=== painel_scan_controller_flat ===
--- config.mk ---
export PLATFORM = sky130hd
export DESIGN_NAME = painel_scan_controller_flat
export DESIGN_NICKNAME = d
export VERILOG_FILES = /design/src/rtl/painel_scan_controller_if.sv /design/src/rtl/painel_scan_controller.sv /design/src/flat_wrapper.sv
export SDC_FILE = /design/constraint.sdc
export NUM_CORES = 1
export LEC_CHECK = 0
export CAP_MARGIN = 0
export CORE_UTILIZATION = 45
export CTS_BUF_LIST = sky130_fd_sc_hd__clkbuf_8
export CTS_CLUSTER_SIZE = 16
export DETAILED_ROUTE_END_ITERATION = 8
export PLACE_DENSITY = 0.67
export SYNTH_ARGS = -nofsm -noshare
export SYNTH_HDL_FRONTEND = slang
export SYNTH_SLANG_ARGS = --single-unit
--- constraint.sdc ---
create_clock -name clk -period 3.65 [get_ports clk]
set_input_delay 0.73 -clock clk [delete_from_list [all_inputs] [get_ports clk]]
set_output_delay 0.73 -clock clk [all_outputs]
set_load 0.01 [all_outputs]
--- src/rtl/painel_scan_controller_if.sv ---
// Control and display-drive bundle of the panel scan controller: run/clear in, row drive and scroll state out.
// The master modport is the controller side; the slave side drives run/clear and consumes the drive signals.
interface painel_scan_controller_if #(
  parameter int ROWS    = 7,
  parameter int MSG_LEN = 16
);
  localparam int OFF_W = $clog2(MSG_LEN);

  logic             run;
  logic             clear;
  logic [ROWS-1:0]  row_sel;
  logic [2:0]       row_idx;
  logic             blank;
  logic             tick_row;
  logic             tick_frame;
  logic             tick_scroll;
  logic [OFF_W-1:0] offset;

  modport master (
    input  run, clear,
    output row_sel, row_idx, blank, tick_row, tick_frame, tick_scroll, offset
  );

  modport slave (
    output run, clear,
    input  row_sel, row_idx, blank, tick_row, tick_frame, tick_scroll, offset
  );
endinterface

--- src/rtl/painel_scan_controller.sv ---
// LED-matrix row scan with blank window plus run-gated scroll offset; outputs decoded from registers,
// row/offset update one edge after their tick; no backpressure (free-running scan, run only gates scrolling).
module painel_scan_controller #(
  parameter int SCAN_DIV     = 65536,
  parameter int BLANK_CYC    = 4,
  parameter int ROWS         = 7,
  parameter int SCROLL_TICKS = 256,
  parameter int MSG_LEN      = 16
) (
  input  logic                     clk,
  input  logic                     rst_n,
  painel_scan_controller_if.master bus
);
  localparam int DIV_W = $clog2(SCAN_DIV);
  localparam int SCR_W = (SCROLL_TICKS > 1) ? $clog2(SCROLL_TICKS) : 1;
  localparam int OFF_W = $clog2(MSG_LEN);

  localparam logic [DIV_W-1:0] DIV_LAST   = DIV_W'(SCAN_DIV - 1);
  localparam logic [DIV_W-1:0] BLANK_LAST = DIV_W'(BLANK_CYC - 1);
  localparam logic [2:0]       ROW_LAST   = 3'(ROWS - 1);
  localparam logic [SCR_W-1:0] SCR_LAST   = SCR_W'(SCROLL_TICKS - 1);
  localparam logic [OFF_W-1:0] OFF_LAST   = OFF_W'(MSG_LEN - 1);
  localparam logic [ROWS-1:0]  ROW0       = ROWS'(1);

  typedef enum logic {ST_BLANK, ST_DRIVE} slot_state_e;

  slot_state_e      state_q, state_d;
  logic [DIV_W-1:0] div_cnt_q, div_cnt_d;
  logic [2:0]       row_idx_q, row_idx_d;
  logic [SCR_W-1:0] scr_cnt_q, scr_cnt_d;
  logic [OFF_W-1:0] offset_q, offset_d;

  logic             slot_end;
  logic             blank;
  logic [ROWS-1:0]  row_sel;
  logic             tick_scroll;

  always_ff @(posedge clk or negedge rst_n) begin
    if (!rst_n) begin
      state_q   <= ST_BLANK;
      div_cnt_q <= '0;
      row_idx_q <= '0;
      scr_cnt_q <= '0;
      offset_q  <= '0;
    end else begin
      state_q   <= state_d;
      div_cnt_q <= div_cnt_d;
      row_idx_q <= row_idx_d;
      scr_cnt_q <= scr_cnt_d;
      offset_q  <= offset_d;
    end
  end

  assign slot_end = (div_cnt_q == DIV_LAST);

  // Slot FSM: the state mirrors div_cnt < BLANK_CYC, so row_sel never leaves a flop-driven decode.
  always_comb begin
    state_d = state_q;
    blank   = 1'b0;
    row_sel = '0;
    case (state_q)
      ST_BLANK: begin
        blank = 1'b1;
        if (div_cnt_q == BLANK_LAST) state_d = ST_DRIVE;
      end
      ST_DRIVE: begin
        row_sel = ROW0 << row_idx_q;
        if (slot_end) state_d = ST_BLANK;
      end
      default: state_d = ST_BLANK;
    endcase
  end

  always_comb begin
    div_cnt_d   = div_cnt_q + 1'b1;
    row_idx_d   = row_idx_q;
    scr_cnt_d   = scr_cnt_q;
    offset_d    = offset_q;
    tick_scroll = 1'b0;

    if (slot_end) begin
      div_cnt_d = '0;
      row_idx_d = (row_idx_q == ROW_LAST) ? 3'd0 : row_idx_q + 3'd1;
    end

    // clear wins over a same-cycle advance and also swallows that cycle's scroll tick.
    if (bus.clear) begin
      scr_cnt_d = '0;
      offset_d  = '0;
    end else if (slot_end && bus.run) begin
      if (scr_cnt_q == SCR_LAST) begin
        tick_scroll = 1'b1;
        scr_cnt_d   = '0;
        offset_d    = (offset_q == OFF_LAST) ? '0 : offset_q + 1'b1;
      end else begin
        scr_cnt_d = scr_cnt_q + 1'b1;
      end
    end
  end

  assign bus.row_sel     = row_sel;
  assign bus.row_idx     = row_idx_q;
  assign bus.blank       = blank;
  assign bus.tick_row    = slot_end;
  assign bus.tick_frame  = slot_end && (row_idx_q == ROW_LAST);
  assign bus.tick_scroll = tick_scroll;
  assign bus.offset      = offset_q;
endmodule

--- src/flat_wrapper.sv ---
// flat-port wrapper written by rule: the top's interface ports become plain ports
module painel_scan_controller_flat 
#(
  parameter int SCAN_DIV     = 65536,
  parameter int BLANK_CYC    = 4,
  parameter int ROWS         = 7,
  parameter int SCROLL_TICKS = 256,
  parameter int MSG_LEN      = 16
)
  (clk, rst_n, bus_run, bus_clear, bus_row_sel, bus_row_idx, bus_blank, bus_tick_row, bus_tick_frame, bus_tick_scroll, bus_offset);
  painel_scan_controller_if #(.ROWS(ROWS), .MSG_LEN(MSG_LEN)) bus_i ();
  input  logic clk;
  input  logic rst_n;
  input wire logic [$bits(bus_i.run)-1:0] bus_run;
  input wire logic [$bits(bus_i.clear)-1:0] bus_clear;
  output wire logic [$bits(bus_i.row_sel)-1:0] bus_row_sel;
  output wire logic [$bits(bus_i.row_idx)-1:0] bus_row_idx;
  output wire logic [$bits(bus_i.blank)-1:0] bus_blank;
  output wire logic [$bits(bus_i.tick_row)-1:0] bus_tick_row;
  output wire logic [$bits(bus_i.tick_frame)-1:0] bus_tick_frame;
  output wire logic [$bits(bus_i.tick_scroll)-1:0] bus_tick_scroll;
  output wire logic [$bits(bus_i.offset)-1:0] bus_offset;
  assign bus_i.run = bus_run;
  assign bus_i.clear = bus_clear;
  assign bus_row_sel = bus_i.row_sel;
  assign bus_row_idx = bus_i.row_idx;
  assign bus_blank = bus_i.blank;
  assign bus_tick_row = bus_i.tick_row;
  assign bus_tick_frame = bus_i.tick_frame;
  assign bus_tick_scroll = bus_i.tick_scroll;
  assign bus_offset = bus_i.offset;
  painel_scan_controller #(.SCAN_DIV(SCAN_DIV), .BLANK_CYC(BLANK_CYC), .ROWS(ROWS), .SCROLL_TICKS(SCROLL_TICKS), .MSG_LEN(MSG_LEN)) u_core (.clk(clk), .rst_n(rst_n), .bus(bus_i));
endmodule
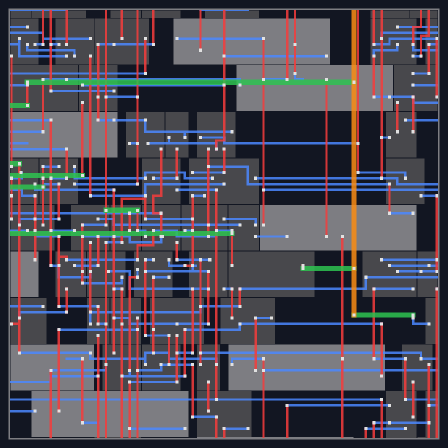
(painel_scan_controller_flat/detail.png)
Region (19, 19) to (44, 44) um. Cells in gray, sequential cells in the stronger gray; small squares are vias.
| layer | color |
|---|---|
| metal 3 | green |
| metal 1 | blue |
| metal 2 | red |
| metal 4 | orange |
most frequent: nand4_1 (8), dfrtp_1 (7)
cells with their middle in the window: 47
netlist names of flops here include: u_core.div_cnt_q (6), u_core.scr_cnt_q (1)
sequential cells in the window: 7

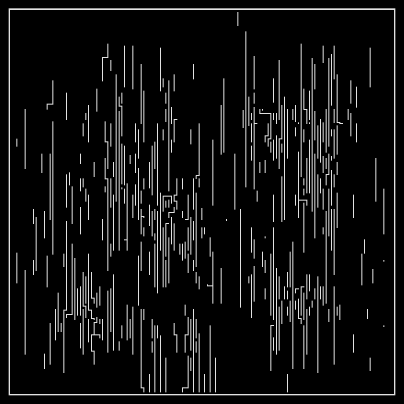
(painel_scan_controller_flat/layer_met2.png)
Drawn at 6 px/um.
share of all routed wire: 49%
nets with wire on the layer: 189
main direction: vertical
wire length on this layer: 1,730 um
longest straight run: 25.8 um

==> summary.json <==
{
  "status": {"value": "finished clean"},
  "routed_wire_length_per_instance": {"value": 14.03, "unit": "um"},
  "postSynthRegisterBits": {"value": 32},
  "vias": {"value": 1488},
  "drt-vias-per-instance": {"value": 5.905},
  "synthArstFlopShare": {"value": 100.0, "unit": "%"},
  "pwr-share-seq": {"value": 53.7, "unit": "%"},
  "detail_route.drc_violations": {"value": 0},
  "floorplanUtilization": {"value": 47.23, "unit": "%"},
  "required": {"value": 2.92, "unit": "ns"},
  "worst_slew_margin_rel": {"value": 64.99, "unit": "%"},
  "core-area": {"value": 3661, "unit": "um^2"},
  "std_cell_rows": {"value": 22},
  "postSynth.topFlopCell": {"value": "dfrtp_1"},
  "netlist_top_cells_area": {"value": "dfrtp_1 (46%), xor2_1 (4.1%), nand4_1 (4.0%), nand3_1 (3.2%), a21oi_1 (2.9%)"},
  "post_synth_inst_count": {"value": 182},
  "preCtsSetupSlack": {"value": 0.6149, "unit": "ns"},
  "post_cts_resize_count": {"value": 0},
  "holdBufCountCts": {"value": 0},
  "slowest_stage": {"value": "clkdlybuf4s50_1"},
  "comb-power": {"value": 13.4, "unit": "uW"},
  "yosys_top_cell_by_instances": {"value": "dfrtp_1"},
  "timing_max_transition_violations_final": {"value": 0},
  "final_critical_path_setup_slack": {"value": 0.5443, "unit": "ns"},
  "area_growth_syn_to_layout": {"value": 20.04, "unit": "%"},
  "most-common-layout-cells": {"value": "dfrtp_1 (32), clkdlybuf4s50_1 (21), nand2_1 (13), nor2_1 (13)"},
  "net_sw_power": {"value": 133.7, "unit": "uW"},
  "min_period_over_period": {"value": 85.09, "unit": "%"},
  "cpLargestDelayFamily": {"value": "simple AND/OR/NAND/NOR gates"},
  "global_route_wire_length_before_repair": {"value": 6403, "unit": "um"},
  "cp.depth": {"value": 6},
  "min_path_cells": {"value": 1},
  "comb_power_share": {"value": 2.0, "unit": "%"},
  "chip_height": {"value": 63.99, "unit": "um"},
  "tritoncts": {"value": "yes"},
  "top_cells_by_count": {"value": "dfrtp_1 (32), nand2_1 (13), nor2_1 (13)"},
  "cts_num_sinks": {"value": 32},
  "clockNetworkPower": {"value": 292, "unit": "uW"},
  "top_level_ports": {"value": 22},
  "dpl_cell_area": {"value": 1979, "unit": "um^2"},
  "cts_buffer_depth": {"value": 2},
  "post-route-min-period": {"value": 3.106, "unit": "ns"},
  "postSynthAreaPerCell": {"value": 9.501, "unit": "um^2"},
  "crit_type": {"value": "flop to primary output"},
  "max_cap_violations": {"value": 0},
  "layout.cell_area.non_filler": {"value": 2076, "unit": "um^2"}
}
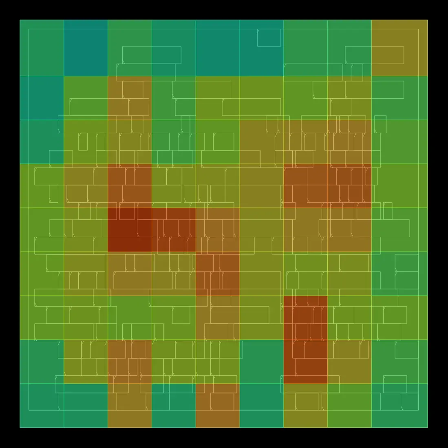
(painel_scan_controller_flat/congestion.png)
fraction of met1 tracks used by global routing: 25.66%
routing layer with the top usage in global route: met2
total global routing track utilization: 20.08%
global routing met2 resource utilization: 32.58%

==> final timing paths <==
path	startpoint	endpoint	slack, ns
min reg2reg	u_core.div_cnt_q[0]	u_core.div_cnt_q[0]	0.48
max reg2reg	u_core.div_cnt_q[0]	u_core.scr_cnt_q[5]	1.53
min	u_core.div_cnt_q[0]	u_core.div_cnt_q[0]	0.48
min in group asynchronous	rst_n	u_core.scr_cnt_q[1]	0.84
max	u_core.div_cnt_q[0]	bus_tick_row	0.54
max in group asynchronous	rst_n	u_core.div_cnt_q[1]	2.51
==> final cells by class <==
class / instances / area, um^2
clock buffers: 7 / 96.34
fillers: 318 / 1585
inverters: 5 / 18.77
multi-input cells: 137 / 874.6
flip-flops and latches: 32 / 800.8
well taps: 48 / 60.06
repair buffers: 23 / 225.2
==> cells by family (layout without fill, tap and decap cells) <==
kind of cell    Yosys count  count (layout)  synth area share [%]
mux                       3               3                 1.809
buf+inv                  13              35                 3.111
fa+ha+maj                 4               4                 2.894
compound gates           32              32                 11.79
flops                    32              32                 46.31
xor+xnor                 12              12                 6.078
simple gates             86              86                 28.00
==> layer usage <==
metal,up-vias,wire (um)
li1,720,-
met2,29,1727
met4,0,46
met1,733,1647
met3,6,114
met5,-,0

=== bus_rx8 ===
## config.mk

```make
export PLATFORM = sky130hd
export DESIGN_NAME = bus_rx8
export DESIGN_NICKNAME = d
export VERILOG_FILES = /design/src/rtl/bus_pkg.sv /design/src/rtl/bus_rx8_rx_mem.sv /design/src/rtl/bus_rx8.sv
export SDC_FILE = /design/constraint.sdc
export NUM_CORES = 1
export LEC_CHECK = 0
export ABC_AREA = 1
export CORE_MARGIN = 5
export CORE_UTILIZATION = 57
export CTS_CLUSTER_DIAMETER = 50
export DETAILED_ROUTE_END_ITERATION = 8
export PLACE_DENSITY = 0.92
export SLEW_MARGIN = 15
export SYNTH_ARGS = -nofsm -noshare
export SYNTH_HDL_FRONTEND = slang
export SYNTH_SLANG_ARGS = --single-unit
```

## constraint.sdc

```tcl
create_clock -name clk -period 3.72 [get_ports clk]
set_input_delay 0.558 -clock clk [delete_from_list [all_inputs] [get_ports clk]]
set_output_delay 0.558 -clock clk [all_outputs]
set_load 0.01 [all_outputs]
```

## src/rtl/bus_pkg.sv

```systemverilog
// bus_pkg: shared byte-bus defaults and pointer-width helper
//   WIDTH_DEF - default data byte width
//   DEPTH_DEF - default FIFO depth (power of two, 2..16)
//   ptr_w()   - bits needed to address DEPTH entries
package bus_pkg;
  localparam int WIDTH_DEF = 8;
  localparam int DEPTH_DEF = 4;
  function automatic int ptr_w(input int depth);
    return depth > 1 ? $clog2(depth) : 1;
  endfunction
endpackage

```

## src/rtl/bus_rx8_rx_mem.sv

```systemverilog
// rx_mem: DEPTHxWIDTH register array, one write port, one async read port
//   clk   - write clock
//   we    - write enable
//   waddr - write address
//   wdata - write data
//   raddr - read address
//   rdata - combinational read data
module rx_mem import bus_pkg::*; #(
  parameter int WIDTH = WIDTH_DEF,
  parameter int DEPTH = DEPTH_DEF
) (
  input  logic                     clk,
  input  logic                     we,
  input  logic [ptr_w(DEPTH)-1:0]  waddr,
  input  logic [WIDTH-1:0]         wdata,
  input  logic [ptr_w(DEPTH)-1:0]  raddr,
  output logic [WIDTH-1:0]         rdata
);
  logic [WIDTH-1:0] mem_q [DEPTH];
  always_ff @(posedge clk)
    if (we) mem_q[waddr] <= wdata;
  assign rdata = mem_q[raddr];
endmodule

```

## src/rtl/bus_rx8.sv

```systemverilog
// bus_rx8: first-word-fall-through receive FIFO for an 8-bit bus with ack and sticky overflow
//   clk, rst            - clock, async active-high reset
//   bus_din, bus_we     - upstream byte and write strobe
//   bus_ack             - registered pulse per accepted byte
//   full, count         - occupancy status
//   dout, dout_valid    - head byte (zero when empty) and its valid
//   dout_ready          - consumer accept
//   overflow, ovf_clr   - sticky dropped-byte flag and its sync clear
module bus_rx8 import bus_pkg::*; #(
  parameter int WIDTH = WIDTH_DEF,
  parameter int DEPTH = DEPTH_DEF
) (
  input  logic                    clk,
  input  logic                    rst,
  input  logic [WIDTH-1:0]        bus_din,
  input  logic                    bus_we,
  output logic                    bus_ack,
  output logic                    full,
  output logic [WIDTH-1:0]        dout,
  output logic                    dout_valid,
  input  logic                    dout_ready,
  output logic [ptr_w(DEPTH):0]   count,
  output logic                    overflow,
  input  logic                    ovf_clr
);
  localparam int PW = ptr_w(DEPTH);
  localparam int CW = PW + 1;
  logic [PW-1:0] wr_q, wr_d, rd_q, rd_d;
  logic [CW-1:0] count_q, count_d;
  logic ack_q, ack_d, ovf_q, ovf_d, push, pop;
  logic [WIDTH-1:0] rdata;
  assign full       = count_q == CW'(DEPTH);
  assign dout_valid = count_q != '0;
  assign dout       = dout_valid ? rdata : '0;
  assign count      = count_q;
  assign bus_ack    = ack_q;
  assign overflow   = ovf_q;
  // a pop frees the slot in the same cycle, so a full FIFO still accepts a push
  always_comb begin
    pop     = dout_valid && dout_ready;
    push    = bus_we && (!full || pop);
    wr_d    = push ? wr_q + PW'(1) : wr_q;
    rd_d    = pop ? rd_q + PW'(1) : rd_q;
    count_d = (push && !pop) ? count_q + CW'(1) : (pop && !push) ? count_q - CW'(1) : count_q;
    ack_d   = push;
    // a fresh drop wins over a simultaneous clear
    ovf_d   = (bus_we && !push) || (ovf_q && !ovf_clr);
  end
  always_ff @(posedge clk or posedge rst)
    if (rst) begin
      wr_q    <= '0;
      rd_q    <= '0;
      count_q <= '0;
      ack_q   <= 1'b0;
      ovf_q   <= 1'b0;
    end else begin
      wr_q    <= wr_d;
      rd_q    <= rd_d;
      count_q <= count_d;
      ack_q   <= ack_d;
      ovf_q   <= ovf_d;
    end
  rx_mem #(.WIDTH(WIDTH), .DEPTH(DEPTH)) u_mem (
    .clk   (clk),
    .we    (push),
    .waddr (wr_q),
    .wdata (bus_din),
    .raddr (rd_q),
    .rdata (rdata)
  );
endmodule
```

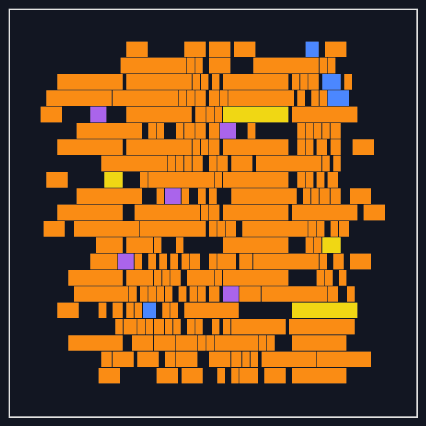
(bus_rx8/sizes.png)
Drawn at 6 px/um.
| size | color | cells | share |
|---|---|---|---|
| _3 and _4 cells | purple | 5 | 2.3% |
| _0 and _1 cells | orange | 208 | 94% |
| _6 and larger | yellow | 4 | 1.8% |
| _2 cells | blue | 4 | 1.8% |

-- worst paths after layout --
kind	from	to	slack [ns]	cells after the start
max	rd_q[0]	dout[5]	0.88	5
min	rst	overflow	0.45	2
max reg2reg	count[0]	count[2]	1.69	11
min reg2reg	wr_q[1]	wr_q[1]	0.56	2
max in group asynchronous	rst	bus_ack	3.01	2
min in group clk	wr_q[1]	wr_q[1]	0.56	2
-- synth_stat cells --
library cell / n
clkbuf_4: 1
buf_4: 1
inv_6: 1
o21ai_0: 1
nor3_1: 1
inv_1: 49
nor2_1: 5
nand3_1: 20
nand2_2: 2
o22ai_1: 1
nand4_1: 1
ha_1: 5
edfxtp_1: 32
dfrtp_1: 9
fa_1: 1
nand3_2: 1
nand2_1: 47
a21oi_1: 7
a21oi_2: 1
xnor2_1: 2
buf_6: 2
-- routing by layer --
layer	vias up	global-route usage [%]	wire, um
met5	-	0	0
met4	0	9.620	84
met3	9	4.326	180
met2	37	31.96	1899
met1	614	20.94	1465
li1	649	-	-
-- cells by family after synthesis --
kind of cell,synth area share [%]
AND/OR/NAND/NOR,17.31
buffers and inverters,12.11
flip-flops,62.41
AND-OR/OR-AND,2.896
adder cells (fa/ha/maj),4.345
XOR/XNOR,0.9218
==> summary.json <==
{
  "status": {"value": "finished clean"},
  "tritoncts": {"value": "yes"},
  "finalHoldViolations": {"value": 0},
  "synth_stat.cells": {"value": 190},
  "net_sw_power": {"value": 646.1, "unit": "uW"},
  "dominant_cells": {"value": "registers"},
  "power_leader": {"value": "combinational cells"},
  "largest_area_cell": {"value": "edfxtp_1"},
  "tritoncts.num_buffers": {"value": 5},
  "critical_path.max_stage_delay": {"value": 0.83, "unit": "ns"},
  "slowest_stage": {"value": "dfrtp_1"},
  "final_critical_path_setup_slack": {"value": 0.8765, "unit": "ns"},
  "postSynthSeqShare": {"value": 62.41, "unit": "%"},
  "drt-vias-per-instance": {"value": 4.903},
  "grt_setup_unrepaired": {"value": "false"},
  "timing.setup.tns": {"value": 0, "unit": "ns"},
  "fin_skew": {"value": 0.009600, "unit": "ns"},
  "cts_num_sinks": {"value": 41},
  "timing.hold.worst.class": {"value": "input port to async pin"},
  "dr.first_iter.drc_count": {"value": 89},
  "crit_type": {"value": "flop to primary output"},
  "number_of_antenna_violations_at_the_first_check_in_global_routing": {"value": 0},
  "vdd_drop_max": {"value": 0.4121, "unit": "mV"},
  "max_flop_register": {"value": "u_mem.mem_q"},
  "global_route_wire_length_before_repair": {"value": 5996, "unit": "um"},
  "post-cts-setup-buffers": {"value": 0},
  "cts.root.buffer_cell": {"value": "clkbuf_4"},
  "die_area": {"value": 4589, "unit": "um^2"},
  "synthesis.yosys.warnings": {"value": 0},
  "htree_levels": {"value": 2},
  "dp.final_hpwl": {"value": 2472, "unit": "um"},
  "finish.utilization": {"value": 69.94, "unit": "%"},
  "crit_path_end_kind": {"value": "primary output"},
  "power_switching_share": {"value": 35.99, "unit": "%"},
  "postSynthRegisterBits": {"value": 41},
  "area_growth_syn_to_layout": {"value": 20.87, "unit": "%"},
  "area_share_clock_buf_inv": {"value": 4.630, "unit": "%"}
}

=== seq_gen ===
==> seq_gen/flops_by_reg.png <==
Drawn at 2 px/um. Other sequential cells in the stronger gray, the rest of the logic in the fainter gray.
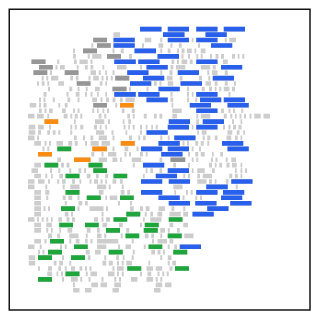
### src/rtl/seq_gen.sv
`default_nettype none
// ---------------------------------------------------------------------------
// seq_gen : Simon Says colour-sequence generator (Galois LFSR + pattern store
//           streamed out over a valid/ready handshake).
// Revision: 1.0 - initial release
// ---------------------------------------------------------------------------
module seq_gen #(
   parameter int          MAX_LEN       = 32,
   parameter int          ADV_SHIFTS    = 2,
   parameter logic [31:0] SEED_ZERO_SUB = 32'h0000_0001,
   localparam int         LW            = $clog2(MAX_LEN + 1)
) (
   input  logic          clk,
   input  logic          reset,
   input  logic [31:0]   seed,
   input  logic          start,
   input  logic          extend,
   input  logic          play,
   output logic          out_valid,
   input  logic          out_ready,
   output logic [1:0]    out_color,
   output logic          out_last,
   output logic [LW-1:0] length,
   output logic          full,
   output logic          busy
);

   localparam int AW = (MAX_LEN > 1) ? $clog2(MAX_LEN) : 1;
   localparam int CW = (ADV_SHIFTS > 1) ? $clog2(ADV_SHIFTS) : 1;
   localparam logic [31:0] TAPS = 32'h8020_0003;

   typedef enum logic [1:0] {
      IDLE   = 2'd0,
      EXTEND = 2'd1,
      PLAY   = 2'd2
   } state_t;

   state_t        state, state_next;
   logic [31:0]   lfsr;
   logic [31:0]   lfsr_step;
   logic [CW-1:0] cnt;
   logic [AW-1:0] idx;
   logic [1:0]    mem [MAX_LEN];
   logic          last_shift;
   logic          last_step;

   assign lfsr_step  = (lfsr >> 1) ^ (lfsr[0] ? TAPS : 32'h0);
   assign last_shift = (cnt == CW'(ADV_SHIFTS - 1));
   assign last_step  = (LW'(idx) == (length - LW'(1)));

   assign full      = (length == LW'(MAX_LEN));
   assign busy      = (state != IDLE);
   assign out_valid = (state == PLAY);
   assign out_color = (state == PLAY) ? mem[idx] : 2'b00;
   assign out_last  = (state == PLAY) && last_step;

   always_ff @(posedge clk) begin
      if (reset) state <= IDLE;
      else       state <= state_next;
   end

   // start overrides everything and always lands back in IDLE
   always_comb begin
      state_next = state;
      if (start) begin
         state_next = IDLE;
      end else begin
         case (state)
            IDLE: begin
               if (extend && !full)                 state_next = EXTEND;
               else if (play && (length != LW'(0))) state_next = PLAY;
            end
            EXTEND:  if (last_shift)             state_next = IDLE;
            PLAY:    if (out_ready && last_step) state_next = IDLE;
            default: state_next = IDLE;
         endcase
      end
   end

   always_ff @(posedge clk) begin
      if (reset) begin
         lfsr   <= SEED_ZERO_SUB;
         length <= '0;
         cnt    <= '0;
         idx    <= '0;
      end else if (start) begin
         lfsr   <= (seed == 32'h0) ? SEED_ZERO_SUB : seed;
         length <= '0;
         cnt    <= '0;
         idx    <= '0;
      end else begin
         case (state)
            IDLE: begin
               cnt <= '0;
               idx <= '0;
            end
            EXTEND: begin
               lfsr <= lfsr_step;
               cnt  <= cnt + CW'(1);
               if (last_shift) length <= length + LW'(1);
            end
            PLAY: begin
               if (out_ready) idx <= idx + AW'(1);
            end
            default: ;
         endcase
      end
   end

   // Store has no reset so it can map onto plain RAM; only length qualifies it.
   always_ff @(posedge clk) begin
      if (!reset && !start && (state == EXTEND) && last_shift)
         mem[length[AW-1:0]] <= lfsr_step[1:0];
   end

endmodule
`default_nettype wire

### config.mk
export PLATFORM = sky130hd
export DESIGN_NAME = seq_gen
export DESIGN_NICKNAME = d
export VERILOG_FILES = /design/src/rtl/seq_gen.sv
export SDC_FILE = /design/constraint.sdc
export NUM_CORES = 1
export LEC_CHECK = 0
export ABC_AREA = 1
export CAP_MARGIN = 20
export CELL_PAD_IN_SITES_DETAIL_PLACEMENT = 1
export CELL_PAD_IN_SITES_GLOBAL_PLACEMENT = 2
export CORE_MARGIN = 8
export CORE_UTILIZATION = 29
export CTS_BUF_LIST = sky130_fd_sc_hd__clkbuf_2 sky130_fd_sc_hd__clkbuf_4 sky130_fd_sc_hd__clkbuf_8
export DETAILED_ROUTE_END_ITERATION = 10
export HOLD_SLACK_MARGIN = 0.15
export PLACE_DENSITY = 0.77
export SLEW_MARGIN = 25
export SYNTH_ARGS = -nofsm -noshare
export SYNTH_HDL_FRONTEND = slang
export SYNTH_SLANG_ARGS = --single-unit
### constraint.sdc
create_clock -name clk -period 3.3 [get_ports clk]
set_clock_uncertainty 0.1 [all_clocks]
set_input_delay 0.495 -clock clk [delete_from_list [all_inputs] [get_ports clk]]
set_output_delay 0.495 -clock clk [all_outputs]
set_load 0.01 [all_outputs]
==> summary.json <==
{
  "cts_buffer_depth": {"value": 2},
  "routed_wire_length_per_instance": {"value": 16.57, "unit": "um"},
  "design_power": {"value": 3035, "unit": "uW"},
  "timing.rr.end": {"value": "mem[30][1]"},
  "floorplanUtilization": {"value": 29.24, "unit": "%"},
  "status": {"value": "finished clean"},
  "final_critical_path_setup_slack": {"value": 0.2386, "unit": "ns"},
  "openroad.warnings": {"value": 30},
  "drt_pass1_iterations": {"value": 4},
  "clkTransAtPathRegs": {"value": 0.07, "unit": "ns"},
  "post_cts_resize_count": {"value": 1},
  "number_of_antenna_violations_at_the_first_check_in_global_routing": {"value": 0},
  "netlist_top_cells_area": {"value": "edfxtp_1 (37%), dfxtp_1 (20%), nand2_1 (10%), nor2_1 (6.7%), o21ai_0 (5.1%)"},
  "grt_use_met3": {"value": 3.810, "unit": "%"},
  "register_to_register_setup_slack": {"value": 1.25, "unit": "ns"},
  "drt-total-wl": {"value": 14660, "unit": "um"},
  "report.final.setup_viol": {"value": 0},
  "cp-startpoint": {"value": "length[0]"},
  "area_growth_syn_to_layout": {"value": 21.74, "unit": "%"},
  "global_route.peak_usage_layer": {"value": "met2"},
  "vias": {"value": 4331},
  "critical_path.startpoint_type": {"value": "flop"},
  "yosys_area": {"value": 5180, "unit": "um^2"},
  "arrival": {"value": 2.47, "unit": "ns"},
  "cts.root.buffer_cell": {"value": "clkbuf_8"},
  "synth_stat.cells": {"value": 592},
  "fillers": {"value": 2065},
  "grt_overflow_total": {"value": 0},
  "holdBufCountCts": {"value": 0},
  "dieWidth": {"value": 149.7, "unit": "um"},
  "preCtsSetupSlack": {"value": 0.4451, "unit": "ns"},
  "worst_slew_margin_rel": {"value": 51.26, "unit": "%"},
  "post-route-min-period": {"value": 3.061, "unit": "ns"},
  "synthesis.yosys.warnings": {"value": 0},
  "layout.cell_area.non_filler": {"value": 6306, "unit": "um^2"},
  "dp_cells": {"value": 853},
  "grt_setup_unrepaired": {"value": "false"},
  "num_antenna_cells": {"value": 0},
  "worstMarginPinSlew": {"value": 0.7303, "unit": "ns"},
  "post_synth_fa_ha_maj_area_fraction": {"value": 1.449, "unit": "%"},
  "critical_path.max_stage_delay": {"value": 0.54, "unit": "ns"},
  "final_antenna_net_count": {"value": 0}
}
## Picture notes: seq_gen/flops_by_reg.png
| signal | color | flops |
|---|---|---|
| lfsr | green | 32 |
| length | orange | 6 |
| mem | blue | 64 |
not colored: 13

==> registers in the layout, indices dropped and copies added, names as in the netlist, named ones only <==
register,count
idx,5
lfsr,32
length,6
mem,64
cnt,1
state,2
==> cells in the final DEF (no fill, tap or decap), types with 2 or more instances in the layout <==
master	instances
a21oi_1	18
a311oi_1	2
a31oi_1	31
buf_4	8
clkbuf_4	3
clkbuf_8	18
clkdlybuf4s50_1	49
clkinv_1	4
clkinv_2	4
clkinvlp_4	4
dfxtp_1	48
dfxtp_2	2
edfxtp_1	64
ha_1	6
inv_1	23
inv_2	6
nand2_1	141
nand3_1	26
nand4_1	3
nor2_1	93
nor2_4	2
nor3_1	13
o211ai_1	3
o21ai_0	53
o21ai_1	2
o21ai_2	2
o221ai_1	7
o31ai_1	4
xnor2_1	3
xor2_2	2
==> final cells by class <==
class	instances	area (um^2)	area share, %
clock inverter	11	87.58	1.389
timing repair buffer	59	581.8	9.226
inverter	32	122.6	1.944
tap	229	286.5	4.544
sequential	115	2949	46.77
multi-input combinational	418	2008	31.85
clock buffer	21	270.3	4.286
==> power breakdown <==
part           internal [uW]  switching, uW  total (uW)
combinational           96.2            142         238
clock                    626            576        1200
sequential              1570           20.8        1590
total                   2300            739        3030

=== fp_to_int_sched ===
## src/rtl/fp_to_int_sched.sv

```systemverilog
// Round-robin scheduler in front of one float-to-int conversion datapath.
// Each accepted operand goes through IDLE -> CLASSIFY -> SHIFT -> RESP.
// The result is held in RESP until the consumer takes it, so a new operand
// is accepted at most once every four cycles.
module fp_to_int_sched #(
    parameter int NREQ = 4,
    parameter int IDW  = $clog2(NREQ)
) (
    input  logic                 clk,
    input  logic                 rst_n,
    input  logic [NREQ-1:0]      req_valid,
    input  logic [32*NREQ-1:0]   req_data,
    output logic [NREQ-1:0]      req_ready,
    output logic                 rsp_valid,
    input  logic                 rsp_ready,
    output logic [31:0]          rsp_data,
    output logic [IDW-1:0]       rsp_id,
    output logic [4:0]           rsp_flags
);

    typedef enum logic [1:0] {IDLE, CLASSIFY, SHIFT, RESP} state_t;

    state_t              state;
    logic [IDW-1:0]      ptr;
    logic [IDW-1:0]      grant_idx;
    logic [IDW-1:0]      ptr_next;
    logic                grant_found;
    logic [31:0]         op_sel;

    // Captured operand and owner
    logic [31:0]         op_reg;
    logic [IDW-1:0]      id_reg;

    // Classification results
    logic                sign_reg;
    logic signed [9:0]   e_reg;
    logic [23:0]         sig_reg;
    logic                nan_reg;
    logic                inf_reg;
    logic                zero_reg;
    logic                denorm_reg;

    // Shift-stage results
    logic [31:0]         mag;
    logic [31:0]         shift_data;
    logic                shift_ovf;

    // Round-robin search starting at ptr, wrapping past NREQ-1
    always_comb begin
        int            cand;
        logic [IDW-1:0] cidx;
        grant_found = 1'b0;
        grant_idx   = '0;
        cand        = 0;
        cidx        = '0;
        for (int k = 0; k < NREQ; k++) begin
            cand = int'(ptr) + k;
            if (cand >= NREQ) begin
                cand = cand - NREQ;
            end
            cidx = IDW'(cand);
            if (!grant_found && req_valid[cidx]) begin
                grant_found = 1'b1;
                grant_idx   = cidx;
            end
        end
    end

    // Pointer advances to the requester after the one granted
    assign ptr_next = (grant_idx == IDW'(NREQ - 1)) ? '0 : grant_idx + IDW'(1);

    // Operand of the granted requester
    always_comb begin
        op_sel = '0;
        for (int k = 0; k < NREQ; k++) begin
            if (grant_idx == IDW'(k)) begin
                op_sel = req_data[k*32 +: 32];
            end
        end
    end

    // Grant is shown combinationally only while idle and out of reset
    genvar gi;
    generate
        for (gi = 0; gi < NREQ; gi++) begin : g_ready
            assign req_ready[gi] = rst_n && (state == IDLE) && grant_found &&
                                   (grant_idx == IDW'(gi));
        end
    endgenerate

    // Saturating truncation of the classified operand to a signed 32-bit value
    always_comb begin
        mag        = '0;
        shift_data = '0;
        shift_ovf  = 1'b0;
        if (nan_reg || inf_reg || (e_reg > 10'sd31)) begin
            shift_data = 32'h8000_0000;
            shift_ovf  = 1'b1;
        end else if (e_reg < 10'sd0) begin
            shift_data = '0;
        end else if (e_reg == 10'sd31) begin
            // Only -2^31 is representable at this exponent
            shift_data = 32'h8000_0000;
            shift_ovf  = !(sign_reg && (sig_reg[22:0] == 23'd0));
        end else begin
            if (e_reg >= 10'sd23) begin
                mag = {8'd0, sig_reg} << (e_reg[4:0] - 5'd23);
            end else begin
                mag = {8'd0, sig_reg} >> (5'd23 - e_reg[4:0]);
            end
            shift_data = sign_reg ? (~mag + 32'd1) : mag;
        end
    end

    // Scheduler FSM with the conversion pipeline and registered response
    always_ff @(posedge clk or negedge rst_n) begin
        if (!rst_n) begin
            state      <= IDLE;
            ptr        <= '0;
            op_reg     <= '0;
            id_reg     <= '0;
            sign_reg   <= 1'b0;
            e_reg      <= '0;
            sig_reg    <= '0;
            nan_reg    <= 1'b0;
            inf_reg    <= 1'b0;
            zero_reg   <= 1'b0;
            denorm_reg <= 1'b0;
            rsp_valid  <= 1'b0;
            rsp_data   <= '0;
            rsp_id     <= '0;
            rsp_flags  <= '0;
        end else begin
            case (state)
                IDLE: begin
                    if (grant_found) begin
                        op_reg <= op_sel;
                        id_reg <= grant_idx;
                        ptr    <= ptr_next;
                        state  <= CLASSIFY;
                    end
                end
                CLASSIFY: begin
                    sign_reg   <= op_reg[31];
                    e_reg      <= $signed({2'b00, op_reg[30:23]}) - 10'sd127;
                    sig_reg    <= {1'b1, op_reg[22:0]};
                    nan_reg    <= (op_reg[30:23] == 8'hFF) && (op_reg[22:0] != 23'd0);
                    inf_reg    <= (op_reg[30:23] == 8'hFF) && (op_reg[22:0] == 23'd0);
                    zero_reg   <= (op_reg[30:23] == 8'h00) && (op_reg[22:0] == 23'd0);
                    denorm_reg <= (op_reg[30:23] == 8'h00) && (op_reg[22:0] != 23'd0);
                    state      <= SHIFT;
                end
                SHIFT: begin
                    rsp_data  <= shift_data;
                    rsp_id    <= id_reg;
                    rsp_flags <= {nan_reg, inf_reg, zero_reg, denorm_reg, shift_ovf};
                    rsp_valid <= 1'b1;
                    state     <= RESP;
                end
                RESP: begin
                    if (rsp_ready) begin
                        rsp_valid <= 1'b0;
                        state     <= IDLE;
                    end
                end
                default: state <= IDLE;
            endcase
        end
    end

endmodule

```

## config.mk

```make
export PLATFORM = sky130hd
export DESIGN_NAME = fp_to_int_sched
export DESIGN_NICKNAME = d
export VERILOG_FILES = /design/src/rtl/fp_to_int_sched.sv
export SDC_FILE = /design/constraint.sdc
export NUM_CORES = 1
export LEC_CHECK = 0
export ABC_AREA = 1
export CORE_MARGIN = 2
export CORE_UTILIZATION = 49
export DETAILED_ROUTE_END_ITERATION = 8
export HOLD_SLACK_MARGIN = 0.15
export PLACE_DENSITY = 0.79
export SLEW_MARGIN = 20
export SYNTH_ARGS = -nofsm -noshare
export SYNTH_HDL_FRONTEND = slang
export SYNTH_SLANG_ARGS = --single-unit
```

## constraint.sdc

```tcl
create_clock -name clk -period 3.4 [get_ports clk]
set_clock_uncertainty 0.15 [all_clocks]
set_input_delay 0.68 -clock clk [delete_from_list [all_inputs] [get_ports clk]]
set_output_delay 0.68 -clock clk [all_outputs]
set_load 0.02 [all_outputs]
```

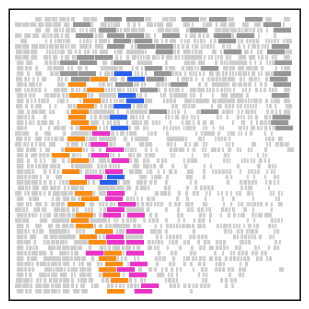
(fp_to_int_sched/flops_by_reg.png)
Drawn at 2 px/um. Other sequential cells in the stronger gray, the rest of the logic in the fainter gray.
| signal | color | flops |
|---|---|---|
| sig_reg | magenta | 24 |
| op_reg | orange | 32 |
| e_reg | blue | 9 |
not colored: 51

==> summary.json <==
{
  "largest_net_degree_at_the_start_of_global_routing": {"value": 77},
  "most-common-layout-cells": {"value": "nand2_1 (416), nand3_1 (301), clkdlybuf4s50_1 (169)"},
  "yosys_top_cell_by_instances": {"value": "nand2_1"},
  "nonClockBufferCount": {"value": 263},
  "post-route-min-period": {"value": 3.478, "unit": "ns"},
  "slowest_stage": {"value": "dfrtp_2"},
  "report.final.setup_viol": {"value": 4},
  "synthesis.area": {"value": 9701, "unit": "um^2"},
  "layout.comb_gates.multi_input": {"value": 1193},
  "finish.utilization": {"value": 65.53, "unit": "%"},
  "worst_slew_margin_rel": {"value": 39.60, "unit": "%"},
  "num_antenna_cells": {"value": 0},
  "comb_share": {"value": 47.35, "unit": "%"},
  "enable_flop_cells": {"value": 0},
  "floorplanUtilization": {"value": 49.84, "unit": "%"},
  "violations_in_the_final_reports": {"value": "setup timing"},
  "num-nets-final": {"value": 1846},
  "final.clkbuf_count": {"value": 17},
  "fillers": {"value": 1769},
  "wl_met3": {"value": 2433, "unit": "um"},
  "global_route.peak_usage_layer": {"value": "met2"},
  "synthDistinctLibCells": {"value": 49},
  "cts_num_sinks": {"value": 116},
  "core-area": {"value": 19460, "unit": "um^2"},
  "postSynthRegisterBits": {"value": 116},
  "htree_levels": {"value": 4},
  "max_freq": {"value": 0.2875, "unit": "GHz"},
  "n_sequential_cell": {"value": 116},
  "grt_use_met3": {"value": 6.581, "unit": "%"},
  "top_cells_by_count": {"value": "nand2_1 (418), nand3_1 (301), o21ai_0 (119)"},
  "post_synth_inst_count": {"value": 1504},
  "mostFrequentLayoutCell": {"value": "nand2_1"},
  "final_critical_path_setup_slack": {"value": -0.07821, "unit": "ns"},
  "timing.hold.worst.class": {"value": "input port to async pin"},
  "cts.root.buffer_cell": {"value": "clkbuf_16"},
  "floorplan.tapcells": {"value": 265},
  "worst-r2r-cell-count": {"value": 19},
  "crit_path_end_kind": {"value": "primary output"},
  "cp-startpoint": {"value": "ptr[0]"},
  "critical_path.startpoint_type": {"value": "flop"},
  "worstMarginPinSlew": {"value": 0.9060, "unit": "ns"},
  "postSynthAreaPerCell": {"value": 6.450, "unit": "um^2"},
  "synthArstFlopShare": {"value": 100.0, "unit": "%"},
  "final-seq-area": {"value": 2904, "unit": "um^2"},
  "top_level_ports": {"value": 179},
  "openroad.warnings": {"value": 36},
  "grt_usage": {"value": 34.02, "unit": "%"},
  "routedLengthMet1": {"value": 13590, "unit": "um"},
  "use_met2": {"value": 57.84, "unit": "%"},
  "path_max_fanout": {"value": 6},
  "dr.first_iter.drc_count": {"value": 1091},
  "register_to_register_setup_slack": {"value": 0.21, "unit": "ns"},
  "required": {"value": 2.57, "unit": "ns"},
  "status": {"value": "finished with violations"},
  "post_cts_resize_count": {"value": 53},
  "post-synth-top-area-fraction": {"value": 29.92, "unit": "%"}
}
metrics by stage:
| stage | instance area (um^2) | instances | hold slack, ns | setup slack, ns |
|---|---|---|---|---|
| 2_1_floorplan | 9729 | 1504 | 0.2344 | -0.03838 |
| 3_3_place_gp | 11970 | 1937 | 0.3081 | -0.8440 |
| 3_5_place_dp | 11980 | 1937 | 0.3075 | -0.9015 |
| 4_1_cts | 12740 | 1980 | 0.2710 | -0.1227 |
| 5_1_grt | 12750 | 1978 | 0.3000 | -0.2456 |
| 6_report | 12750 | 1978 | 0.2593 | -0.07821 |
worst max-delay path: cells and delay by family, from the launching register on:
kind,cells,cell delay (ns)
buffers and inverters,5,0.47
muxes,1,0.32
AOI/OAI and AO/OA,2,0.25
DFF,1,0.47
adders and majority gates,1,0.16
and+or+nand+nor,6,0.55
logic make-up after synthesis:
group | after synthesis | synth area share, %
compound gates | 266 | 15.44
fa+ha+maj | 11 | 1.419
mux | 3 | 0.3096
simple gates | 911 | 43.62
flops | 116 | 29.92
buf+inv | 195 | 9.106
xor+xnor | 2 | 0.1806

=== coef_update_sched ===
[config.mk]
export PLATFORM = sky130hd
export DESIGN_NAME = coef_update_sched
export DESIGN_NICKNAME = d
export VERILOG_FILES = /design/src/rtl/coef_update_sched.sv
export SDC_FILE = /design/constraint.sdc
export NUM_CORES = 1
export LEC_CHECK = 0
export ABC_AREA = 1
export CAP_MARGIN = 20
export CORE_ASPECT_RATIO = 0.7
export CORE_MARGIN = 5
export CORE_UTILIZATION = 50
export DETAILED_ROUTE_END_ITERATION = 10
export MAX_ROUTING_LAYER = met4
export PLACE_DENSITY = 0.81
export SYNTH_ARGS = -nofsm -noshare
export SYNTH_HDL_FRONTEND = slang
export SYNTH_SLANG_ARGS = --single-unit
export TNS_END_PERCENT = 30
[constraint.sdc]
create_clock -name clk -period 26.1 [get_ports clk]
set_clock_uncertainty 0.1 [all_clocks]
set_input_delay 5.22 -clock clk [delete_from_list [all_inputs] [get_ports clk]]
set_output_delay 5.22 -clock clk [all_outputs]
set_load 0.05 [all_outputs]
[src/rtl/coef_update_sched.sv]
// coef_update_sched: validates SPI coefficient frames and swaps them into the filter bank on a sample boundary
module coef_update_sched #(
  parameter logic [15:0] FRAME_HDR = 16'hC0EF,
  parameter logic [15:0] COEF_ONE = 16'h4000,
  parameter int TIMEOUT_CYC = 4096
) (
  input logic clk,
  input logic reset,
  input logic update_en,
  input logic [335:0] frame,
  input logic output_ready,
  output logic [15:0] low_b0,
  output logic [15:0] low_b1,
  output logic [15:0] low_b2,
  output logic [15:0] low_a1,
  output logic [15:0] low_a2,
  output logic [15:0] mid_b0,
  output logic [15:0] mid_b1,
  output logic [15:0] mid_b2,
  output logic [15:0] mid_a1,
  output logic [15:0] mid_a2,
  output logic [15:0] high_b0,
  output logic [15:0] high_b1,
  output logic [15:0] high_b2,
  output logic [15:0] high_a1,
  output logic [15:0] high_a2,
  output logic busy,
  output logic apply_pulse,
  output logic err_hdr,
  output logic err_sum,
  output logic err_unstable,
  output logic bound_timeout,
  output logic [7:0] update_count
);
  localparam int TW = $clog2(TIMEOUT_CYC);
  localparam logic [239:0] COEF_RST = {3{64'h0, COEF_ONE}};
  typedef enum logic [2:0] {IDLE, CAPTURE, CHECK, WAIT_BOUND, APPLY} state_t;
  state_t state, state_nxt;
  logic prev, pending, forced, rise, hdr_ok, last, expire, bad, unstable, unstable_nxt, sum_bad;
  logic [239:0] shadow_coef, coef;
  logic [15:0] shadow_sum, shadow_mask, acc, acc_nxt, word_cur;
  logic [255:0] words;
  logic [3:0] cnt;
  logic [TW-1:0] wcnt;
  logic unused_reserved;
  // words 15-17 are reserved and never looked at
  assign unused_reserved = ^frame[287:240];
  assign rise = update_en & ~prev;
  assign hdr_ok = frame[335:320] == FRAME_HDR;
  assign last = cnt == 4'd15;
  assign expire = wcnt == TW'(TIMEOUT_CYC - 1);
  // check order: coefficient words 0-14, then the mask word in slot 15
  assign words = {shadow_mask, shadow_coef};
  assign word_cur = words[{cnt, 4'b0} +: 16];
  assign acc_nxt = acc ^ word_cur;
  // an a2 outside [-1,1) in Q2.14 has its top two bits disagreeing
  assign bad = (cnt == 4'd4 && shadow_mask[0] || cnt == 4'd9 && shadow_mask[1] || cnt == 4'd14 && shadow_mask[2]) && (word_cur[15] ^ word_cur[14]);
  assign unstable_nxt = unstable | bad;
  assign sum_bad = acc_nxt != shadow_sum;
  assign busy = state != IDLE;
  assign apply_pulse = state == APPLY;
  assign {low_a2, low_a1, low_b2, low_b1, low_b0} = coef[79:0];
  assign {mid_a2, mid_a1, mid_b2, mid_b1, mid_b0} = coef[159:80];
  assign {high_a2, high_a1, high_b2, high_b1, high_b0} = coef[239:160];
  // next-state logic
  always_comb begin
    state_nxt = state;
    case (state)
      IDLE: state_nxt = (rise | pending) ? CAPTURE : IDLE;
      CAPTURE: state_nxt = hdr_ok ? CHECK : IDLE;
      CHECK: state_nxt = !last ? CHECK : (sum_bad | unstable_nxt) ? IDLE : WAIT_BOUND;
      WAIT_BOUND: state_nxt = (output_ready | expire) ? APPLY : WAIT_BOUND;
      APPLY: state_nxt = IDLE;
      default: state_nxt = IDLE;
    endcase
  end
  // state register and datapath
  always_ff @(posedge clk or posedge reset) begin
    if (reset) begin
      state <= IDLE;
      prev <= 1'b0;
      pending <= 1'b0;
      forced <= 1'b0;
      shadow_coef <= '0;
      shadow_sum <= '0;
      shadow_mask <= '0;
      acc <= '0;
      unstable <= 1'b0;
      cnt <= '0;
      wcnt <= '0;
      coef <= COEF_RST;
      err_hdr <= 1'b0;
      err_sum <= 1'b0;
      err_unstable <= 1'b0;
      bound_timeout <= 1'b0;
      update_count <= '0;
    end else begin
      state <= state_nxt;
      prev <= update_en;
      pending <= (state == IDLE) ? 1'b0 : pending | rise;
      cnt <= (state == CHECK) ? cnt + 4'd1 : '0;
      acc <= (state == CHECK) ? acc_nxt : '0;
      unstable <= (state == CHECK) ? unstable_nxt : 1'b0;
      wcnt <= (state == WAIT_BOUND) ? wcnt + 1'b1 : '0;
      if (state == CAPTURE) begin
        shadow_coef <= frame[239:0];
        shadow_sum <= frame[303:288];
        shadow_mask <= frame[319:304];
        if (!hdr_ok) err_hdr <= 1'b1;
      end
      if (state == CHECK && last) begin
        if (sum_bad) err_sum <= 1'b1;
        else if (unstable_nxt) err_unstable <= 1'b1;
      end
      if (state == WAIT_BOUND && expire && !output_ready) begin
        bound_timeout <= 1'b1;
        forced <= 1'b1;
      end
      if (state == APPLY) begin
        for (int b = 0; b < 3; b++)
          if (shadow_mask[b]) coef[b*80 +: 80] <= shadow_coef[b*80 +: 80];
        err_hdr <= 1'b0;
        err_sum <= 1'b0;
        err_unstable <= 1'b0;
        if (!forced) bound_timeout <= 1'b0;
        forced <= 1'b0;
        update_count <= update_count + 8'd1;
      end
    end
  end
endmodule

==> summary.json <==
{
  "status": {"value": "finished clean"},
  "crit_type": {"value": "flop to primary output"},
  "detail_route.drc_violations": {"value": 0},
  "dr.first_iter.drc_count": {"value": 2360},
  "post_synth_inst_count": {"value": 2841},
  "max_freq": {"value": 0.1275, "unit": "GHz"},
  "floorplanUtilization": {"value": 50.45, "unit": "%"},
  "buffer_ports.inserted": {"value": 545},
  "min_period_over_period": {"value": 30.05, "unit": "%"},
  "biggestRegsByFlops": {"value": "coef (240), shadow_coef (240)"},
  "global_route_wire_length_before_repair": {"value": 122500, "unit": "um"},
  "cpLargestDelayFamily": {"value": "buffers and inverters"},
  "cellPowerDensity": {"value": 67.36, "unit": "nW/um^2"},
  "yosys_area": {"value": 24100, "unit": "um^2"},
  "grt_overflow_total": {"value": 0},
  "finalHoldViolations": {"value": 0},
  "area_growth_syn_to_layout": {"value": 32.10, "unit": "%"},
  "clock_insertion_delay_worst_skew": {"value": 0.59, "unit": "ns"},
  "post-cts-setup-buffers": {"value": 0},
  "chip_height": {"value": 193.7, "unit": "um"},
  "tritoncts": {"value": "yes"},
  "largest_area_cell": {"value": "dfrtp_1"},
  "postSynthRegisterBits": {"value": 563},
  "synth_stat.cells": {"value": 2841},
  "worstMarginPinSlew": {"value": 1.067, "unit": "ns"},
  "postSynthSeqShare": {"value": 58.46, "unit": "%"},
  "critical_path_buf_inv_count": {"value": 2},
  "cts_buffer_depth": {"value": 3},
  "post_route_cells_drive_above_1_share": {"value": 4.418, "unit": "%"},
  "clkTransAtPathRegs": {"value": 0.06, "unit": "ns"},
  "grt_setup_unrepaired": {"value": "false"},
  "slowest_stage": {"value": "clkdlybuf4s50_1"},
  "routed_wire_length_per_instance": {"value": 20.09, "unit": "um"},
  "place.gp.congestion": {"value": 0.9153},
  "timing.hold.worst.class": {"value": "flop to flop"},
  "cells_along_the_critical_path": {"value": "nor2_1, nand2_1, inv_2, clkdlybuf4s50_1"},
  "min_from": {"value": "wcnt[0]"},
  "final_antenna_net_count": {"value": 0},
  "max_cap_violations": {"value": 0},
  "drt-vias-per-instance": {"value": 5.505},
  "yosys_top_cell_by_instances": {"value": "nand2_1"},
  "post-synth-top-area-fraction": {"value": 58.14, "unit": "%"},
  "timing_max_transition_violations_final": {"value": 0},
  "fillers": {"value": 3579}
}
-- final cells by class --
type,count,area share [%]
multi-input combinational,1788,25.19
inverter,330,3.921
clock inverter,22,1.033
tap,621,2.440
sequential,563,44.28
antenna,6,0.04715
clock buffer,77,4.990
timing repair buffer,570,18.10
-- stage by stage --
stage               std cells  util, %  hold slack [ns]  area (um^2)
global placement         3866    62.25           0.3449        29740
finish                   3977    66.64           0.3675        31840
CTS                      3965    66.26           0.3685        31660
floorplan                2841        -           0.3319        24100
detailed placement       3866    62.25           0.3541        29740
global route             3977    66.64           0.4023        31840
-- cells by family after synthesis --
group	share of synthesized area, %
AOI/OAI and AO/OA	12.34
xor gates and xnor gates	0.2180
adders and majority gates	0.3114
buffers and inverters	8.373
DFF	58.46
muxes	0.3270
and+or+nand+nor	19.96
-- layer usage --
layer  up-vias  track usage, %  part of all wire (%)
met5         -               -                     0
met4         0           7.676                   2.8
met3       155           7.100                   9.7
met2      1140           45.35                    45
met1     10659           41.89                    42
li1       9941               -                     -
-- report_power, final --
| group | switching (uW) | internal, uW | total [uW] |
|---|---|---|---|
| logic | 197 | 107 | 304 |
| clock network | 344 | 503 | 847 |
| registers | 34.0 | 960 | 994 |
| total | 576 | 1570 | 2150 |
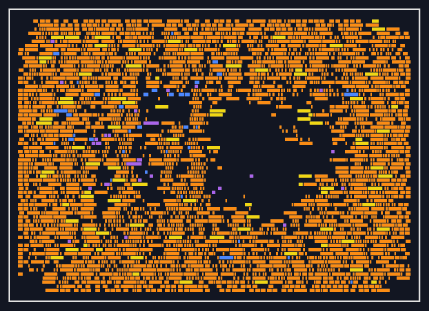
(coef_update_sched/sizes.png)
Drawn at 1.5 px/um.
| size | color | cells | share |
|---|---|---|---|
| _6 and larger | yellow | 87 | 2.6% |
| _2 cells | blue | 35 | 1.0% |
| _0 and _1 cells | orange | 3,202 | 96% |
| _3 and _4 cells | purple | 26 | 0.78% |


=== sr165_chain_reader ===
File: config.mk
export PLATFORM = sky130hd
export DESIGN_NAME = sr165_chain_reader
export DESIGN_NICKNAME = d
export VERILOG_FILES = /design/src/rtl/sr165_chain_reader.sv
export SDC_FILE = /design/constraint.sdc
export NUM_CORES = 1
export LEC_CHECK = 0
export ABC_AREA = 0
export CAP_MARGIN = 15
export CORE_UTILIZATION = 56
export CTS_BUF_LIST = sky130_fd_sc_hd__clkbuf_8
export DETAILED_ROUTE_END_ITERATION = 16
export GPL_TIMING_DRIVEN = 0
export PLACE_DENSITY = 0.81
export SETUP_SLACK_MARGIN = 0.1
export SLEW_MARGIN = 0
export SYNTH_ARGS = -nofsm -noshare
export SYNTH_HDL_FRONTEND = slang
export SYNTH_SLANG_ARGS = --single-unit
File: constraint.sdc
create_clock -name CLK -period 1.7 [get_ports CLK]
set_input_delay 0.34 -clock CLK [delete_from_list [all_inputs] [get_ports CLK]]
set_output_delay 0.34 -clock CLK [all_outputs]
set_load 0.05 [all_outputs]
File: src/rtl/sr165_chain_reader.sv
// Receiver for a daisy-chain of 74x165 PISO shift registers.
// Pulses SH/LD, generates the chain shift clock from CLK, samples QH MSB-first
// and hands the captured word over on a valid/ready interface.
//
// state    | meaning
// ---------+---------------------------------------------------------------
// IDLE     | waiting for an accepted start; sr_ld_n=1, sr_clk=0
// LOAD     | sr_ld_n=0 for DIV cycles, chain captures its parallel inputs
// SETTLE   | sr_ld_n=1 for DIV cycles; first bit (QH) sampled on last edge
// SHIFT_HI | sr_clk=1 for DIV cycles, chain advances one bit
// SHIFT_LO | sr_clk=0 for DIV cycles; next bit sampled on last edge
module sr165_chain_reader #(
    parameter int N_CHIPS = 1,
    parameter int DIV     = 2
) (
    input  logic                 CLK,
    input  logic                 nRST,
    input  logic                 start,
    output logic                 busy,
    output logic                 sr_ld_n,
    output logic                 sr_clk,
    input  logic                 sr_q,
    output logic [8*N_CHIPS-1:0] out_data,
    output logic                 out_valid,
    input  logic                 out_ready
);

    localparam int W  = 8 * N_CHIPS;
    localparam int PW = $clog2(DIV + 1);
    localparam int BW = $clog2(W + 1);

    localparam logic [2:0] ST_IDLE     = 3'd0;
    localparam logic [2:0] ST_LOAD     = 3'd1;
    localparam logic [2:0] ST_SETTLE   = 3'd2;
    localparam logic [2:0] ST_SHIFT_HI = 3'd3;
    localparam logic [2:0] ST_SHIFT_LO = 3'd4;

    logic [2:0]    state;
    logic [2:0]    state_nxt;
    logic [PW-1:0] phase_cnt;
    logic [BW-1:0] bits_left;
    // Holds the W-1 samples taken before the final one; the last sample goes
    // straight into out_data together with these.
    logic [W-2:0]  shreg;

    logic accept;
    logic phase_done;
    logic sample;
    logic last_sample;

    // Handshake-qualified start, phase terminal count and sampling strobes.
    always_comb begin
        accept      = 1'b0;
        phase_done  = (phase_cnt == '0);
        sample      = 1'b0;
        last_sample = 1'b0;
        if (state == ST_IDLE && start && (!out_valid || out_ready)) begin
            accept = 1'b1;
        end
        if (phase_done && (state == ST_SETTLE || state == ST_SHIFT_LO)) begin
            sample = 1'b1;
        end
        if (sample && bits_left == BW'(1)) begin
            last_sample = 1'b1;
        end
    end

    // Next-state decode; every timed state leaves on the phase terminal count.
    always_comb begin
        state_nxt = state;
        case (state)
            ST_IDLE: begin
                if (accept) state_nxt = ST_LOAD;
            end
            ST_LOAD: begin
                if (phase_done) state_nxt = ST_SETTLE;
            end
            ST_SETTLE: begin
                if (phase_done) state_nxt = last_sample ? ST_IDLE : ST_SHIFT_HI;
            end
            ST_SHIFT_HI: begin
                if (phase_done) state_nxt = ST_SHIFT_LO;
            end
            ST_SHIFT_LO: begin
                if (phase_done) state_nxt = last_sample ? ST_IDLE : ST_SHIFT_HI;
            end
            default: state_nxt = ST_IDLE;
        endcase
    end

    // State register and outputs registered from the next state so the pins never glitch.
    always_ff @(posedge CLK or negedge nRST) begin
        if (!nRST) begin
            state   <= ST_IDLE;
            sr_ld_n <= 1'b1;
            sr_clk  <= 1'b0;
            busy    <= 1'b0;
        end else begin
            state   <= state_nxt;
            sr_ld_n <= (state_nxt != ST_LOAD);
            sr_clk  <= (state_nxt == ST_SHIFT_HI);
            busy    <= (state_nxt != ST_IDLE);
        end
    end

    // Phase down-counter: reloaded to DIV-1 on every state change, so each
    // timed state lasts exactly DIV cycles.
    always_ff @(posedge CLK or negedge nRST) begin
        if (!nRST) begin
            phase_cnt <= '0;
        end else if (state_nxt != state) begin
            phase_cnt <= PW'(DIV - 1);
        end else if (phase_cnt != '0) begin
            phase_cnt <= phase_cnt - PW'(1);
        end
    end

    // Remaining-sample down-counter and sample shift register.
    always_ff @(posedge CLK or negedge nRST) begin
        if (!nRST) begin
            bits_left <= '0;
            shreg     <= '0;
        end else if (accept) begin
            bits_left <= BW'(W);
        end else if (sample) begin
            bits_left <= bits_left - BW'(1);
            shreg     <= {shreg[W-3:0], sr_q};
        end
    end

    // Output word and valid; a completing read wins over a same-edge handshake.
    always_ff @(posedge CLK or negedge nRST) begin
        if (!nRST) begin
            out_data  <= '0;
            out_valid <= 1'b0;
        end else if (last_sample) begin
            out_data  <= {shreg, sr_q};
            out_valid <= 1'b1;
        end else if (out_valid && out_ready) begin
            out_valid <= 1'b0;
        end
    end

endmodule

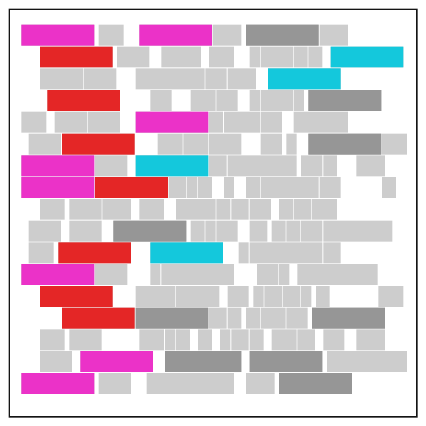
(sr165_chain_reader/flops_by_reg.png)
Drawn at 8 px/um. Other sequential cells in the stronger gray, the rest of the logic in the fainter gray.
| signal | color | flops |
|---|---|---|
| bits_left | cyan | 4 |
| out_data | magenta | 8 |
| shreg | red | 7 |
not colored: 9

==> summary.json <==
{
  "dominant_cells": {"value": "registers"},
  "mostFrequentLayoutCell": {"value": "dfrtp_1"},
  "cts_buffer_depth": {"value": 2},
  "drt-total-wl": {"value": 3063, "unit": "um"},
  "report.final.setup_viol": {"value": 0},
  "comb_power_share": {"value": 52.7, "unit": "%"},
  "post-synth-top-area-fraction": {"value": 50.75, "unit": "%"},
  "comb_share": {"value": 37.19, "unit": "%"},
  "num-nets-final": {"value": 149},
  "synthesis.area": {"value": 1331, "unit": "um^2"},
  "cts.root.buffer_cell": {"value": "clkbuf_8"},
  "post_route_cells_drive_above_1_share": {"value": 34.29, "unit": "%"},
  "global_route_wire_length_before_repair": {"value": 4712, "unit": "um"},
  "detail_route.drc_violations": {"value": 0},
  "status": {"value": "finished clean"},
  "min_period_over_period": {"value": 94.13, "unit": "%"},
  "top_cells_by_count": {"value": "dfrtp_1 (27), mux2_2 (16), inv_1 (6)"},
  "cts_num_sinks": {"value": 28},
  "final.clkbuf_count": {"value": 3},
  "synth_nets": {"value": 117},
  "area_growth_syn_to_layout": {"value": 33.18, "unit": "%"},
  "core-area": {"value": 2233, "unit": "um^2"},
  "routedLengthMet1": {"value": 1338, "unit": "um"},
  "floorplanUtilization": {"value": 59.61, "unit": "%"},
  "vdd_drop_max": {"value": 1.397, "unit": "mV"},
  "yosys_area": {"value": 1331, "unit": "um^2"},
  "largest_area_cell": {"value": "dfrtp_1"},
  "path_max_fanout": {"value": 4},
  "std_cell_rows": {"value": 17},
  "crit_path_end_kind": {"value": "flop"},
  "finalHoldWorstSlack": {"value": 0.4800, "unit": "ns"},
  "pwr-share-seq": {"value": 31.9, "unit": "%"},
  "cells_along_the_critical_path": {"value": "inv_2, ha_4, nor3b_4, buf_6, nand4b_4, mux2_4"},
  "comb_area": {"value": 659.4, "unit": "um^2"},
  "grt_usage": {"value": 25.54, "unit": "%"},
  "timing_max_transition_violations_final": {"value": 0},
  "seq_cell_power": {"value": 1100, "unit": "uW"},
  "grt_use_met3": {"value": 3.636, "unit": "%"},
  "cellLeakagePower": {"value": 0.0008728, "unit": "uW"},
  "largest_net_degree_at_the_start_of_global_routing": {"value": 17},
  "area_share_clock_buf_inv": {"value": 4.023, "unit": "%"},
  "fillers": {"value": 149}
}
==> flip-flops by register name, summed over array words and instances, names as in the netlist <==
name / flops
state: 3
phase_cnt: 2
sr_clk: 1
sr_ld_n: 1
shreg: 7
out_valid: 1
busy: 1
out_data: 8
bits_left: 4
==> repair_timing <==
item | in CTS | in global routing
resized | 18 | 11
pin swaps | 0 | 3
setup buffers | 2 | 7
cloned | 1 | 0
setup endpoints to repair | 27 | 22
==> cell families (layout without fill, tap and decap cells) <==
family / Yosys count / count (layout) / synth area share, %
buffers and inverters: 11 / 41 / 3.665
adder cells (fa/ha/maj): 3 / 3 / 2.820
AND/OR/NAND/NOR: 29 / 30 / 15.23
AND-OR/OR-AND: 19 / 19 / 9.306
flip-flops: 28 / 28 / 52.73
XOR/XNOR: 1 / 1 / 1.222
multiplexers: 18 / 18 / 15.04
==> how the worst max path moves through the flow <==
stage / endpoint / slack, ns / cells after the start
CTS: sr_ld_n / 0.03 / 1
finish: out_data[2] / 0.1 / 6
global placement: out_data[3] / -0.09 / 1
global route: shreg[0] / 0.004 / 6
detailed placement: out_data[4] / -0.04 / 5
floorplan: shreg[0] / 0.21 / 6

=== ped_walk_ctrl ===
File: src/rtl/traffic_pkg.sv
// Shared definitions for the traffic_light / ped_walk_ctrl family:
// light phase codes, pedestrian FSM states and a small decode helper.
package traffic_pkg;

  localparam logic [1:0] LIGHT_RED     = 2'b00;
  localparam logic [1:0] LIGHT_GREEN   = 2'b01;
  localparam logic [1:0] LIGHT_YELLOW  = 2'b10;
  localparam logic [1:0] LIGHT_INVALID = 2'b11;

  typedef enum logic [1:0] {
    IDLE     = 2'b00,
    WAIT_RED = 2'b01,
    WALK     = 2'b10,
    FLASH    = 2'b11
  } ped_state_t;

  // Only the RED code counts as RED; the invalid code is treated as non-RED.
  function automatic logic is_red(input logic [1:0] code);
    return (code == LIGHT_RED);
  endfunction

endpackage

File: src/rtl/ped_phase_counter.sv
// 8-bit loadable down-counter shared by the WALK and FLASH phases.
// Load has priority over decrement; the counter holds at zero.
module ped_phase_counter (
  input  logic       clk,
  input  logic       reset,
  input  logic       load,
  input  logic [7:0] load_val,
  input  logic       en,
  output logic [7:0] count,
  output logic       zero
);

  // Load, or count down towards zero while enabled.
  always_ff @(posedge clk or posedge reset) begin
    if (reset) begin
      count <= 8'd0;
    end else if (load) begin
      count <= load_val;
    end else if (en && (count != 8'd0)) begin
      count <= count - 8'd1;
    end
  end

  assign zero = (count == 8'd0);

endmodule

File: src/rtl/ped_walk_ctrl.sv
// Pedestrian walk-signal controller. Latches a button request, grants WALK
// only on entry to a RED phase, follows it with a flashing DONT_WALK
// countdown, and drops back to steady DONT_WALK as soon as RED ends.
module ped_walk_ctrl
  import traffic_pkg::*;
#(
  parameter int unsigned WALK_CYCLES  = 8,
  parameter int unsigned FLASH_CYCLES = 6
) (
  input  logic       clk,
  input  logic       reset,
  input  logic [1:0] light,
  input  logic       ped_btn,
  output logic       walk,
  output logic       dont_walk,
  output logic       flash,
  output logic [3:0] countdown,
  output logic       req_pending,
  output logic       fault
);

  localparam logic [7:0] WALK_LOAD  = 8'(WALK_CYCLES - 1);
  localparam logic [7:0] FLASH_LOAD = 8'(FLASH_CYCLES - 1);

  ped_state_t state;
  logic       btn_q;
  logic [1:0] light_q;

  logic       btn_rise;
  logic       red_entry;
  logic       light_red;
  logic       abort;

  logic       cnt_load;
  logic [7:0] cnt_load_val;
  logic       cnt_en;
  logic [7:0] cnt_count;
  logic       cnt_zero;

  assign light_red = is_red(light);
  assign btn_rise  = ped_btn & ~btn_q;
  assign red_entry = light_red & ~is_red(light_q);
  // Leaving RED while pedestrians may be crossing always wins.
  assign abort     = ((state == WALK) || (state == FLASH)) && !light_red;

  // Counter control: load on phase entry, decrement while a phase runs.
  always_comb begin
    cnt_load     = 1'b0;
    cnt_load_val = WALK_LOAD;
    cnt_en       = 1'b0;
    case (state)
      WAIT_RED: begin
        if (red_entry) cnt_load = 1'b1;
      end
      WALK: begin
        if (!abort) begin
          if (cnt_zero) begin
            cnt_load     = 1'b1;
            cnt_load_val = FLASH_LOAD;
          end else begin
            cnt_en = 1'b1;
          end
        end
      end
      FLASH: begin
        if (!abort && !cnt_zero) cnt_en = 1'b1;
      end
      default: ;
    endcase
  end

  ped_phase_counter u_counter (
    .clk      (clk),
    .reset    (reset),
    .load     (cnt_load),
    .load_val (cnt_load_val),
    .en       (cnt_en),
    .count    (cnt_count),
    .zero     (cnt_zero)
  );

  // Edge-detect history, sticky fault, FSM and registered indications.
  always_ff @(posedge clk or posedge reset) begin
    if (reset) begin
      state       <= IDLE;
      btn_q       <= 1'b0;
      light_q     <= LIGHT_RED;
      walk        <= 1'b0;
      dont_walk   <= 1'b1;
      flash       <= 1'b0;
      countdown   <= 4'd0;
      req_pending <= 1'b0;
      fault       <= 1'b0;
    end else begin
      btn_q   <= ped_btn;
      light_q <= light;
      if (light == LIGHT_INVALID) fault <= 1'b1;

      if (abort) begin
        state     <= IDLE;
        walk      <= 1'b0;
        dont_walk <= 1'b1;
        flash     <= 1'b0;
        countdown <= 4'd0;
      end else begin
        case (state)
          IDLE: begin
            // A coincident red_entry is deliberately not used here.
            if (btn_rise) begin
              state       <= WAIT_RED;
              req_pending <= 1'b1;
            end
          end
          WAIT_RED: begin
            if (red_entry) begin
              state       <= WALK;
              walk        <= 1'b1;
              dont_walk   <= 1'b0;
              req_pending <= 1'b0;
            end else if (btn_rise) begin
              req_pending <= 1'b1;
            end
          end
          WALK: begin
            if (cnt_zero) begin
              state     <= FLASH;
              walk      <= 1'b0;
              dont_walk <= 1'b1;
              flash     <= 1'b1;
              countdown <= FLASH_LOAD[3:0];
            end
          end
          FLASH: begin
            if (cnt_zero) begin
              state     <= IDLE;
              dont_walk <= 1'b1;
              flash     <= 1'b0;
              countdown <= 4'd0;
            end else begin
              dont_walk <= ~dont_walk;
              countdown <= 4'(cnt_count - 8'd1);
            end
          end
          default: state <= IDLE;
        endcase
      end
    end
  end

endmodule

File: config.mk
export PLATFORM = sky130hd
export DESIGN_NAME = ped_walk_ctrl
export DESIGN_NICKNAME = d
export VERILOG_FILES = /design/src/rtl/traffic_pkg.sv /design/src/rtl/ped_phase_counter.sv /design/src/rtl/ped_walk_ctrl.sv
export SDC_FILE = /design/constraint.sdc
export NUM_CORES = 1
export LEC_CHECK = 0
export ABC_AREA = 1
export CORE_MARGIN = 2
export CORE_UTILIZATION = 47
export CTS_CLUSTER_SIZE = 8
export DETAILED_ROUTE_END_ITERATION = 16
export PLACE_DENSITY = 0.71
export SETUP_SLACK_MARGIN = 0.5
export SLEW_MARGIN = 20
export SYNTH_ARGS = -nofsm -noshare
export SYNTH_HDL_FRONTEND = slang
export SYNTH_SLANG_ARGS = --single-unit
File: constraint.sdc
create_clock -name clk -period 1.8 [get_ports clk]
set_clock_uncertainty 0.2 [all_clocks]
set_input_delay 0.36 -clock clk [delete_from_list [all_inputs] [get_ports clk]]
set_output_delay 0.36 -clock clk [all_outputs]
set_load 0.05 [all_outputs]
==> summary.json <==
{
  "postSynthAreaPerCell": {"value": 7.858, "unit": "um^2"},
  "net_sw_power": {"value": 2239, "unit": "uW"},
  "final_critical_path_setup_slack": {"value": 0.03720, "unit": "ns"},
  "dr.first_iter.drc_count": {"value": 59},
  "min_period_over_period": {"value": 97.93, "unit": "%"},
  "holdBufCountCts": {"value": 0},
  "post-route-min-period": {"value": 1.763, "unit": "ns"},
  "design_power": {"value": 4576, "unit": "uW"},
  "clkPwrFrac": {"value": 6.4, "unit": "%"},
  "power_leader": {"value": "combinational cells"},
  "timing.hold.worst.class": {"value": "input port to flop"},
  "core-area": {"value": 2545, "unit": "um^2"},
  "netlist_top_cells_area": {"value": "dfrtp_1 (41%), nand2_1 (10%), nand3_1 (7.4%), nor2_1 (7.0%), ha_1 (6.8%)"},
  "endpoint": {"value": "state[1]"},
  "pwr-share-seq": {"value": 20.3, "unit": "%"},
  "timing.setup.tns": {"value": 0, "unit": "ns"},
  "vias_in_the_first_global_route": {"value": 1338},
  "fillers": {"value": 138},
  "postSynthSeqShare": {"value": 42.82, "unit": "%"},
  "cpLargestDelayFamily": {"value": "flip-flops"},
  "cts_buffer_depth": {"value": 2},
  "postSynthRegisterBits": {"value": 22},
  "global_route_wire_length_before_repair": {"value": 6630, "unit": "um"},
  "clkTransAtPathRegs": {"value": 0.14, "unit": "ns"},
  "ys_sh_xor": {"value": 4.078, "unit": "%"},
  "post_synth_main_logic_family": {"value": "simple AND/OR/NAND/NOR gates"},
  "cellPowerDensity": {"value": 2168, "unit": "nW/um^2"},
  "status": {"value": "finished clean"},
  "cts_num_sinks": {"value": 22},
  "buffer_ports.inserted": {"value": 13},
  "post_route_cells_drive_above_1_share": {"value": 52.86, "unit": "%"},
  "chip_height": {"value": 56.37, "unit": "um"},
  "place.gp.congestion": {"value": 0.8073},
  "postSynth.topFlopCell": {"value": "dfrtp_1"},
  "num-nets-final": {"value": 223},
  "path_max_fanout": {"value": 4},
  "synth_nets": {"value": 176},
  "finish.utilization": {"value": 82.94, "unit": "%"},
  "worstMarginPinSlew": {"value": 0.2901, "unit": "ns"},
  "top_cells_by_count": {"value": "nand2_1 (35), nor2_1 (24), dfrtp_1 (21)"},
  "grt_overflow_total": {"value": 0},
  "synthArstFlopShare": {"value": 100.0, "unit": "%"}
}
## repair_timing
action                                  in CTS  in global routing
pin swaps                                   20                  5
endpoints found under the setup margin      27                 27
gates resized                               51                 23
cloned                                       1                  0
setup buffers                               11                  5
## area by class of cell
type,instances,area share [%]
Inverter,18,3.794
Timing Repair Buffer,43,22.64
Multi-Input combinational cell,123,43.75
Sequential cell,22,26.32
Clock buffer,4,1.719
Tap cell,30,1.778
## cells by family (layout without fill, tap and decap cells)
group | count (synthesis) | in the layout
buf+inv | 20 | 65
xor+xnor | 6 | 6
fa+ha+maj | 7 | 7
compound gates | 14 | 14
simple gates | 95 | 96
flops | 22 | 22
## state kept, by name (all words and copies together), names as in the netlist
register / count
fault: 1
countdown: 4
u_counter.count: 8
btn_q: 1
dont_walk: 1
state: 2
flash: 1
walk: 1
light_q: 2
req_pending: 1
## routing by layer
metal | up-vias | track usage (%) | wire length [um]
met5 | - | 0 | 0
met4 | 0 | 15.31 | 210
met3 | 29 | 4.608 | 317
met2 | 82 | 45.38 | 2063
met1 | 656 | 32.90 | 1674
li1 | 615 | - | -
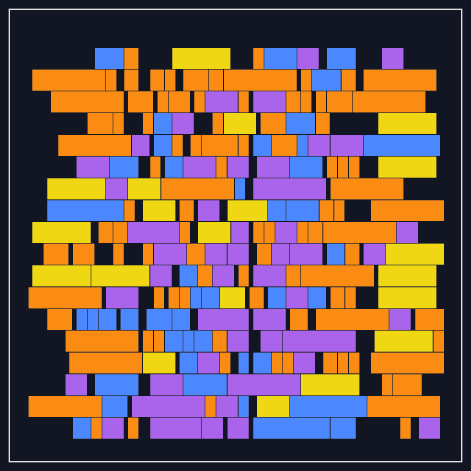
(ped_walk_ctrl/sizes.png)
Drawn at 8 px/um.
| size | color | cells | share |
|---|---|---|---|
| _6 and larger | yellow | 20 | 9.5% |
| _0 and _1 cells | orange | 99 | 47% |
| _3 and _4 cells | purple | 48 | 23% |
| _2 cells | blue | 43 | 20% |

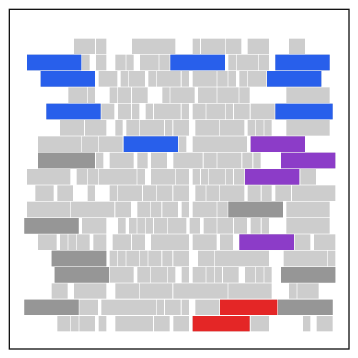
(ped_walk_ctrl/flops_by_reg.png)
Drawn at 6 px/um. Other sequential cells in the stronger gray, the rest of the logic in the fainter gray.
| signal | color | flops |
|---|---|---|
| state | red | 2 |
| u_counter.count | blue | 8 |
| countdown | purple | 4 |


=== fmlarb_sched ===
===== config.mk =====
export PLATFORM = sky130hd
export DESIGN_NAME = fmlarb_sched
export DESIGN_NICKNAME = d
export VERILOG_FILES = /design/src/rtl/fmlarb_pkg.sv /design/src/rtl/fmlarb_rr.sv /design/src/rtl/fmlarb_sched.sv
export SDC_FILE = /design/constraint.sdc
export NUM_CORES = 1
export LEC_CHECK = 0
export CORE_AREA = 8 8 241 243
export CTS_CLUSTER_SIZE = 12
export DETAILED_ROUTE_END_ITERATION = 10
export DIE_AREA = 0 0 249 251
export GPL_TIMING_DRIVEN = 0
export RECOVER_POWER = 25
export SLEW_MARGIN = 15
export SYNTH_ARGS = -nofsm -noshare
export SYNTH_HDL_FRONTEND = slang
export SYNTH_SLANG_ARGS = --single-unit

===== constraint.sdc =====
create_clock -name sys_clk -period 6.1 [get_ports sys_clk]
set_clock_uncertainty 0.2 [all_clocks]
set_input_delay 1.22 -clock sys_clk [delete_from_list [all_inputs] [get_ports sys_clk]]
set_output_delay 1.22 -clock sys_clk [all_outputs]
set_load 0.01 [all_outputs]

===== src/rtl/fmlarb_pkg.sv =====
// Shared FML constants and scheduler state encoding for the fmlarb_sched block.
package fmlarb_pkg;

    localparam int FML_BURST = 4;
    localparam int FML_DW    = 64;
    localparam int FML_SEL_W = 8;
    localparam int BEAT_W    = $clog2(FML_BURST);

    typedef enum logic [1:0] {
        ST_IDLE  = 2'd0,
        ST_REQ   = 2'd1,
        ST_WAIT  = 2'd2,
        ST_BURST = 2'd3
    } arb_state_e;

endpackage


===== src/rtl/fmlarb_rr.sv =====
// Combinational round-robin picker: first asserted request at or after ptr, wrapping.
module fmlarb_rr
    import fmlarb_pkg::*;
#(
    parameter int NM    = 4,
    parameter int IDX_W = 2
) (
    input  logic [NM-1:0]    req,
    input  logic [IDX_W-1:0] ptr,
    output logic [IDX_W-1:0] gnt,
    output logic             valid
);

    // Scan from the farthest offset down so the closest requester to ptr wins last.
    always_comb begin : pick
        int idx;
        idx   = 0;
        gnt   = ptr;
        valid = 1'b0;
        for (int i = NM - 1; i >= 0; i--) begin
            idx = int'(ptr) + i;
            if (idx >= NM) idx = idx - NM;
            if (req[idx]) begin
                gnt   = IDX_W'(idx);
                valid = 1'b1;
            end
        end
    end

endmodule


===== src/rtl/fmlarb_sched.sv =====
// Round-robin scheduler sharing one FML slave port among NM masters, with
// early-ack to delayed master-ack conversion and grant held through the burst.
//
// state    | meaning
// ---------+----------------------------------------------------------------
// ST_IDLE  | no owner; pick next requester from the rr pointer
// ST_REQ   | owner's strobe forwarded to slave, waiting for s_eack
// ST_WAIT  | strobe masked, latency down-counter running (skipped if lat==1)
// ST_BURST | 4 beats; beat 0 carries m_ack, owner's wdata/sel muxed if write
module fmlarb_sched
    import fmlarb_pkg::*;
#(
    parameter int ADR_W      = 26,
    parameter int NM         = 4,
    parameter int RD_ACK_LAT = 4,
    parameter int WR_ACK_LAT = 1
) (
    input  logic                    sys_clk,
    input  logic                    sys_rst_n,
    input  logic [NM*ADR_W-1:0]     m_adr,
    input  logic [NM-1:0]           m_stb,
    input  logic [NM-1:0]           m_we,
    input  logic [NM*FML_SEL_W-1:0] m_sel,
    input  logic [NM*FML_DW-1:0]    m_dw,
    output logic [NM-1:0]           m_ack,
    output logic [FML_DW-1:0]       m_dr,
    output logic [ADR_W-1:0]        s_adr,
    output logic                    s_stb,
    output logic                    s_we,
    output logic [FML_SEL_W-1:0]    s_sel,
    output logic [FML_DW-1:0]       s_dw,
    input  logic                    s_eack,
    input  logic [FML_DW-1:0]       s_dr
);

    localparam int IDX_W   = $clog2(NM);
    localparam int LAT_MAX = (RD_ACK_LAT > WR_ACK_LAT) ? RD_ACK_LAT : WR_ACK_LAT;
    localparam int CNT_W   = $clog2(LAT_MAX + 1);

    arb_state_e        state_q, state_d;
    logic [IDX_W-1:0]  owner_q, owner_d;
    logic [IDX_W-1:0]  ptr_q, ptr_d;
    logic              we_q, we_d;
    logic [CNT_W-1:0]  cnt_q, cnt_d;
    logic [BEAT_W-1:0] beat_q, beat_d;

    logic [IDX_W-1:0]     rr_gnt;
    logic                 rr_valid;
    logic [CNT_W-1:0]     lat_ld;
    logic [ADR_W-1:0]     adr_a [NM];
    logic [FML_SEL_W-1:0] sel_a [NM];
    logic [FML_DW-1:0]    dw_a  [NM];

    always_comb begin
        for (int i = 0; i < NM; i++) begin
            adr_a[i] = m_adr[i*ADR_W +: ADR_W];
            sel_a[i] = m_sel[i*FML_SEL_W +: FML_SEL_W];
            dw_a[i]  = m_dw[i*FML_DW +: FML_DW];
        end
    end

    fmlarb_rr #(
        .NM    (NM),
        .IDX_W (IDX_W)
    ) u_rr (
        .req   (m_stb),
        .ptr   (ptr_q),
        .gnt   (rr_gnt),
        .valid (rr_valid)
    );

    always_comb begin
        state_d = state_q;
        owner_d = owner_q;
        ptr_d   = ptr_q;
        we_d    = we_q;
        cnt_d   = cnt_q;
        beat_d  = beat_q;
        lat_ld  = m_we[owner_q] ? CNT_W'(WR_ACK_LAT) : CNT_W'(RD_ACK_LAT);
        case (state_q)
            ST_IDLE: begin
                if (rr_valid) begin
                    owner_d = rr_gnt;
                    state_d = ST_REQ;
                end
            end
            ST_REQ: begin
                if (!m_stb[owner_q]) begin
                    state_d = ST_IDLE;
                end else if (s_eack) begin
                    we_d    = m_we[owner_q];
                    cnt_d   = lat_ld;
                    beat_d  = '0;
                    // A latency of 1 means the very next cycle is the ack beat.
                    state_d = (lat_ld == CNT_W'(1)) ? ST_BURST : ST_WAIT;
                end
            end
            ST_WAIT: begin
                cnt_d = cnt_q - CNT_W'(1);
                if (cnt_q == CNT_W'(2)) state_d = ST_BURST;
            end
            ST_BURST: begin
                beat_d = beat_q + BEAT_W'(1);
                if (beat_q == BEAT_W'(FML_BURST - 1)) begin
                    ptr_d   = (owner_q == IDX_W'(NM - 1)) ? '0 : owner_q + IDX_W'(1);
                    state_d = ST_IDLE;
                end
            end
            default: state_d = ST_IDLE;
        endcase
    end

    always_ff @(posedge sys_clk or negedge sys_rst_n) begin
        if (!sys_rst_n) begin
            state_q <= ST_IDLE;
            owner_q <= '0;
            ptr_q   <= '0;
            we_q    <= 1'b0;
            cnt_q   <= '0;
            beat_q  <= '0;
        end else begin
            state_q <= state_d;
            owner_q <= owner_d;
            ptr_q   <= ptr_d;
            we_q    <= we_d;
            cnt_q   <= cnt_d;
            beat_q  <= beat_d;
        end
    end

    always_comb begin
        m_ack = '0;
        if (state_q == ST_BURST && beat_q == '0) m_ack[owner_q] = 1'b1;
        s_stb = (state_q == ST_REQ) && m_stb[owner_q];
        case (state_q)
            ST_REQ:            s_we = m_we[owner_q];
            ST_WAIT, ST_BURST: s_we = we_q;
            default:           s_we = 1'b0;
        endcase
        s_sel = (state_q == ST_BURST && we_q) ? sel_a[owner_q] : '0;
        s_adr = adr_a[owner_q];
        s_dw  = dw_a[owner_q];
        m_dr  = s_dr;
    end

endmodule


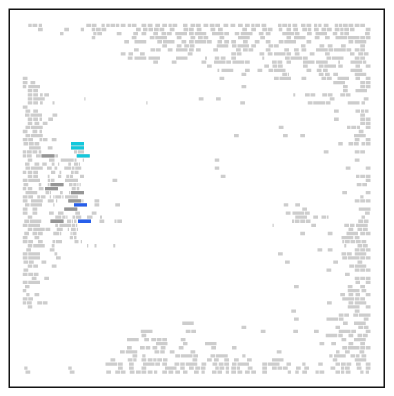
(fmlarb_sched/flops_by_reg.png)
Drawn at 1.5 px/um. Other sequential cells in the stronger gray, the rest of the logic in the fainter gray.
| signal | color | flops |
|---|---|---|
| owner_q | blue | 2 |
| cnt_q | cyan | 3 |

==> registers in the layout (all words and copies together) (netlist names), named ones only <==
register and flops:
beat_q 2, we_q 1, state_q 1, owner_q 2, ptr_q 2, cnt_q 3
==> kinds of logic after synthesis <==
group                      Yosys count
muxes                              104
buffers and inverters               98
and+or+nand+nor                     35
AOI/OAI and AO/OA                   20
DFF                                 12
adders and majority gates            8
==> power breakdown <==
part           total [uW]  internal [uW]  switching, uW
Combinational        2780           1530           1250
Sequential            168            120           48.0
Clock                 136           99.2           36.5
==> worst paths after layout <==
check,cells past startpoint,slack (ns),end,from
worst max-delay path,5,0.78,s_adr[15],owner_q[1]
worst min-delay path,1,0.31,cnt_q[2],cnt_q[2]
worst max register to register,6,2.57,ptr_q[1],owner_q[1]
worst min register to register,1,0.31,cnt_q[2],cnt_q[2]
max in group asynchronous,1,4.10,beat_q[0],sys_rst_n
min in group asynchronous,1,1.22,we_q,sys_rst_n
==> per-layer routing <==
layer / track usage (%) / wire length (um) / up-vias
li1: - / - / 2278
met5: 0 / 158 / -
met4: 1.077 / 460 / 24
met3: 6.269 / 5391 / 45
met1: 14.96 / 16270 / 2719
met2: 21.93 / 20450 / 412
==> summary.json <==
{
  "openroad.warnings": {"value": 31},
  "status": {"value": "finished clean"},
  "floorplanUtilization": {"value": 6.816, "unit": "%"},
  "tritoncts.num_buffers": {"value": 3},
  "post_synth_main_logic_family": {"value": "multiplexers"},
  "synth_stat.cells": {"value": 277},
  "fillers": {"value": 5900},
  "place.gp.congestion": {"value": 0.9047},
  "post_synth_fa_ha_maj_area_fraction": {"value": 2.703, "unit": "%"},
  "critical_path_buf_inv_count": {"value": 4},
  "yosys-mux-area-fraction": {"value": 61.99, "unit": "%"},
  "vias_in_the_first_global_route": {"value": 6079},
  "grt_overflow_total": {"value": 0},
  "non_clock_buffer_area_share": {"value": 60.64, "unit": "%"},
  "path_max_fanout": {"value": 11},
  "core-area": {"value": 54340, "unit": "um^2"},
  "clkTransAtPathRegs": {"value": 0.05, "unit": "ns"},
  "top_cells_by_count": {"value": "mux4_2 (100), buf_4 (64), buf_2 (16)"},
  "worst_slew_margin_rel": {"value": 31.31, "unit": "%"},
  "post_synth_and_or_nand_nor_area_fraction": {"value": 5.608, "unit": "%"}
}

=== multicycle_ctrl ===
==> src/rtl/multicycle_ctrl.sv <==
// Main control FSM for the multi-cycle RISC core: sequences the shared ALU, memory,
// IR, register file and PC, with a mem_ready handshake, run gating and an illegal-opcode trap.
module multicycle_ctrl #(
  parameter int CNT_W = 16
) (
  input  logic             clk,
  input  logic             rst_n,
  input  logic             run,
  input  logic [5:0]       opcode,
  input  logic             mem_ready,
  output logic             pc_write,
  output logic             pc_write_cond,
  output logic [1:0]       pc_source,
  output logic             i_or_d,
  output logic             mem_read,
  output logic             mem_write,
  output logic             ir_write,
  output logic             reg_dst,
  output logic             reg_write,
  output logic             mem_to_reg,
  output logic             alu_src_a,
  output logic [1:0]       alu_src_b,
  output logic [1:0]       aluop,
  output logic             illegal,
  output logic [3:0]       state,
  output logic [CNT_W-1:0] instr_count
);

  typedef enum logic [3:0] {
    S_IDLE   = 4'd0,
    S_FETCH  = 4'd1,
    S_DECODE = 4'd2,
    S_MEMADR = 4'd3,
    S_MEMRD  = 4'd4,
    S_MEMWB  = 4'd5,
    S_MEMWR  = 4'd6,
    S_EXEC   = 4'd7,
    S_RWB    = 4'd8,
    S_BRANCH = 4'd9,
    S_JUMP   = 4'd10,
    S_ADDIEX = 4'd11,
    S_ADDIWB = 4'd12,
    S_TRAP   = 4'd13
  } state_t;

  localparam logic [5:0] OP_RTYPE = 6'b000000;
  localparam logic [5:0] OP_LW    = 6'b100011;
  localparam logic [5:0] OP_SW    = 6'b101011;
  localparam logic [5:0] OP_BEQ   = 6'b000100;
  localparam logic [5:0] OP_J     = 6'b000010;
  localparam logic [5:0] OP_ADDI  = 6'b001000;

  state_t           r_state;
  state_t           w_next_state;
  state_t           w_end_state;
  logic             r_illegal;
  logic [CNT_W-1:0] r_instr_count;

  always_ff @(posedge clk or negedge rst_n) begin
    if (!rst_n) begin
      r_state       <= S_IDLE;
      r_illegal     <= 1'b0;
      r_instr_count <= '0;
    end else begin
      r_state <= w_next_state;
      // Only reset leaves TRAP, so setting on entry is enough to make the flag sticky.
      if (w_next_state == S_TRAP) begin
        r_illegal <= 1'b1;
      end
      if ((r_state == S_FETCH) && mem_ready) begin
        r_instr_count <= r_instr_count + CNT_W'(1);
      end
    end
  end

  assign w_end_state = run ? S_FETCH : S_IDLE;

  always_comb begin
    w_next_state  = r_state;
    pc_write      = 1'b0;
    pc_write_cond = 1'b0;
    pc_source     = 2'b00;
    i_or_d        = 1'b0;
    mem_read      = 1'b0;
    mem_write     = 1'b0;
    ir_write      = 1'b0;
    reg_dst       = 1'b0;
    reg_write     = 1'b0;
    mem_to_reg    = 1'b0;
    alu_src_a     = 1'b0;
    alu_src_b     = 2'b00;
    aluop         = 2'b00;
    case (r_state)
      S_IDLE: begin
        if (run) w_next_state = S_FETCH;
      end
      S_FETCH: begin
        mem_read  = 1'b1;
        alu_src_b = 2'b01;
        ir_write  = mem_ready;
        pc_write  = mem_ready;
        if (mem_ready) w_next_state = S_DECODE;
      end
      S_DECODE: begin
        alu_src_b = 2'b11;
        case (opcode)
          OP_RTYPE:      w_next_state = S_EXEC;
          OP_LW, OP_SW:  w_next_state = S_MEMADR;
          OP_BEQ:        w_next_state = S_BRANCH;
          OP_J:          w_next_state = S_JUMP;
          OP_ADDI:       w_next_state = S_ADDIEX;
          default:       w_next_state = S_TRAP;
        endcase
      end
      S_MEMADR: begin
        alu_src_a    = 1'b1;
        alu_src_b    = 2'b10;
        w_next_state = (opcode == OP_LW) ? S_MEMRD : S_MEMWR;
      end
      S_MEMRD: begin
        mem_read = 1'b1;
        i_or_d   = 1'b1;
        if (mem_ready) w_next_state = S_MEMWB;
      end
      S_MEMWB: begin
        reg_write    = 1'b1;
        mem_to_reg   = 1'b1;
        w_next_state = w_end_state;
      end
      S_MEMWR: begin
        mem_write = 1'b1;
        i_or_d    = 1'b1;
        if (mem_ready) w_next_state = w_end_state;
      end
      S_EXEC: begin
        alu_src_a    = 1'b1;
        aluop        = 2'b10;
        w_next_state = S_RWB;
      end
      S_RWB: begin
        reg_write    = 1'b1;
        reg_dst      = 1'b1;
        w_next_state = w_end_state;
      end
      S_BRANCH: begin
        alu_src_a     = 1'b1;
        aluop         = 2'b01;
        pc_write_cond = 1'b1;
        pc_source     = 2'b01;
        w_next_state  = w_end_state;
      end
      S_JUMP: begin
        pc_write     = 1'b1;
        pc_source    = 2'b10;
        w_next_state = w_end_state;
      end
      S_ADDIEX: begin
        alu_src_a    = 1'b1;
        alu_src_b    = 2'b10;
        w_next_state = S_ADDIWB;
      end
      S_ADDIWB: begin
        reg_write    = 1'b1;
        w_next_state = w_end_state;
      end
      S_TRAP: begin
        w_next_state = S_TRAP;
      end
      default: begin
        w_next_state = S_IDLE;
      end
    endcase
  end

  assign illegal     = r_illegal;
  assign state       = r_state;
  assign instr_count = r_instr_count;

endmodule

==> config.mk <==
export PLATFORM = sky130hd
export DESIGN_NAME = multicycle_ctrl
export DESIGN_NICKNAME = d
export VERILOG_FILES = /design/src/rtl/multicycle_ctrl.sv
export SDC_FILE = /design/constraint.sdc
export NUM_CORES = 1
export LEC_CHECK = 0
export ABC_AREA = 1
export CAP_MARGIN = 30
export CELL_PAD_IN_SITES_DETAIL_PLACEMENT = 0
export CELL_PAD_IN_SITES_GLOBAL_PLACEMENT = 2
export CORE_ASPECT_RATIO = 1.1
export CORE_UTILIZATION = 24
export CTS_CLUSTER_DIAMETER = 30
export CTS_CLUSTER_SIZE = 12
export DETAILED_ROUTE_END_ITERATION = 10
export PLACE_DENSITY_LB_ADDON = 0.1
export SLEW_MARGIN = 20
export SYNTH_ARGS = -nofsm -noshare
export SYNTH_HDL_FRONTEND = slang
export SYNTH_SLANG_ARGS = --single-unit
==> constraint.sdc <==
create_clock -name clk -period 1.5 [get_ports clk]
set_input_delay 0.15 -clock clk [delete_from_list [all_inputs] [get_ports clk]]
set_output_delay 0.15 -clock clk [all_outputs]
set_load 0.01 [all_outputs]
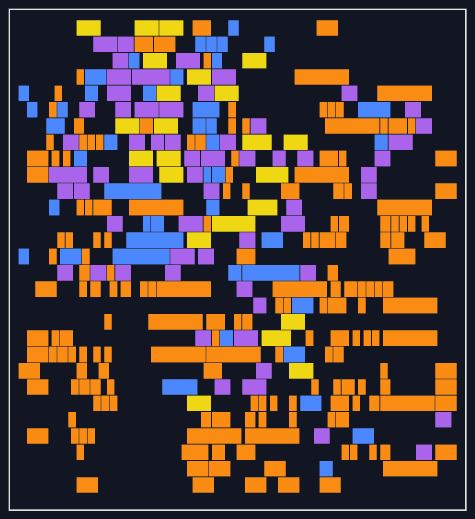
(multicycle_ctrl/sizes.png)
Drawn at 6 px/um.
| size | color | cells | share |
|---|---|---|---|
| _6 and larger | yellow | 23 | 7.4% |
| _0 and _1 cells | orange | 184 | 59% |
| _2 cells | blue | 44 | 14% |
| _3 and _4 cells | purple | 60 | 19% |

==> summary.json <==
{
  "cp-startpoint": {"value": "state[0]"},
  "worst_slew_margin_rel": {"value": 81.82, "unit": "%"},
  "yosys_area": {"value": 1440, "unit": "um^2"},
  "fillers": {"value": 591},
  "grt_setup_unrepaired": {"value": "true"},
  "synthDistinctLibCells": {"value": 26},
  "buffer_ports.inserted": {"value": 46},
  "grt_usage": {"value": 15.75, "unit": "%"},
  "drt-vias-per-instance": {"value": 4.255},
  "synth_stat.cells": {"value": 209},
  "synthesis.area": {"value": 1440, "unit": "um^2"},
  "post-route-min-period": {"value": 1.533, "unit": "ns"},
  "vias_in_the_first_global_route": {"value": 1663},
  "cts.root.buffer_cell": {"value": "clkbuf_8"},
  "post-synth-top-area-fraction": {"value": 36.49, "unit": "%"},
  "enable_flop_cells": {"value": 0},
  "timing.hold.worst.class": {"value": "input port to async pin"},
  "area_share_clock_buf_inv": {"value": 1.709, "unit": "%"},
  "openroad.warnings": {"value": 28},
  "report.final.setup_viol": {"value": 1},
  "fin_skew": {"value": 0.003110, "unit": "ns"},
  "finalHoldWorstSlack": {"value": 0.2316, "unit": "ns"},
  "preCtsSetupSlack": {"value": -0.1307, "unit": "ns"},
  "nonClockBufferCount": {"value": 101},
  "top_cells_by_count": {"value": "nand2_1 (53), nor2_1 (39), inv_1 (26)"},
  "violations_in_the_final_reports": {"value": "setup timing"},
  "arrival": {"value": 1.38, "unit": "ns"},
  "comb_share": {"value": 36.85, "unit": "%"},
  "htree_levels": {"value": 1},
  "cellLeakagePower": {"value": 0.001287, "unit": "uW"},
  "num-nets-final": {"value": 323},
  "max_freq": {"value": 0.6521, "unit": "GHz"},
  "postSynthAreaPerCell": {"value": 6.891, "unit": "um^2"},
  "status": {"value": "finished with violations"},
  "timing_max_transition_violations_final": {"value": 0},
  "drt_pass1_iterations": {"value": 4},
  "netlist_top_cells_area": {"value": "dfrtp_1 (36%), nand2_1 (14%), nor2_1 (10%), inv_1 (6.8%), xor2_1 (6.1%)"},
  "n_sequential_cell": {"value": 21},
  "dr.first_iter.drc_count": {"value": 59},
  "detail_route.drc_violations": {"value": 0},
  "std_cell_rows": {"value": 29},
  "top_level_ports": {"value": 47},
  "finalHoldViolations": {"value": 0},
  "dieWidth": {"value": 75.86, "unit": "um"},
  "final_critical_path_setup_slack": {"value": -0.03344, "unit": "ns"},
  "num_antenna_cells": {"value": 0},
  "seq-cell-share": {"value": 20.13, "unit": "%"},
  "post_route_cells_drive_above_1_share": {"value": 40.84, "unit": "%"},
  "finish.utilization": {"value": 45.67, "unit": "%"},
  "design_power": {"value": 4414, "unit": "uW"},
  "dominant_cells": {"value": "multi-input combinational cells"},
  "routed_wire_length_per_instance": {"value": 11.96, "unit": "um"},
  "synth_nets": {"value": 220},
  "floorplanUtilization": {"value": 24.96, "unit": "%"},
  "tritoncts.num_buffers": {"value": 3},
  "postSynthRegisterBits": {"value": 21},
  "tritoncts": {"value": "yes"},
  "clock_insertion_delay_worst_skew": {"value": 0.26, "unit": "ns"},
  "final.clkbuf_count": {"value": 4}
}
critical path, stage by stage (launching register included):
cell and delay, ns:
dfrtp_2 0.43, buf_6 0.12, buf_6 0.13, nand2_8 0.09, nor2_4 0.04, a31o_4 0.20, buf_6 0.11
power breakdown:
group          leakage, uW  switching, uW  internal (uW)  total, uW
clock            0.0000228            191            189        380
sequential        0.000256            157            750        908
combinational      0.00101           1530           1600       3130
final timing paths:
kind | cells after the start | slack, ns | endpoint
max | 6 | -0.03 | alu_src_a
min | 2 | 0.23 | instr_count[14]
max reg2reg | 9 | 0.01 | illegal
min reg2reg | 2 | 0.50 | illegal
max in group asynchronous | 2 | 1.03 | state[1]
min in group clk | 2 | 0.50 | illegal
registers in the layout, summed over array words and instances (netlist names):
signal       flops
illegal          1
state            4
instr_count     16
cells by family after synthesis:
logic type	after synthesis	synth area share (%)
xor gates and xnor gates	12	7.298
AOI/OAI and AO/OA	13	5.212
and+or+nand+nor	130	41.36
adders and majority gates	1	0.8687
buffers and inverters	32	8.775
DFF	21	36.49
per-layer routing:
metal	GRT usage (%)	wire, um	up-vias
met5	0	0	-
met4	6.061	47	0
met3	1.092	73	2
met2	26.55	2431	26
met1	20.35	2088	755
li1	-	-	868

=== ip_encode_flat ===
==> ip_encode_flat/sizes.png <==
Drawn at 3 px/um.
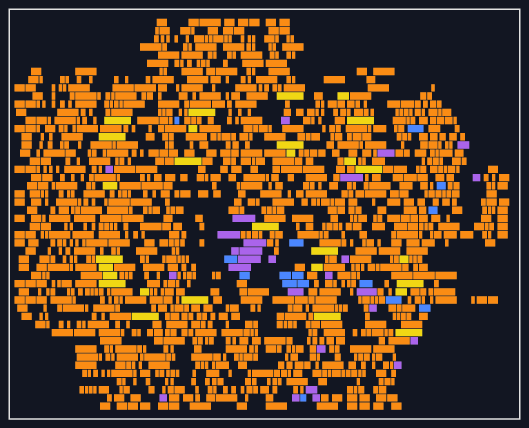
## config.mk

```make
export PLATFORM = sky130hd
export DESIGN_NAME = ip_encode_flat
export DESIGN_NICKNAME = d
export VERILOG_FILES = /design/src/rtl/ip_pkg.sv /design/src/rtl/ip_encode_if.sv /design/src/rtl/ip_hdr_word.sv /design/src/rtl/ip_encode.sv /design/src/flat_wrapper.sv
export SDC_FILE = /design/constraint.sdc
export NUM_CORES = 1
export LEC_CHECK = 0
export ABC_AREA = 0
export CAP_MARGIN = 30
export CORE_ASPECT_RATIO = 0.8
export CORE_MARGIN = 1
export CORE_UTILIZATION = 40
export CTS_CLUSTER_SIZE = 20
export DETAILED_ROUTE_END_ITERATION = 10
export PLACE_DENSITY = 0.7
export SKIP_LAST_GASP = 1
export SYNTH_ARGS = -nofsm -noshare
export SYNTH_HDL_FRONTEND = slang
export SYNTH_SLANG_ARGS = --single-unit
```

## constraint.sdc

```tcl
create_clock -name clk -period 11.3 [get_ports clk]
set_clock_uncertainty 0.1 [all_clocks]
set_input_delay 2.26 -clock clk [delete_from_list [all_inputs] [get_ports clk]]
set_output_delay 2.26 -clock clk [all_outputs]
set_load 0.05 [all_outputs]
```

## src/rtl/ip_pkg.sv

```systemverilog
// Shared IPv4 constants, encoder state type and the ones-complement adder
// used by the header checksum logic.
package ip_pkg;

  localparam logic [7:0]  IP_VER_IHL     = 8'h45;
  localparam logic [7:0]  IP_TTL         = 8'd64;
  localparam logic [15:0] IP_FLAGS_DF    = 16'h4000;
  localparam logic [4:0]  IP_HDR_BYTES   = 5'd20;
  localparam logic [15:0] IP_MAX_PAYLOAD = 16'd65515;

  localparam logic [7:0]  PROTO_TCP      = 8'd6;
  localparam logic [7:0]  PROTO_UDP      = 8'd17;

  typedef enum logic [2:0] {
    S_IDLE,
    S_CSUM,
    S_HDR,
    S_PAYLOAD,
    S_DONE
  } ip_enc_state_t;

  // 16-bit add with end-around carry; cannot overflow a second time.
  function automatic logic [15:0] ones_comp(input logic [15:0] a, input logic [15:0] b);
    logic [16:0] s;
    s = {1'b0, a} + {1'b0, b};
    return s[15:0] + {15'd0, s[16]};
  endfunction

endpackage

```

## src/rtl/ip_encode_if.sv

```systemverilog
// Byte streams of the IPv4 encoder: payload in from the transport framer,
// packet bytes out to the MAC framer.
interface ip_encode_if;

  logic [7:0] pl_data;
  logic       pl_valid;
  logic       pl_ready;
  logic [7:0] dout;
  logic       dout_valid;
  logic       dout_ready;
  logic       dout_last;

  modport master (
    input  pl_data, pl_valid, dout_ready,
    output pl_ready, dout, dout_valid, dout_last
  );

  modport slave (
    output pl_data, pl_valid, dout_ready,
    input  pl_ready, dout, dout_valid, dout_last
  );

endinterface

```

## src/rtl/ip_hdr_word.sv

```systemverilog
// Selects one 16-bit IPv4 header word (0..9) from the latched packet fields.
module ip_hdr_word
  import ip_pkg::*;
(
  input  logic [3:0]  word_idx,
  input  logic [15:0] total_len,
  input  logic [15:0] ident,
  input  logic [15:0] checksum,
  input  logic [7:0]  protocol,
  input  logic [31:0] sa,
  input  logic [31:0] da,
  output logic [15:0] word
);

  always_comb begin
    word = 16'h0000;
    case (word_idx)
      4'd0:    word = {IP_VER_IHL, 8'h00};
      4'd1:    word = total_len;
      4'd2:    word = ident;
      4'd3:    word = IP_FLAGS_DF;
      4'd4:    word = {IP_TTL, protocol};
      4'd5:    word = checksum;
      4'd6:    word = sa[31:16];
      4'd7:    word = sa[15:0];
      4'd8:    word = da[31:16];
      4'd9:    word = da[15:0];
      default: word = 16'h0000;
    endcase
  end

endmodule

```

## src/rtl/ip_encode.sv

```systemverilog
// IPv4 transmit encoder: checksums the header over 10 cycles, then streams
// the 20 header bytes followed by the pass-through payload.
module ip_encode
  import ip_pkg::*;
(
  input  logic        clk,
  input  logic        rst,
  input  logic        start,
  input  logic [31:0] sa,
  input  logic [31:0] da,
  input  logic [7:0]  protocol,
  input  logic [15:0] payload_len,
  ip_encode_if.master bus,
  output logic        busy,
  output logic        done,
  output logic        err
);

  ip_enc_state_t state_reg, state_next;
  logic [31:0] sa_reg, sa_next;
  logic [31:0] da_reg, da_next;
  logic [7:0]  proto_reg, proto_next;
  logic [15:0] len_reg, len_next;
  logic [15:0] ident_reg, ident_next;
  logic [15:0] acc_reg, acc_next;
  logic [15:0] csum_reg, csum_next;
  logic [3:0]  cnt_reg, cnt_next;
  logic [4:0]  idx_reg, idx_next;
  logic [15:0] rem_reg, rem_next;
  logic        err_reg, err_next;

  logic [3:0]  word_sel;
  logic [15:0] hdr_word;
  logic [15:0] acc_sum;
  logic [15:0] total_len;

  assign total_len = len_reg + 16'd20;
  // CSUM walks the words by cycle count; HDR picks the word holding the current byte.
  assign word_sel  = (state_reg == S_CSUM) ? cnt_reg : idx_reg[4:1];
  assign acc_sum   = ones_comp(acc_reg, hdr_word);

  ip_hdr_word u_hdr_word (
    .word_idx  (word_sel),
    .total_len (total_len),
    .ident     (ident_reg),
    .checksum  (csum_reg),
    .protocol  (proto_reg),
    .sa        (sa_reg),
    .da        (da_reg),
    .word      (hdr_word)
  );

  always_ff @(posedge clk) begin
    if (rst) begin
      state_reg <= S_IDLE;
      sa_reg    <= '0;
      da_reg    <= '0;
      proto_reg <= '0;
      len_reg   <= '0;
      ident_reg <= '0;
      acc_reg   <= '0;
      csum_reg  <= '0;
      cnt_reg   <= '0;
      idx_reg   <= '0;
      rem_reg   <= '0;
      err_reg   <= 1'b0;
    end else begin
      state_reg <= state_next;
      sa_reg    <= sa_next;
      da_reg    <= da_next;
      proto_reg <= proto_next;
      len_reg   <= len_next;
      ident_reg <= ident_next;
      acc_reg   <= acc_next;
      csum_reg  <= csum_next;
      cnt_reg   <= cnt_next;
      idx_reg   <= idx_next;
      rem_reg   <= rem_next;
      err_reg   <= err_next;
    end
  end

  always_comb begin
    state_next     = state_reg;
    sa_next        = sa_reg;
    da_next        = da_reg;
    proto_next     = proto_reg;
    len_next       = len_reg;
    ident_next     = ident_reg;
    acc_next       = acc_reg;
    csum_next      = csum_reg;
    cnt_next       = cnt_reg;
    idx_next       = idx_reg;
    rem_next       = rem_reg;
    err_next       = 1'b0;
    bus.dout       = 8'h00;
    bus.dout_valid = 1'b0;
    bus.dout_last  = 1'b0;
    bus.pl_ready   = 1'b0;

    case (state_reg)
      S_IDLE: begin
        if (start) begin
          if (payload_len > IP_MAX_PAYLOAD) begin
            err_next = 1'b1;
          end else begin
            sa_next    = sa;
            da_next    = da;
            proto_next = protocol;
            len_next   = payload_len;
            acc_next   = 16'h0000;
            csum_next  = 16'h0000;
            cnt_next   = 4'd0;
            state_next = S_CSUM;
          end
        end
      end

      S_CSUM: begin
        acc_next = acc_sum;
        cnt_next = cnt_reg + 4'd1;
        if (cnt_reg == 4'd9) begin
          csum_next  = ~acc_sum;
          idx_next   = 5'd0;
          state_next = S_HDR;
        end
      end

      S_HDR: begin
        bus.dout       = idx_reg[0] ? hdr_word[7:0] : hdr_word[15:8];
        bus.dout_valid = 1'b1;
        bus.dout_last  = (idx_reg == IP_HDR_BYTES - 5'd1) && (len_reg == 16'd0);
        if (bus.dout_ready) begin
          idx_next = idx_reg + 5'd1;
          if (idx_reg == IP_HDR_BYTES - 5'd1) begin
            rem_next   = len_reg;
            state_next = (len_reg == 16'd0) ? S_DONE : S_PAYLOAD;
          end
        end
      end

      S_PAYLOAD: begin
        bus.dout       = bus.pl_data;
        bus.dout_valid = bus.pl_valid;
        bus.pl_ready   = bus.dout_ready;
        bus.dout_last  = (rem_reg == 16'd1);
        if (bus.pl_valid && bus.dout_ready) begin
          rem_next = rem_reg - 16'd1;
          if (rem_reg == 16'd1) begin
            state_next = S_DONE;
          end
        end
      end

      S_DONE: begin
        ident_next = ident_reg + 16'd1;
        state_next = S_IDLE;
      end

      default: state_next = S_IDLE;
    endcase
  end

  assign busy = (state_reg != S_IDLE);
  assign done = (state_reg == S_DONE);
  assign err  = err_reg;

endmodule

```

## src/flat_wrapper.sv

```systemverilog
// flat-port wrapper written by rule: the top's interface ports become plain ports
module ip_encode_flat import ip_pkg::*;
  (clk, rst, start, sa, da, protocol, payload_len, busy, done, err, bus_pl_data, bus_pl_valid, bus_dout_ready, bus_pl_ready, bus_dout, bus_dout_valid, bus_dout_last);
  ip_encode_if bus_i ();
  input  logic clk;
  input  logic rst;
  input  logic start;
  input  logic [31:0] sa;
  input  logic [31:0] da;
  input  logic [7:0] protocol;
  input  logic [15:0] payload_len;
  output logic busy;
  output logic done;
  output logic err;
  input wire logic [$bits(bus_i.pl_data)-1:0] bus_pl_data;
  input wire logic [$bits(bus_i.pl_valid)-1:0] bus_pl_valid;
  input wire logic [$bits(bus_i.dout_ready)-1:0] bus_dout_ready;
  output wire logic [$bits(bus_i.pl_ready)-1:0] bus_pl_ready;
  output wire logic [$bits(bus_i.dout)-1:0] bus_dout;
  output wire logic [$bits(bus_i.dout_valid)-1:0] bus_dout_valid;
  output wire logic [$bits(bus_i.dout_last)-1:0] bus_dout_last;
  assign bus_i.pl_data = bus_pl_data;
  assign bus_i.pl_valid = bus_pl_valid;
  assign bus_i.dout_ready = bus_dout_ready;
  assign bus_pl_ready = bus_i.pl_ready;
  assign bus_dout = bus_i.dout;
  assign bus_dout_valid = bus_i.dout_valid;
  assign bus_dout_last = bus_i.dout_last;
  ip_encode u_core (.clk(clk), .rst(rst), .start(start), .sa(sa), .da(da), .protocol(protocol), .payload_len(payload_len), .bus(bus_i), .busy(busy), .done(done), .err(err));
endmodule
```

==> summary.json <==
{
  "status": {"value": "finished clean"},
  "required": {"value": 8.94, "unit": "ns"},
  "post-cts-setup-buffers": {"value": 0},
  "final.clkbuf_count": {"value": 20},
  "synthesis.yosys.warnings": {"value": 0},
  "crit_type": {"value": "flop to primary output"},
  "path_max_fanout": {"value": 33},
  "clock_insertion_delay_worst_skew": {"value": 0.44, "unit": "ns"},
  "non_clock_inverter_count": {"value": 21},
  "dieWidth": {"value": 169.6, "unit": "um"},
  "register_to_register_setup_slack": {"value": 4.41, "unit": "ns"},
  "cellPowerDensity": {"value": 130.0, "unit": "nW/um^2"},
  "crit_path_end_kind": {"value": "primary output"},
  "grt_overflow_total": {"value": 0},
  "area_share_clock_buf_inv": {"value": 5.296, "unit": "%"},
  "vias": {"value": 8712},
  "post-route-min-period": {"value": 7.274, "unit": "ns"},
  "hold_end": {"value": "u_core.sa_reg[9]"},
  "min_path_cells": {"value": 2},
  "finish.utilization": {"value": 49.95, "unit": "%"},
  "worstMarginPinSlew": {"value": 0.9216, "unit": "ns"},
  "preCtsSetupSlack": {"value": 4.528, "unit": "ns"},
  "chip_height": {"value": 136.1, "unit": "um"},
  "timing.rr.end": {"value": "u_core.acc_reg[14]"},
  "cp.depth": {"value": 10},
  "num-nets-final": {"value": 1359},
  "critical_path.startpoint_type": {"value": "flop"},
  "power_leader": {"value": "registers"},
  "final_critical_path_setup_slack": {"value": 4.026, "unit": "ns"},
  "comb_share": {"value": 48.99, "unit": "%"},
  "report.final.setup_viol": {"value": 0},
  "postSynthAreaPerCell": {"value": 7.806, "unit": "um^2"},
  "finalHoldViolations": {"value": 0},
  "finalHoldWorstSlack": {"value": 0.3550, "unit": "ns"},
  "max_cap_violations": {"value": 0},
  "synthesis.area": {"value": 8992, "unit": "um^2"},
  "nonClockBufferCount": {"value": 125},
  "n_sequential_cell": {"value": 165},
  "yosys_area": {"value": 8992, "unit": "um^2"},
  "die_area": {"value": 23090, "unit": "um^2"},
  "post_synth_inst_count": {"value": 1152},
  "htree_levels": {"value": 4},
  "arrival": {"value": 4.91, "unit": "ns"},
  "pwr-share-seq": {"value": 45.3, "unit": "%"},
  "grt_setup_unrepaired": {"value": "false"},
  "tritoncts.num_buffers": {"value": 17},
  "global_route_wire_length_before_repair": {"value": 43080, "unit": "um"},
  "cpLargestDelayFamily": {"value": "simple AND/OR/NAND/NOR gates"},
  "layout.cell_area.non_filler": {"value": 10890, "unit": "um^2"},
  "core-area": {"value": 21800, "unit": "um^2"},
  "detail_route.drc_violations": {"value": 0}
}
About ip_encode_flat/sizes.png:
| size | color | cells | share |
|---|---|---|---|
| _6 and larger | yellow | 28 | 2.3% |
| _2 cells | blue | 15 | 1.2% |
| _0 and _1 cells | orange | 1,174 | 94% |
| _3 and _4 cells | purple | 27 | 2.2% |

synthesized netlist by cell type (20+ instances only):
cell | number | area share [%]
nor2_1 | 79 | 3.3
inv_1 | 20 | 0.83
nor3_1 | 23 | 1.3
dfxtp_1 | 165 | 37
nand2_1 | 261 | 11
clkbuf_1 | 52 | 2.2
xor2_1 | 29 | 2.8
ha_1 | 26 | 3.6
o21ai_0 | 32 | 1.8
a21oi_1 | 132 | 7.3
xnor2_1 | 24 | 2.3
nand3_1 | 43 | 2.4
layer usage:
layer | vias up | share of wire (%) | track usage, %
li1 | 4269 | - | -
met5 | - | 0 | 0
met3 | 29 | 10 | 6.579
met1 | 4042 | 48 | 36.39
met2 | 372 | 41 | 34.08
met4 | 0 | 1.2 | 6.006
layout by cell type, fill, tap and decap left out, types with 13 or more instances in the layout:
cell type,n
clkbuf_16,17
nor2_1,78
o21ai_0,32
clkdlybuf4s50_1,113
inv_1,20
nand2_1,261
xor2_1,29
nor4_1,13
ha_1,26
nor3_1,23
o211ai_1,14
nand3_1,43
a22oi_1,19
dfxtp_1,165
a222oi_1,16
xnor2_1,24
a21oi_1,132

=== wbr_ctrl ===
==> wbr_ctrl/cell_density.png <==
Drawn at 8 px/um. The die is cut into 8 by 9 equal tiles; black is low, pale yellow is high, 0 to 100% covered.
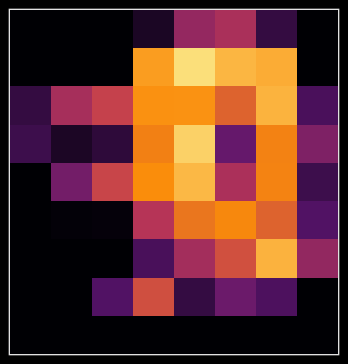
==> wbr_ctrl/detail.png <==
Region (8, 9) to (33, 34) um. Cells in gray, sequential cells in the stronger gray; small squares are vias.
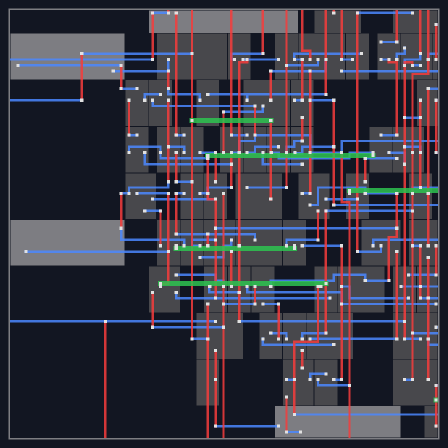
[src/rtl/wbr_ctrl.sv]
// IEEE 1500 wrapper serial controller: WIR, WBY, WBR cell controls and WSO steering.
// Define WBR_SHIFT_CHECK_EN to build the WBR shift-length counter and shift_err flag.
module wbr_ctrl #(
  parameter int WBR_LEN = 8,
  parameter int CNT_W   = 16
) (
  input  logic       CLK,
  input  logic       reset,
  input  logic       WSI,
  input  logic       SelectWIR,
  input  logic       CaptureWR,
  input  logic       ShiftWR,
  input  logic       UpdateWR,
  input  logic       wbr_so,
  output logic       WSO,
  output logic       wbr_si,
  output logic       wse_inputs,
  output logic       hold_inputs,
  output logic       wse_outputs,
  output logic       hold_outputs,
  output logic [2:0] instr,
  output logic       shift_err
);

  localparam logic [2:0] WS_BYPASS  = 3'b000;
  localparam logic [2:0] WS_EXTEST  = 3'b001;
  localparam logic [2:0] WS_INTEST  = 3'b010;
  localparam logic [2:0] WS_PRELOAD = 3'b011;

  if (WBR_LEN >= 2**CNT_W) begin : g_bad_cnt_w
    $error("wbr_ctrl: CNT_W too small for WBR_LEN");
  end

  logic [2:0] r_instr;
  logic [2:0] r_wir_sr;
  logic       r_wby;
  logic       w_cap;
  logic       w_shf;
  logic       w_upd;
  logic       w_wbr_sel;
  logic       w_wbr_act;
  logic       w_cap_cfi;
  logic       w_wse;
  logic       w_hold;

  // Strobe priority: capture > shift > update
  assign w_cap = CaptureWR;
  assign w_shf = ShiftWR & ~CaptureWR;
  assign w_upd = UpdateWR & ~CaptureWR & ~ShiftWR;

  assign w_wbr_sel = (r_instr == WS_EXTEST) || (r_instr == WS_INTEST) ||
                     (r_instr == WS_PRELOAD);
  assign w_wbr_act = w_wbr_sel & ~SelectWIR & ~reset;
  assign w_cap_cfi = (r_instr == WS_EXTEST) || (r_instr == WS_INTEST);

  // Cells act on the same edge as the strobe, so these stay combinational
  assign w_wse  = w_wbr_act & w_shf;
  assign w_hold = ~(w_wbr_act & (w_shf | (w_cap & w_cap_cfi)));

  assign wse_inputs   = w_wse;
  assign hold_inputs  = w_hold;
  assign wse_outputs  = w_wse;
  assign hold_outputs = w_hold;
  assign wbr_si       = WSI;
  assign instr        = r_instr;

  assign WSO = SelectWIR ? r_wir_sr[0] : (w_wbr_sel ? wbr_so : r_wby);

  always_ff @(posedge CLK) begin
    if (reset) begin
      r_instr  <= WS_BYPASS;
      r_wir_sr <= 3'b000;
      r_wby    <= 1'b0;
    end else if (SelectWIR) begin
      if (w_cap)      r_wir_sr <= r_instr;
      else if (w_shf) r_wir_sr <= {WSI, r_wir_sr[2:1]};
      else if (w_upd) r_instr  <= r_wir_sr;
    end else if (!w_wbr_sel) begin
      if (w_cap)      r_wby <= 1'b0;
      else if (w_shf) r_wby <= WSI;
    end
  end

`ifdef WBR_SHIFT_CHECK_EN
  localparam logic [CNT_W-1:0] LEN_C = CNT_W'(WBR_LEN);

  logic [CNT_W-1:0] r_cnt;
  logic             r_shift_err;

  always_ff @(posedge CLK) begin
    if (reset) begin
      r_cnt       <= '0;
      r_shift_err <= 1'b0;
    end else if (w_wbr_sel && !SelectWIR) begin
      if (w_cap) begin
        r_cnt       <= '0;
        r_shift_err <= 1'b0;
      end else if (w_shf) begin
        if (r_cnt != '1) r_cnt <= r_cnt + 1'b1;
      end else if (w_upd) begin
        r_shift_err <= (r_cnt != LEN_C);
      end
    end
  end

  assign shift_err = r_shift_err;
`else
  assign shift_err = 1'b0;
`endif

endmodule
[config.mk]
export PLATFORM = sky130hd
export DESIGN_NAME = wbr_ctrl
export DESIGN_NICKNAME = d
export VERILOG_FILES = /design/src/rtl/wbr_ctrl.sv
export SDC_FILE = /design/constraint.sdc
export NUM_CORES = 1
export LEC_CHECK = 0
export ABC_AREA = 1
export CAP_MARGIN = 20
export CORE_AREA = 2 2 39 41
export DETAILED_ROUTE_END_ITERATION = 8
export DIE_AREA = 0 0 41 43
export DONT_BUFFER_PORTS = 1
export SYNTH_ARGS = -nofsm -noshare
export SYNTH_HDL_FRONTEND = slang
export SYNTH_SLANG_ARGS = --single-unit
[constraint.sdc]
create_clock -name CLK -period 1.1 [get_ports CLK]
set_clock_uncertainty 0.15 [all_clocks]
set_input_delay 0.165 -clock CLK [delete_from_list [all_inputs] [get_ports CLK]]
set_output_delay 0.165 -clock CLK [all_outputs]
set_load 0.02 [all_outputs]
==> summary.json <==
{
  "status": {"value": "finished with violations"},
  "violations_in_the_final_reports": {"value": "setup timing"},
  "min_period_over_period": {"value": 132.5, "unit": "%"},
  "final_critical_path_setup_slack": {"value": -0.3573, "unit": "ns"},
  "vias": {"value": 430},
  "nonClockBufferCount": {"value": 12},
  "comb_power_share": {"value": 18.4, "unit": "%"},
  "vias_in_the_first_global_route": {"value": 386},
  "power_leader": {"value": "registers"},
  "comb-power": {"value": 115, "unit": "uW"},
  "tritoncts.num_buffers": {"value": 3},
  "net_sw_power": {"value": 175.5, "unit": "uW"},
  "post-route-min-period": {"value": 1.457, "unit": "ns"},
  "core-area": {"value": 1384, "unit": "um^2"},
  "report.final.setup_viol": {"value": 6},
  "number_of_antenna_violations_at_the_first_check_in_global_routing": {"value": 0},
  "regToRegStartpoint": {"value": "instr[0]"},
  "global_route.peak_usage_layer": {"value": "met2"},
  "post_cts_resize_count": {"value": 6},
  "seq_cell_power": {"value": 276, "unit": "uW"},
  "non_clock_buffer_area_share": {"value": 18.16, "unit": "%"},
  "slowest_stage": {"value": "dfxtp_4"},
  "clkPwrFrac": {"value": 37.6, "unit": "%"},
  "grt_use_met3": {"value": 1.571, "unit": "%"},
  "place.gp.congestion": {"value": 0.7037},
  "cp-startpoint": {"value": "instr[1]"},
  "max_cap_violations": {"value": 0},
  "synth_nets": {"value": 75},
  "cts_num_sinks": {"value": 7},
  "arrival": {"value": 1.14, "unit": "ns"},
  "crit_type": {"value": "flop to primary output"},
  "floorplanUtilization": {"value": 29.75, "unit": "%"},
  "layout.cell_area.non_filler": {"value": 571.8, "unit": "um^2"},
  "mostFrequentLayoutCell": {"value": "nand2_1"},
  "min_from": {"value": "ShiftWR"},
  "final_antenna_net_count": {"value": 0},
  "uppermost_metal_layer_occupied_by_signal_nets": {"value": "met3"},
  "critical_path.max_stage_delay": {"value": 0.35, "unit": "ns"},
  "pwr-share-seq": {"value": 44.0, "unit": "%"},
  "grt_overflow_total": {"value": 0},
  "die_area": {"value": 1763, "unit": "um^2"},
  "post_synth_and_or_nand_nor_area_fraction": {"value": 39.82, "unit": "%"}
}
Notes on wbr_ctrl/cell_density.png above:
nearly empty tiles: 36%
emptiest ninth of the die: bottom left
tiles over 75% full: 15%
fullest tile: 93%

Notes on wbr_ctrl/detail.png above:
| layer | color |
|---|---|
| metal 3 | green |
| metal 2 | red |
| metal 1 | blue |
cells with their middle in the window: 56
sequential cells in the window: 3
most frequent: nand2_1 (14), nor2_1 (13)
netlist names of flops here include: r_wir_sr (2), instr (1)

metrics by stage:
| stage | hold slack [ns] | utilization, % | setup TNS (ns) | total power [uW] |
|---|---|---|---|---|
| floorplan | 0.08407 | - | -0.7972 | 358.2 |
| global placement | 0.08562 | 36.44 | -0.3719 | 379.8 |
| detailed placement | 0.08741 | 36.44 | -0.3978 | 380.1 |
| CTS | 0.001398 | 40.60 | -1.624 | 629.5 |
| global route | 0.008144 | 41.32 | -1.959 | 671.3 |
| finish | 0.01179 | 41.32 | -1.592 | 626.3 |
synthesized netlist by cell type:
master	n	area (um^2)
nand3b_1	1	7.510
conb_1	1	3.750
nor3_1	1	5.000
nor2_2	1	6.260
dfxtp_1	7	140.1
nor2_1	14	52.55
o21ai_0	4	20.02
o21ai_1	2	10.01
a21oi_1	2	10.01
o211ai_1	1	7.510
buf_4	4	30.03
nand2_1	18	67.56
inv_1	7	26.28
nand3_1	3	15.01
nand3_2	1	10.01
critical path: cells and delay by family, from the launching register on:
family                 cells  cell delay (ns)
AND-OR/OR-AND              2             0.28
flip-flops                 1             0.35
AND/OR/NAND/NOR            1             0.06
buffers and inverters      1             0.20


==> notes/layouts.md <==
Pictures saved along the way, in no particular order.

Congestion heat map.
(a)
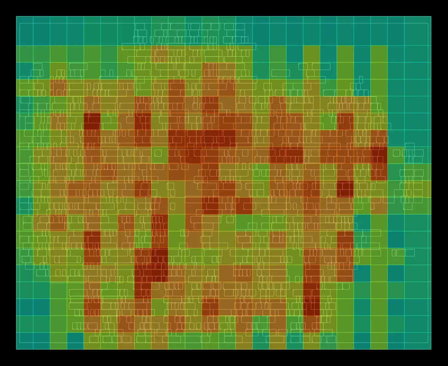
(b)
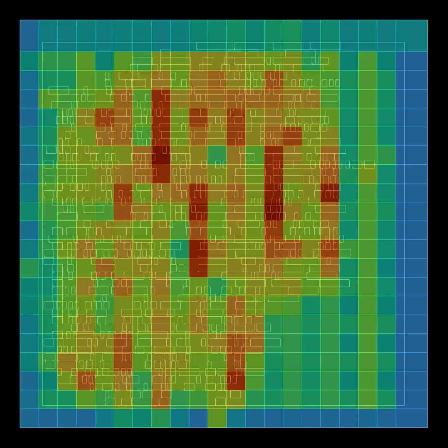
(c)
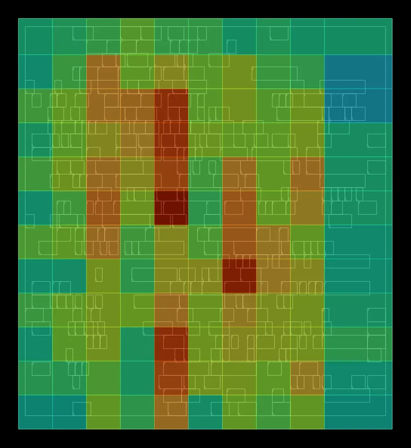
(d)
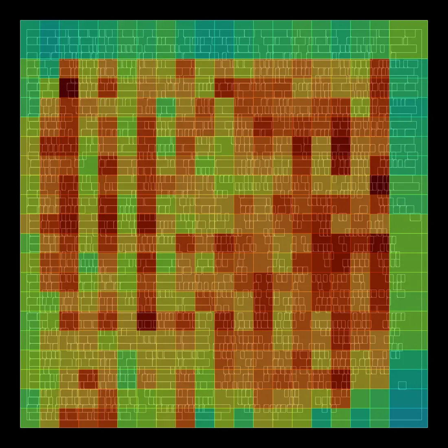
(e)
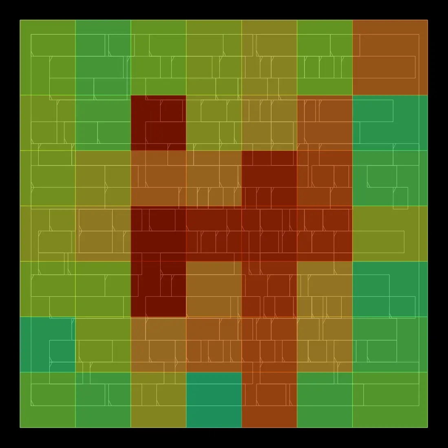
(f)
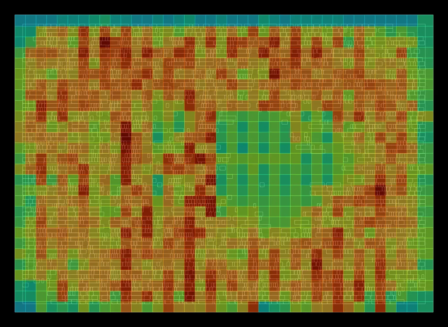
seq_gen -> (b)
multicycle_ctrl -> (c)
ip_encode_flat -> (a)
coef_update_sched -> (f)
sr165_chain_reader -> (e)
fp_to_int_sched -> (d)
Of these, least wire per cell: (c)
Of these, highest utilization: (e)


==> screenshots <==
Sequential cells colored by netlist name.
image #1
Drawn at 4 px/um. Other sequential cells in the stronger gray, the rest of the logic in the fainter gray.
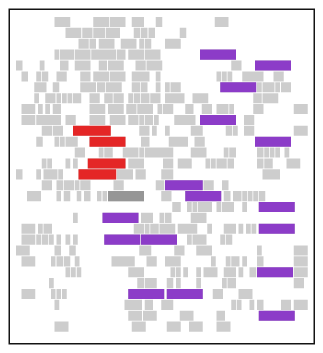
image #2
Drawn at 1.5 px/um. Other sequential cells in the stronger gray, the rest of the logic in the fainter gray.
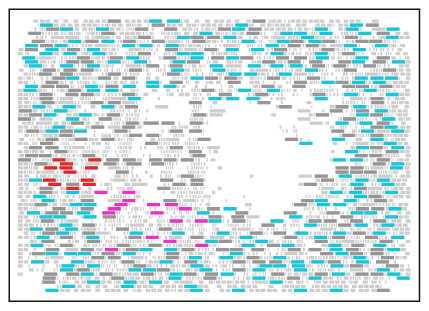
image #3
Drawn at 6 px/um. Other sequential cells in the stronger gray, the rest of the logic in the fainter gray.
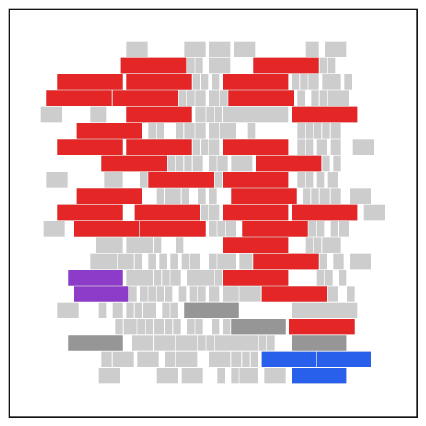
image #4
Drawn at 2 px/um. Other sequential cells in the stronger gray, the rest of the logic in the fainter gray.
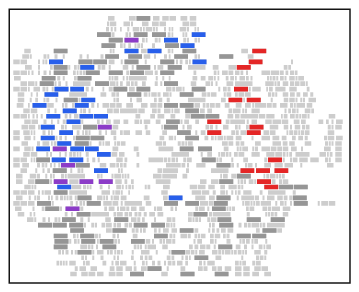
image #5
Drawn at 6 px/um. Other sequential cells in the stronger gray, the rest of the logic in the fainter gray.
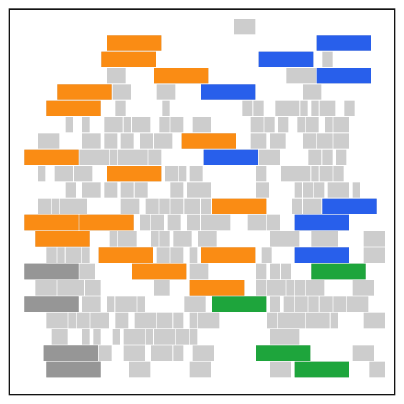
- image #5 = painel_scan_controller_flat
- image #2 = coef_update_sched
- image #3 = bus_rx8
- image #4 = ip_encode_flat
- image #1 = multicycle_ctrl
Of these, most cells: image #2

Key to image #1:
| signal | color | flops |
|---|---|---|
| state | red | 4 |
| instr_count | purple | 16 |
not colored: 1

Power figures rest on the tool's default switching activity, not on a simulated workload.
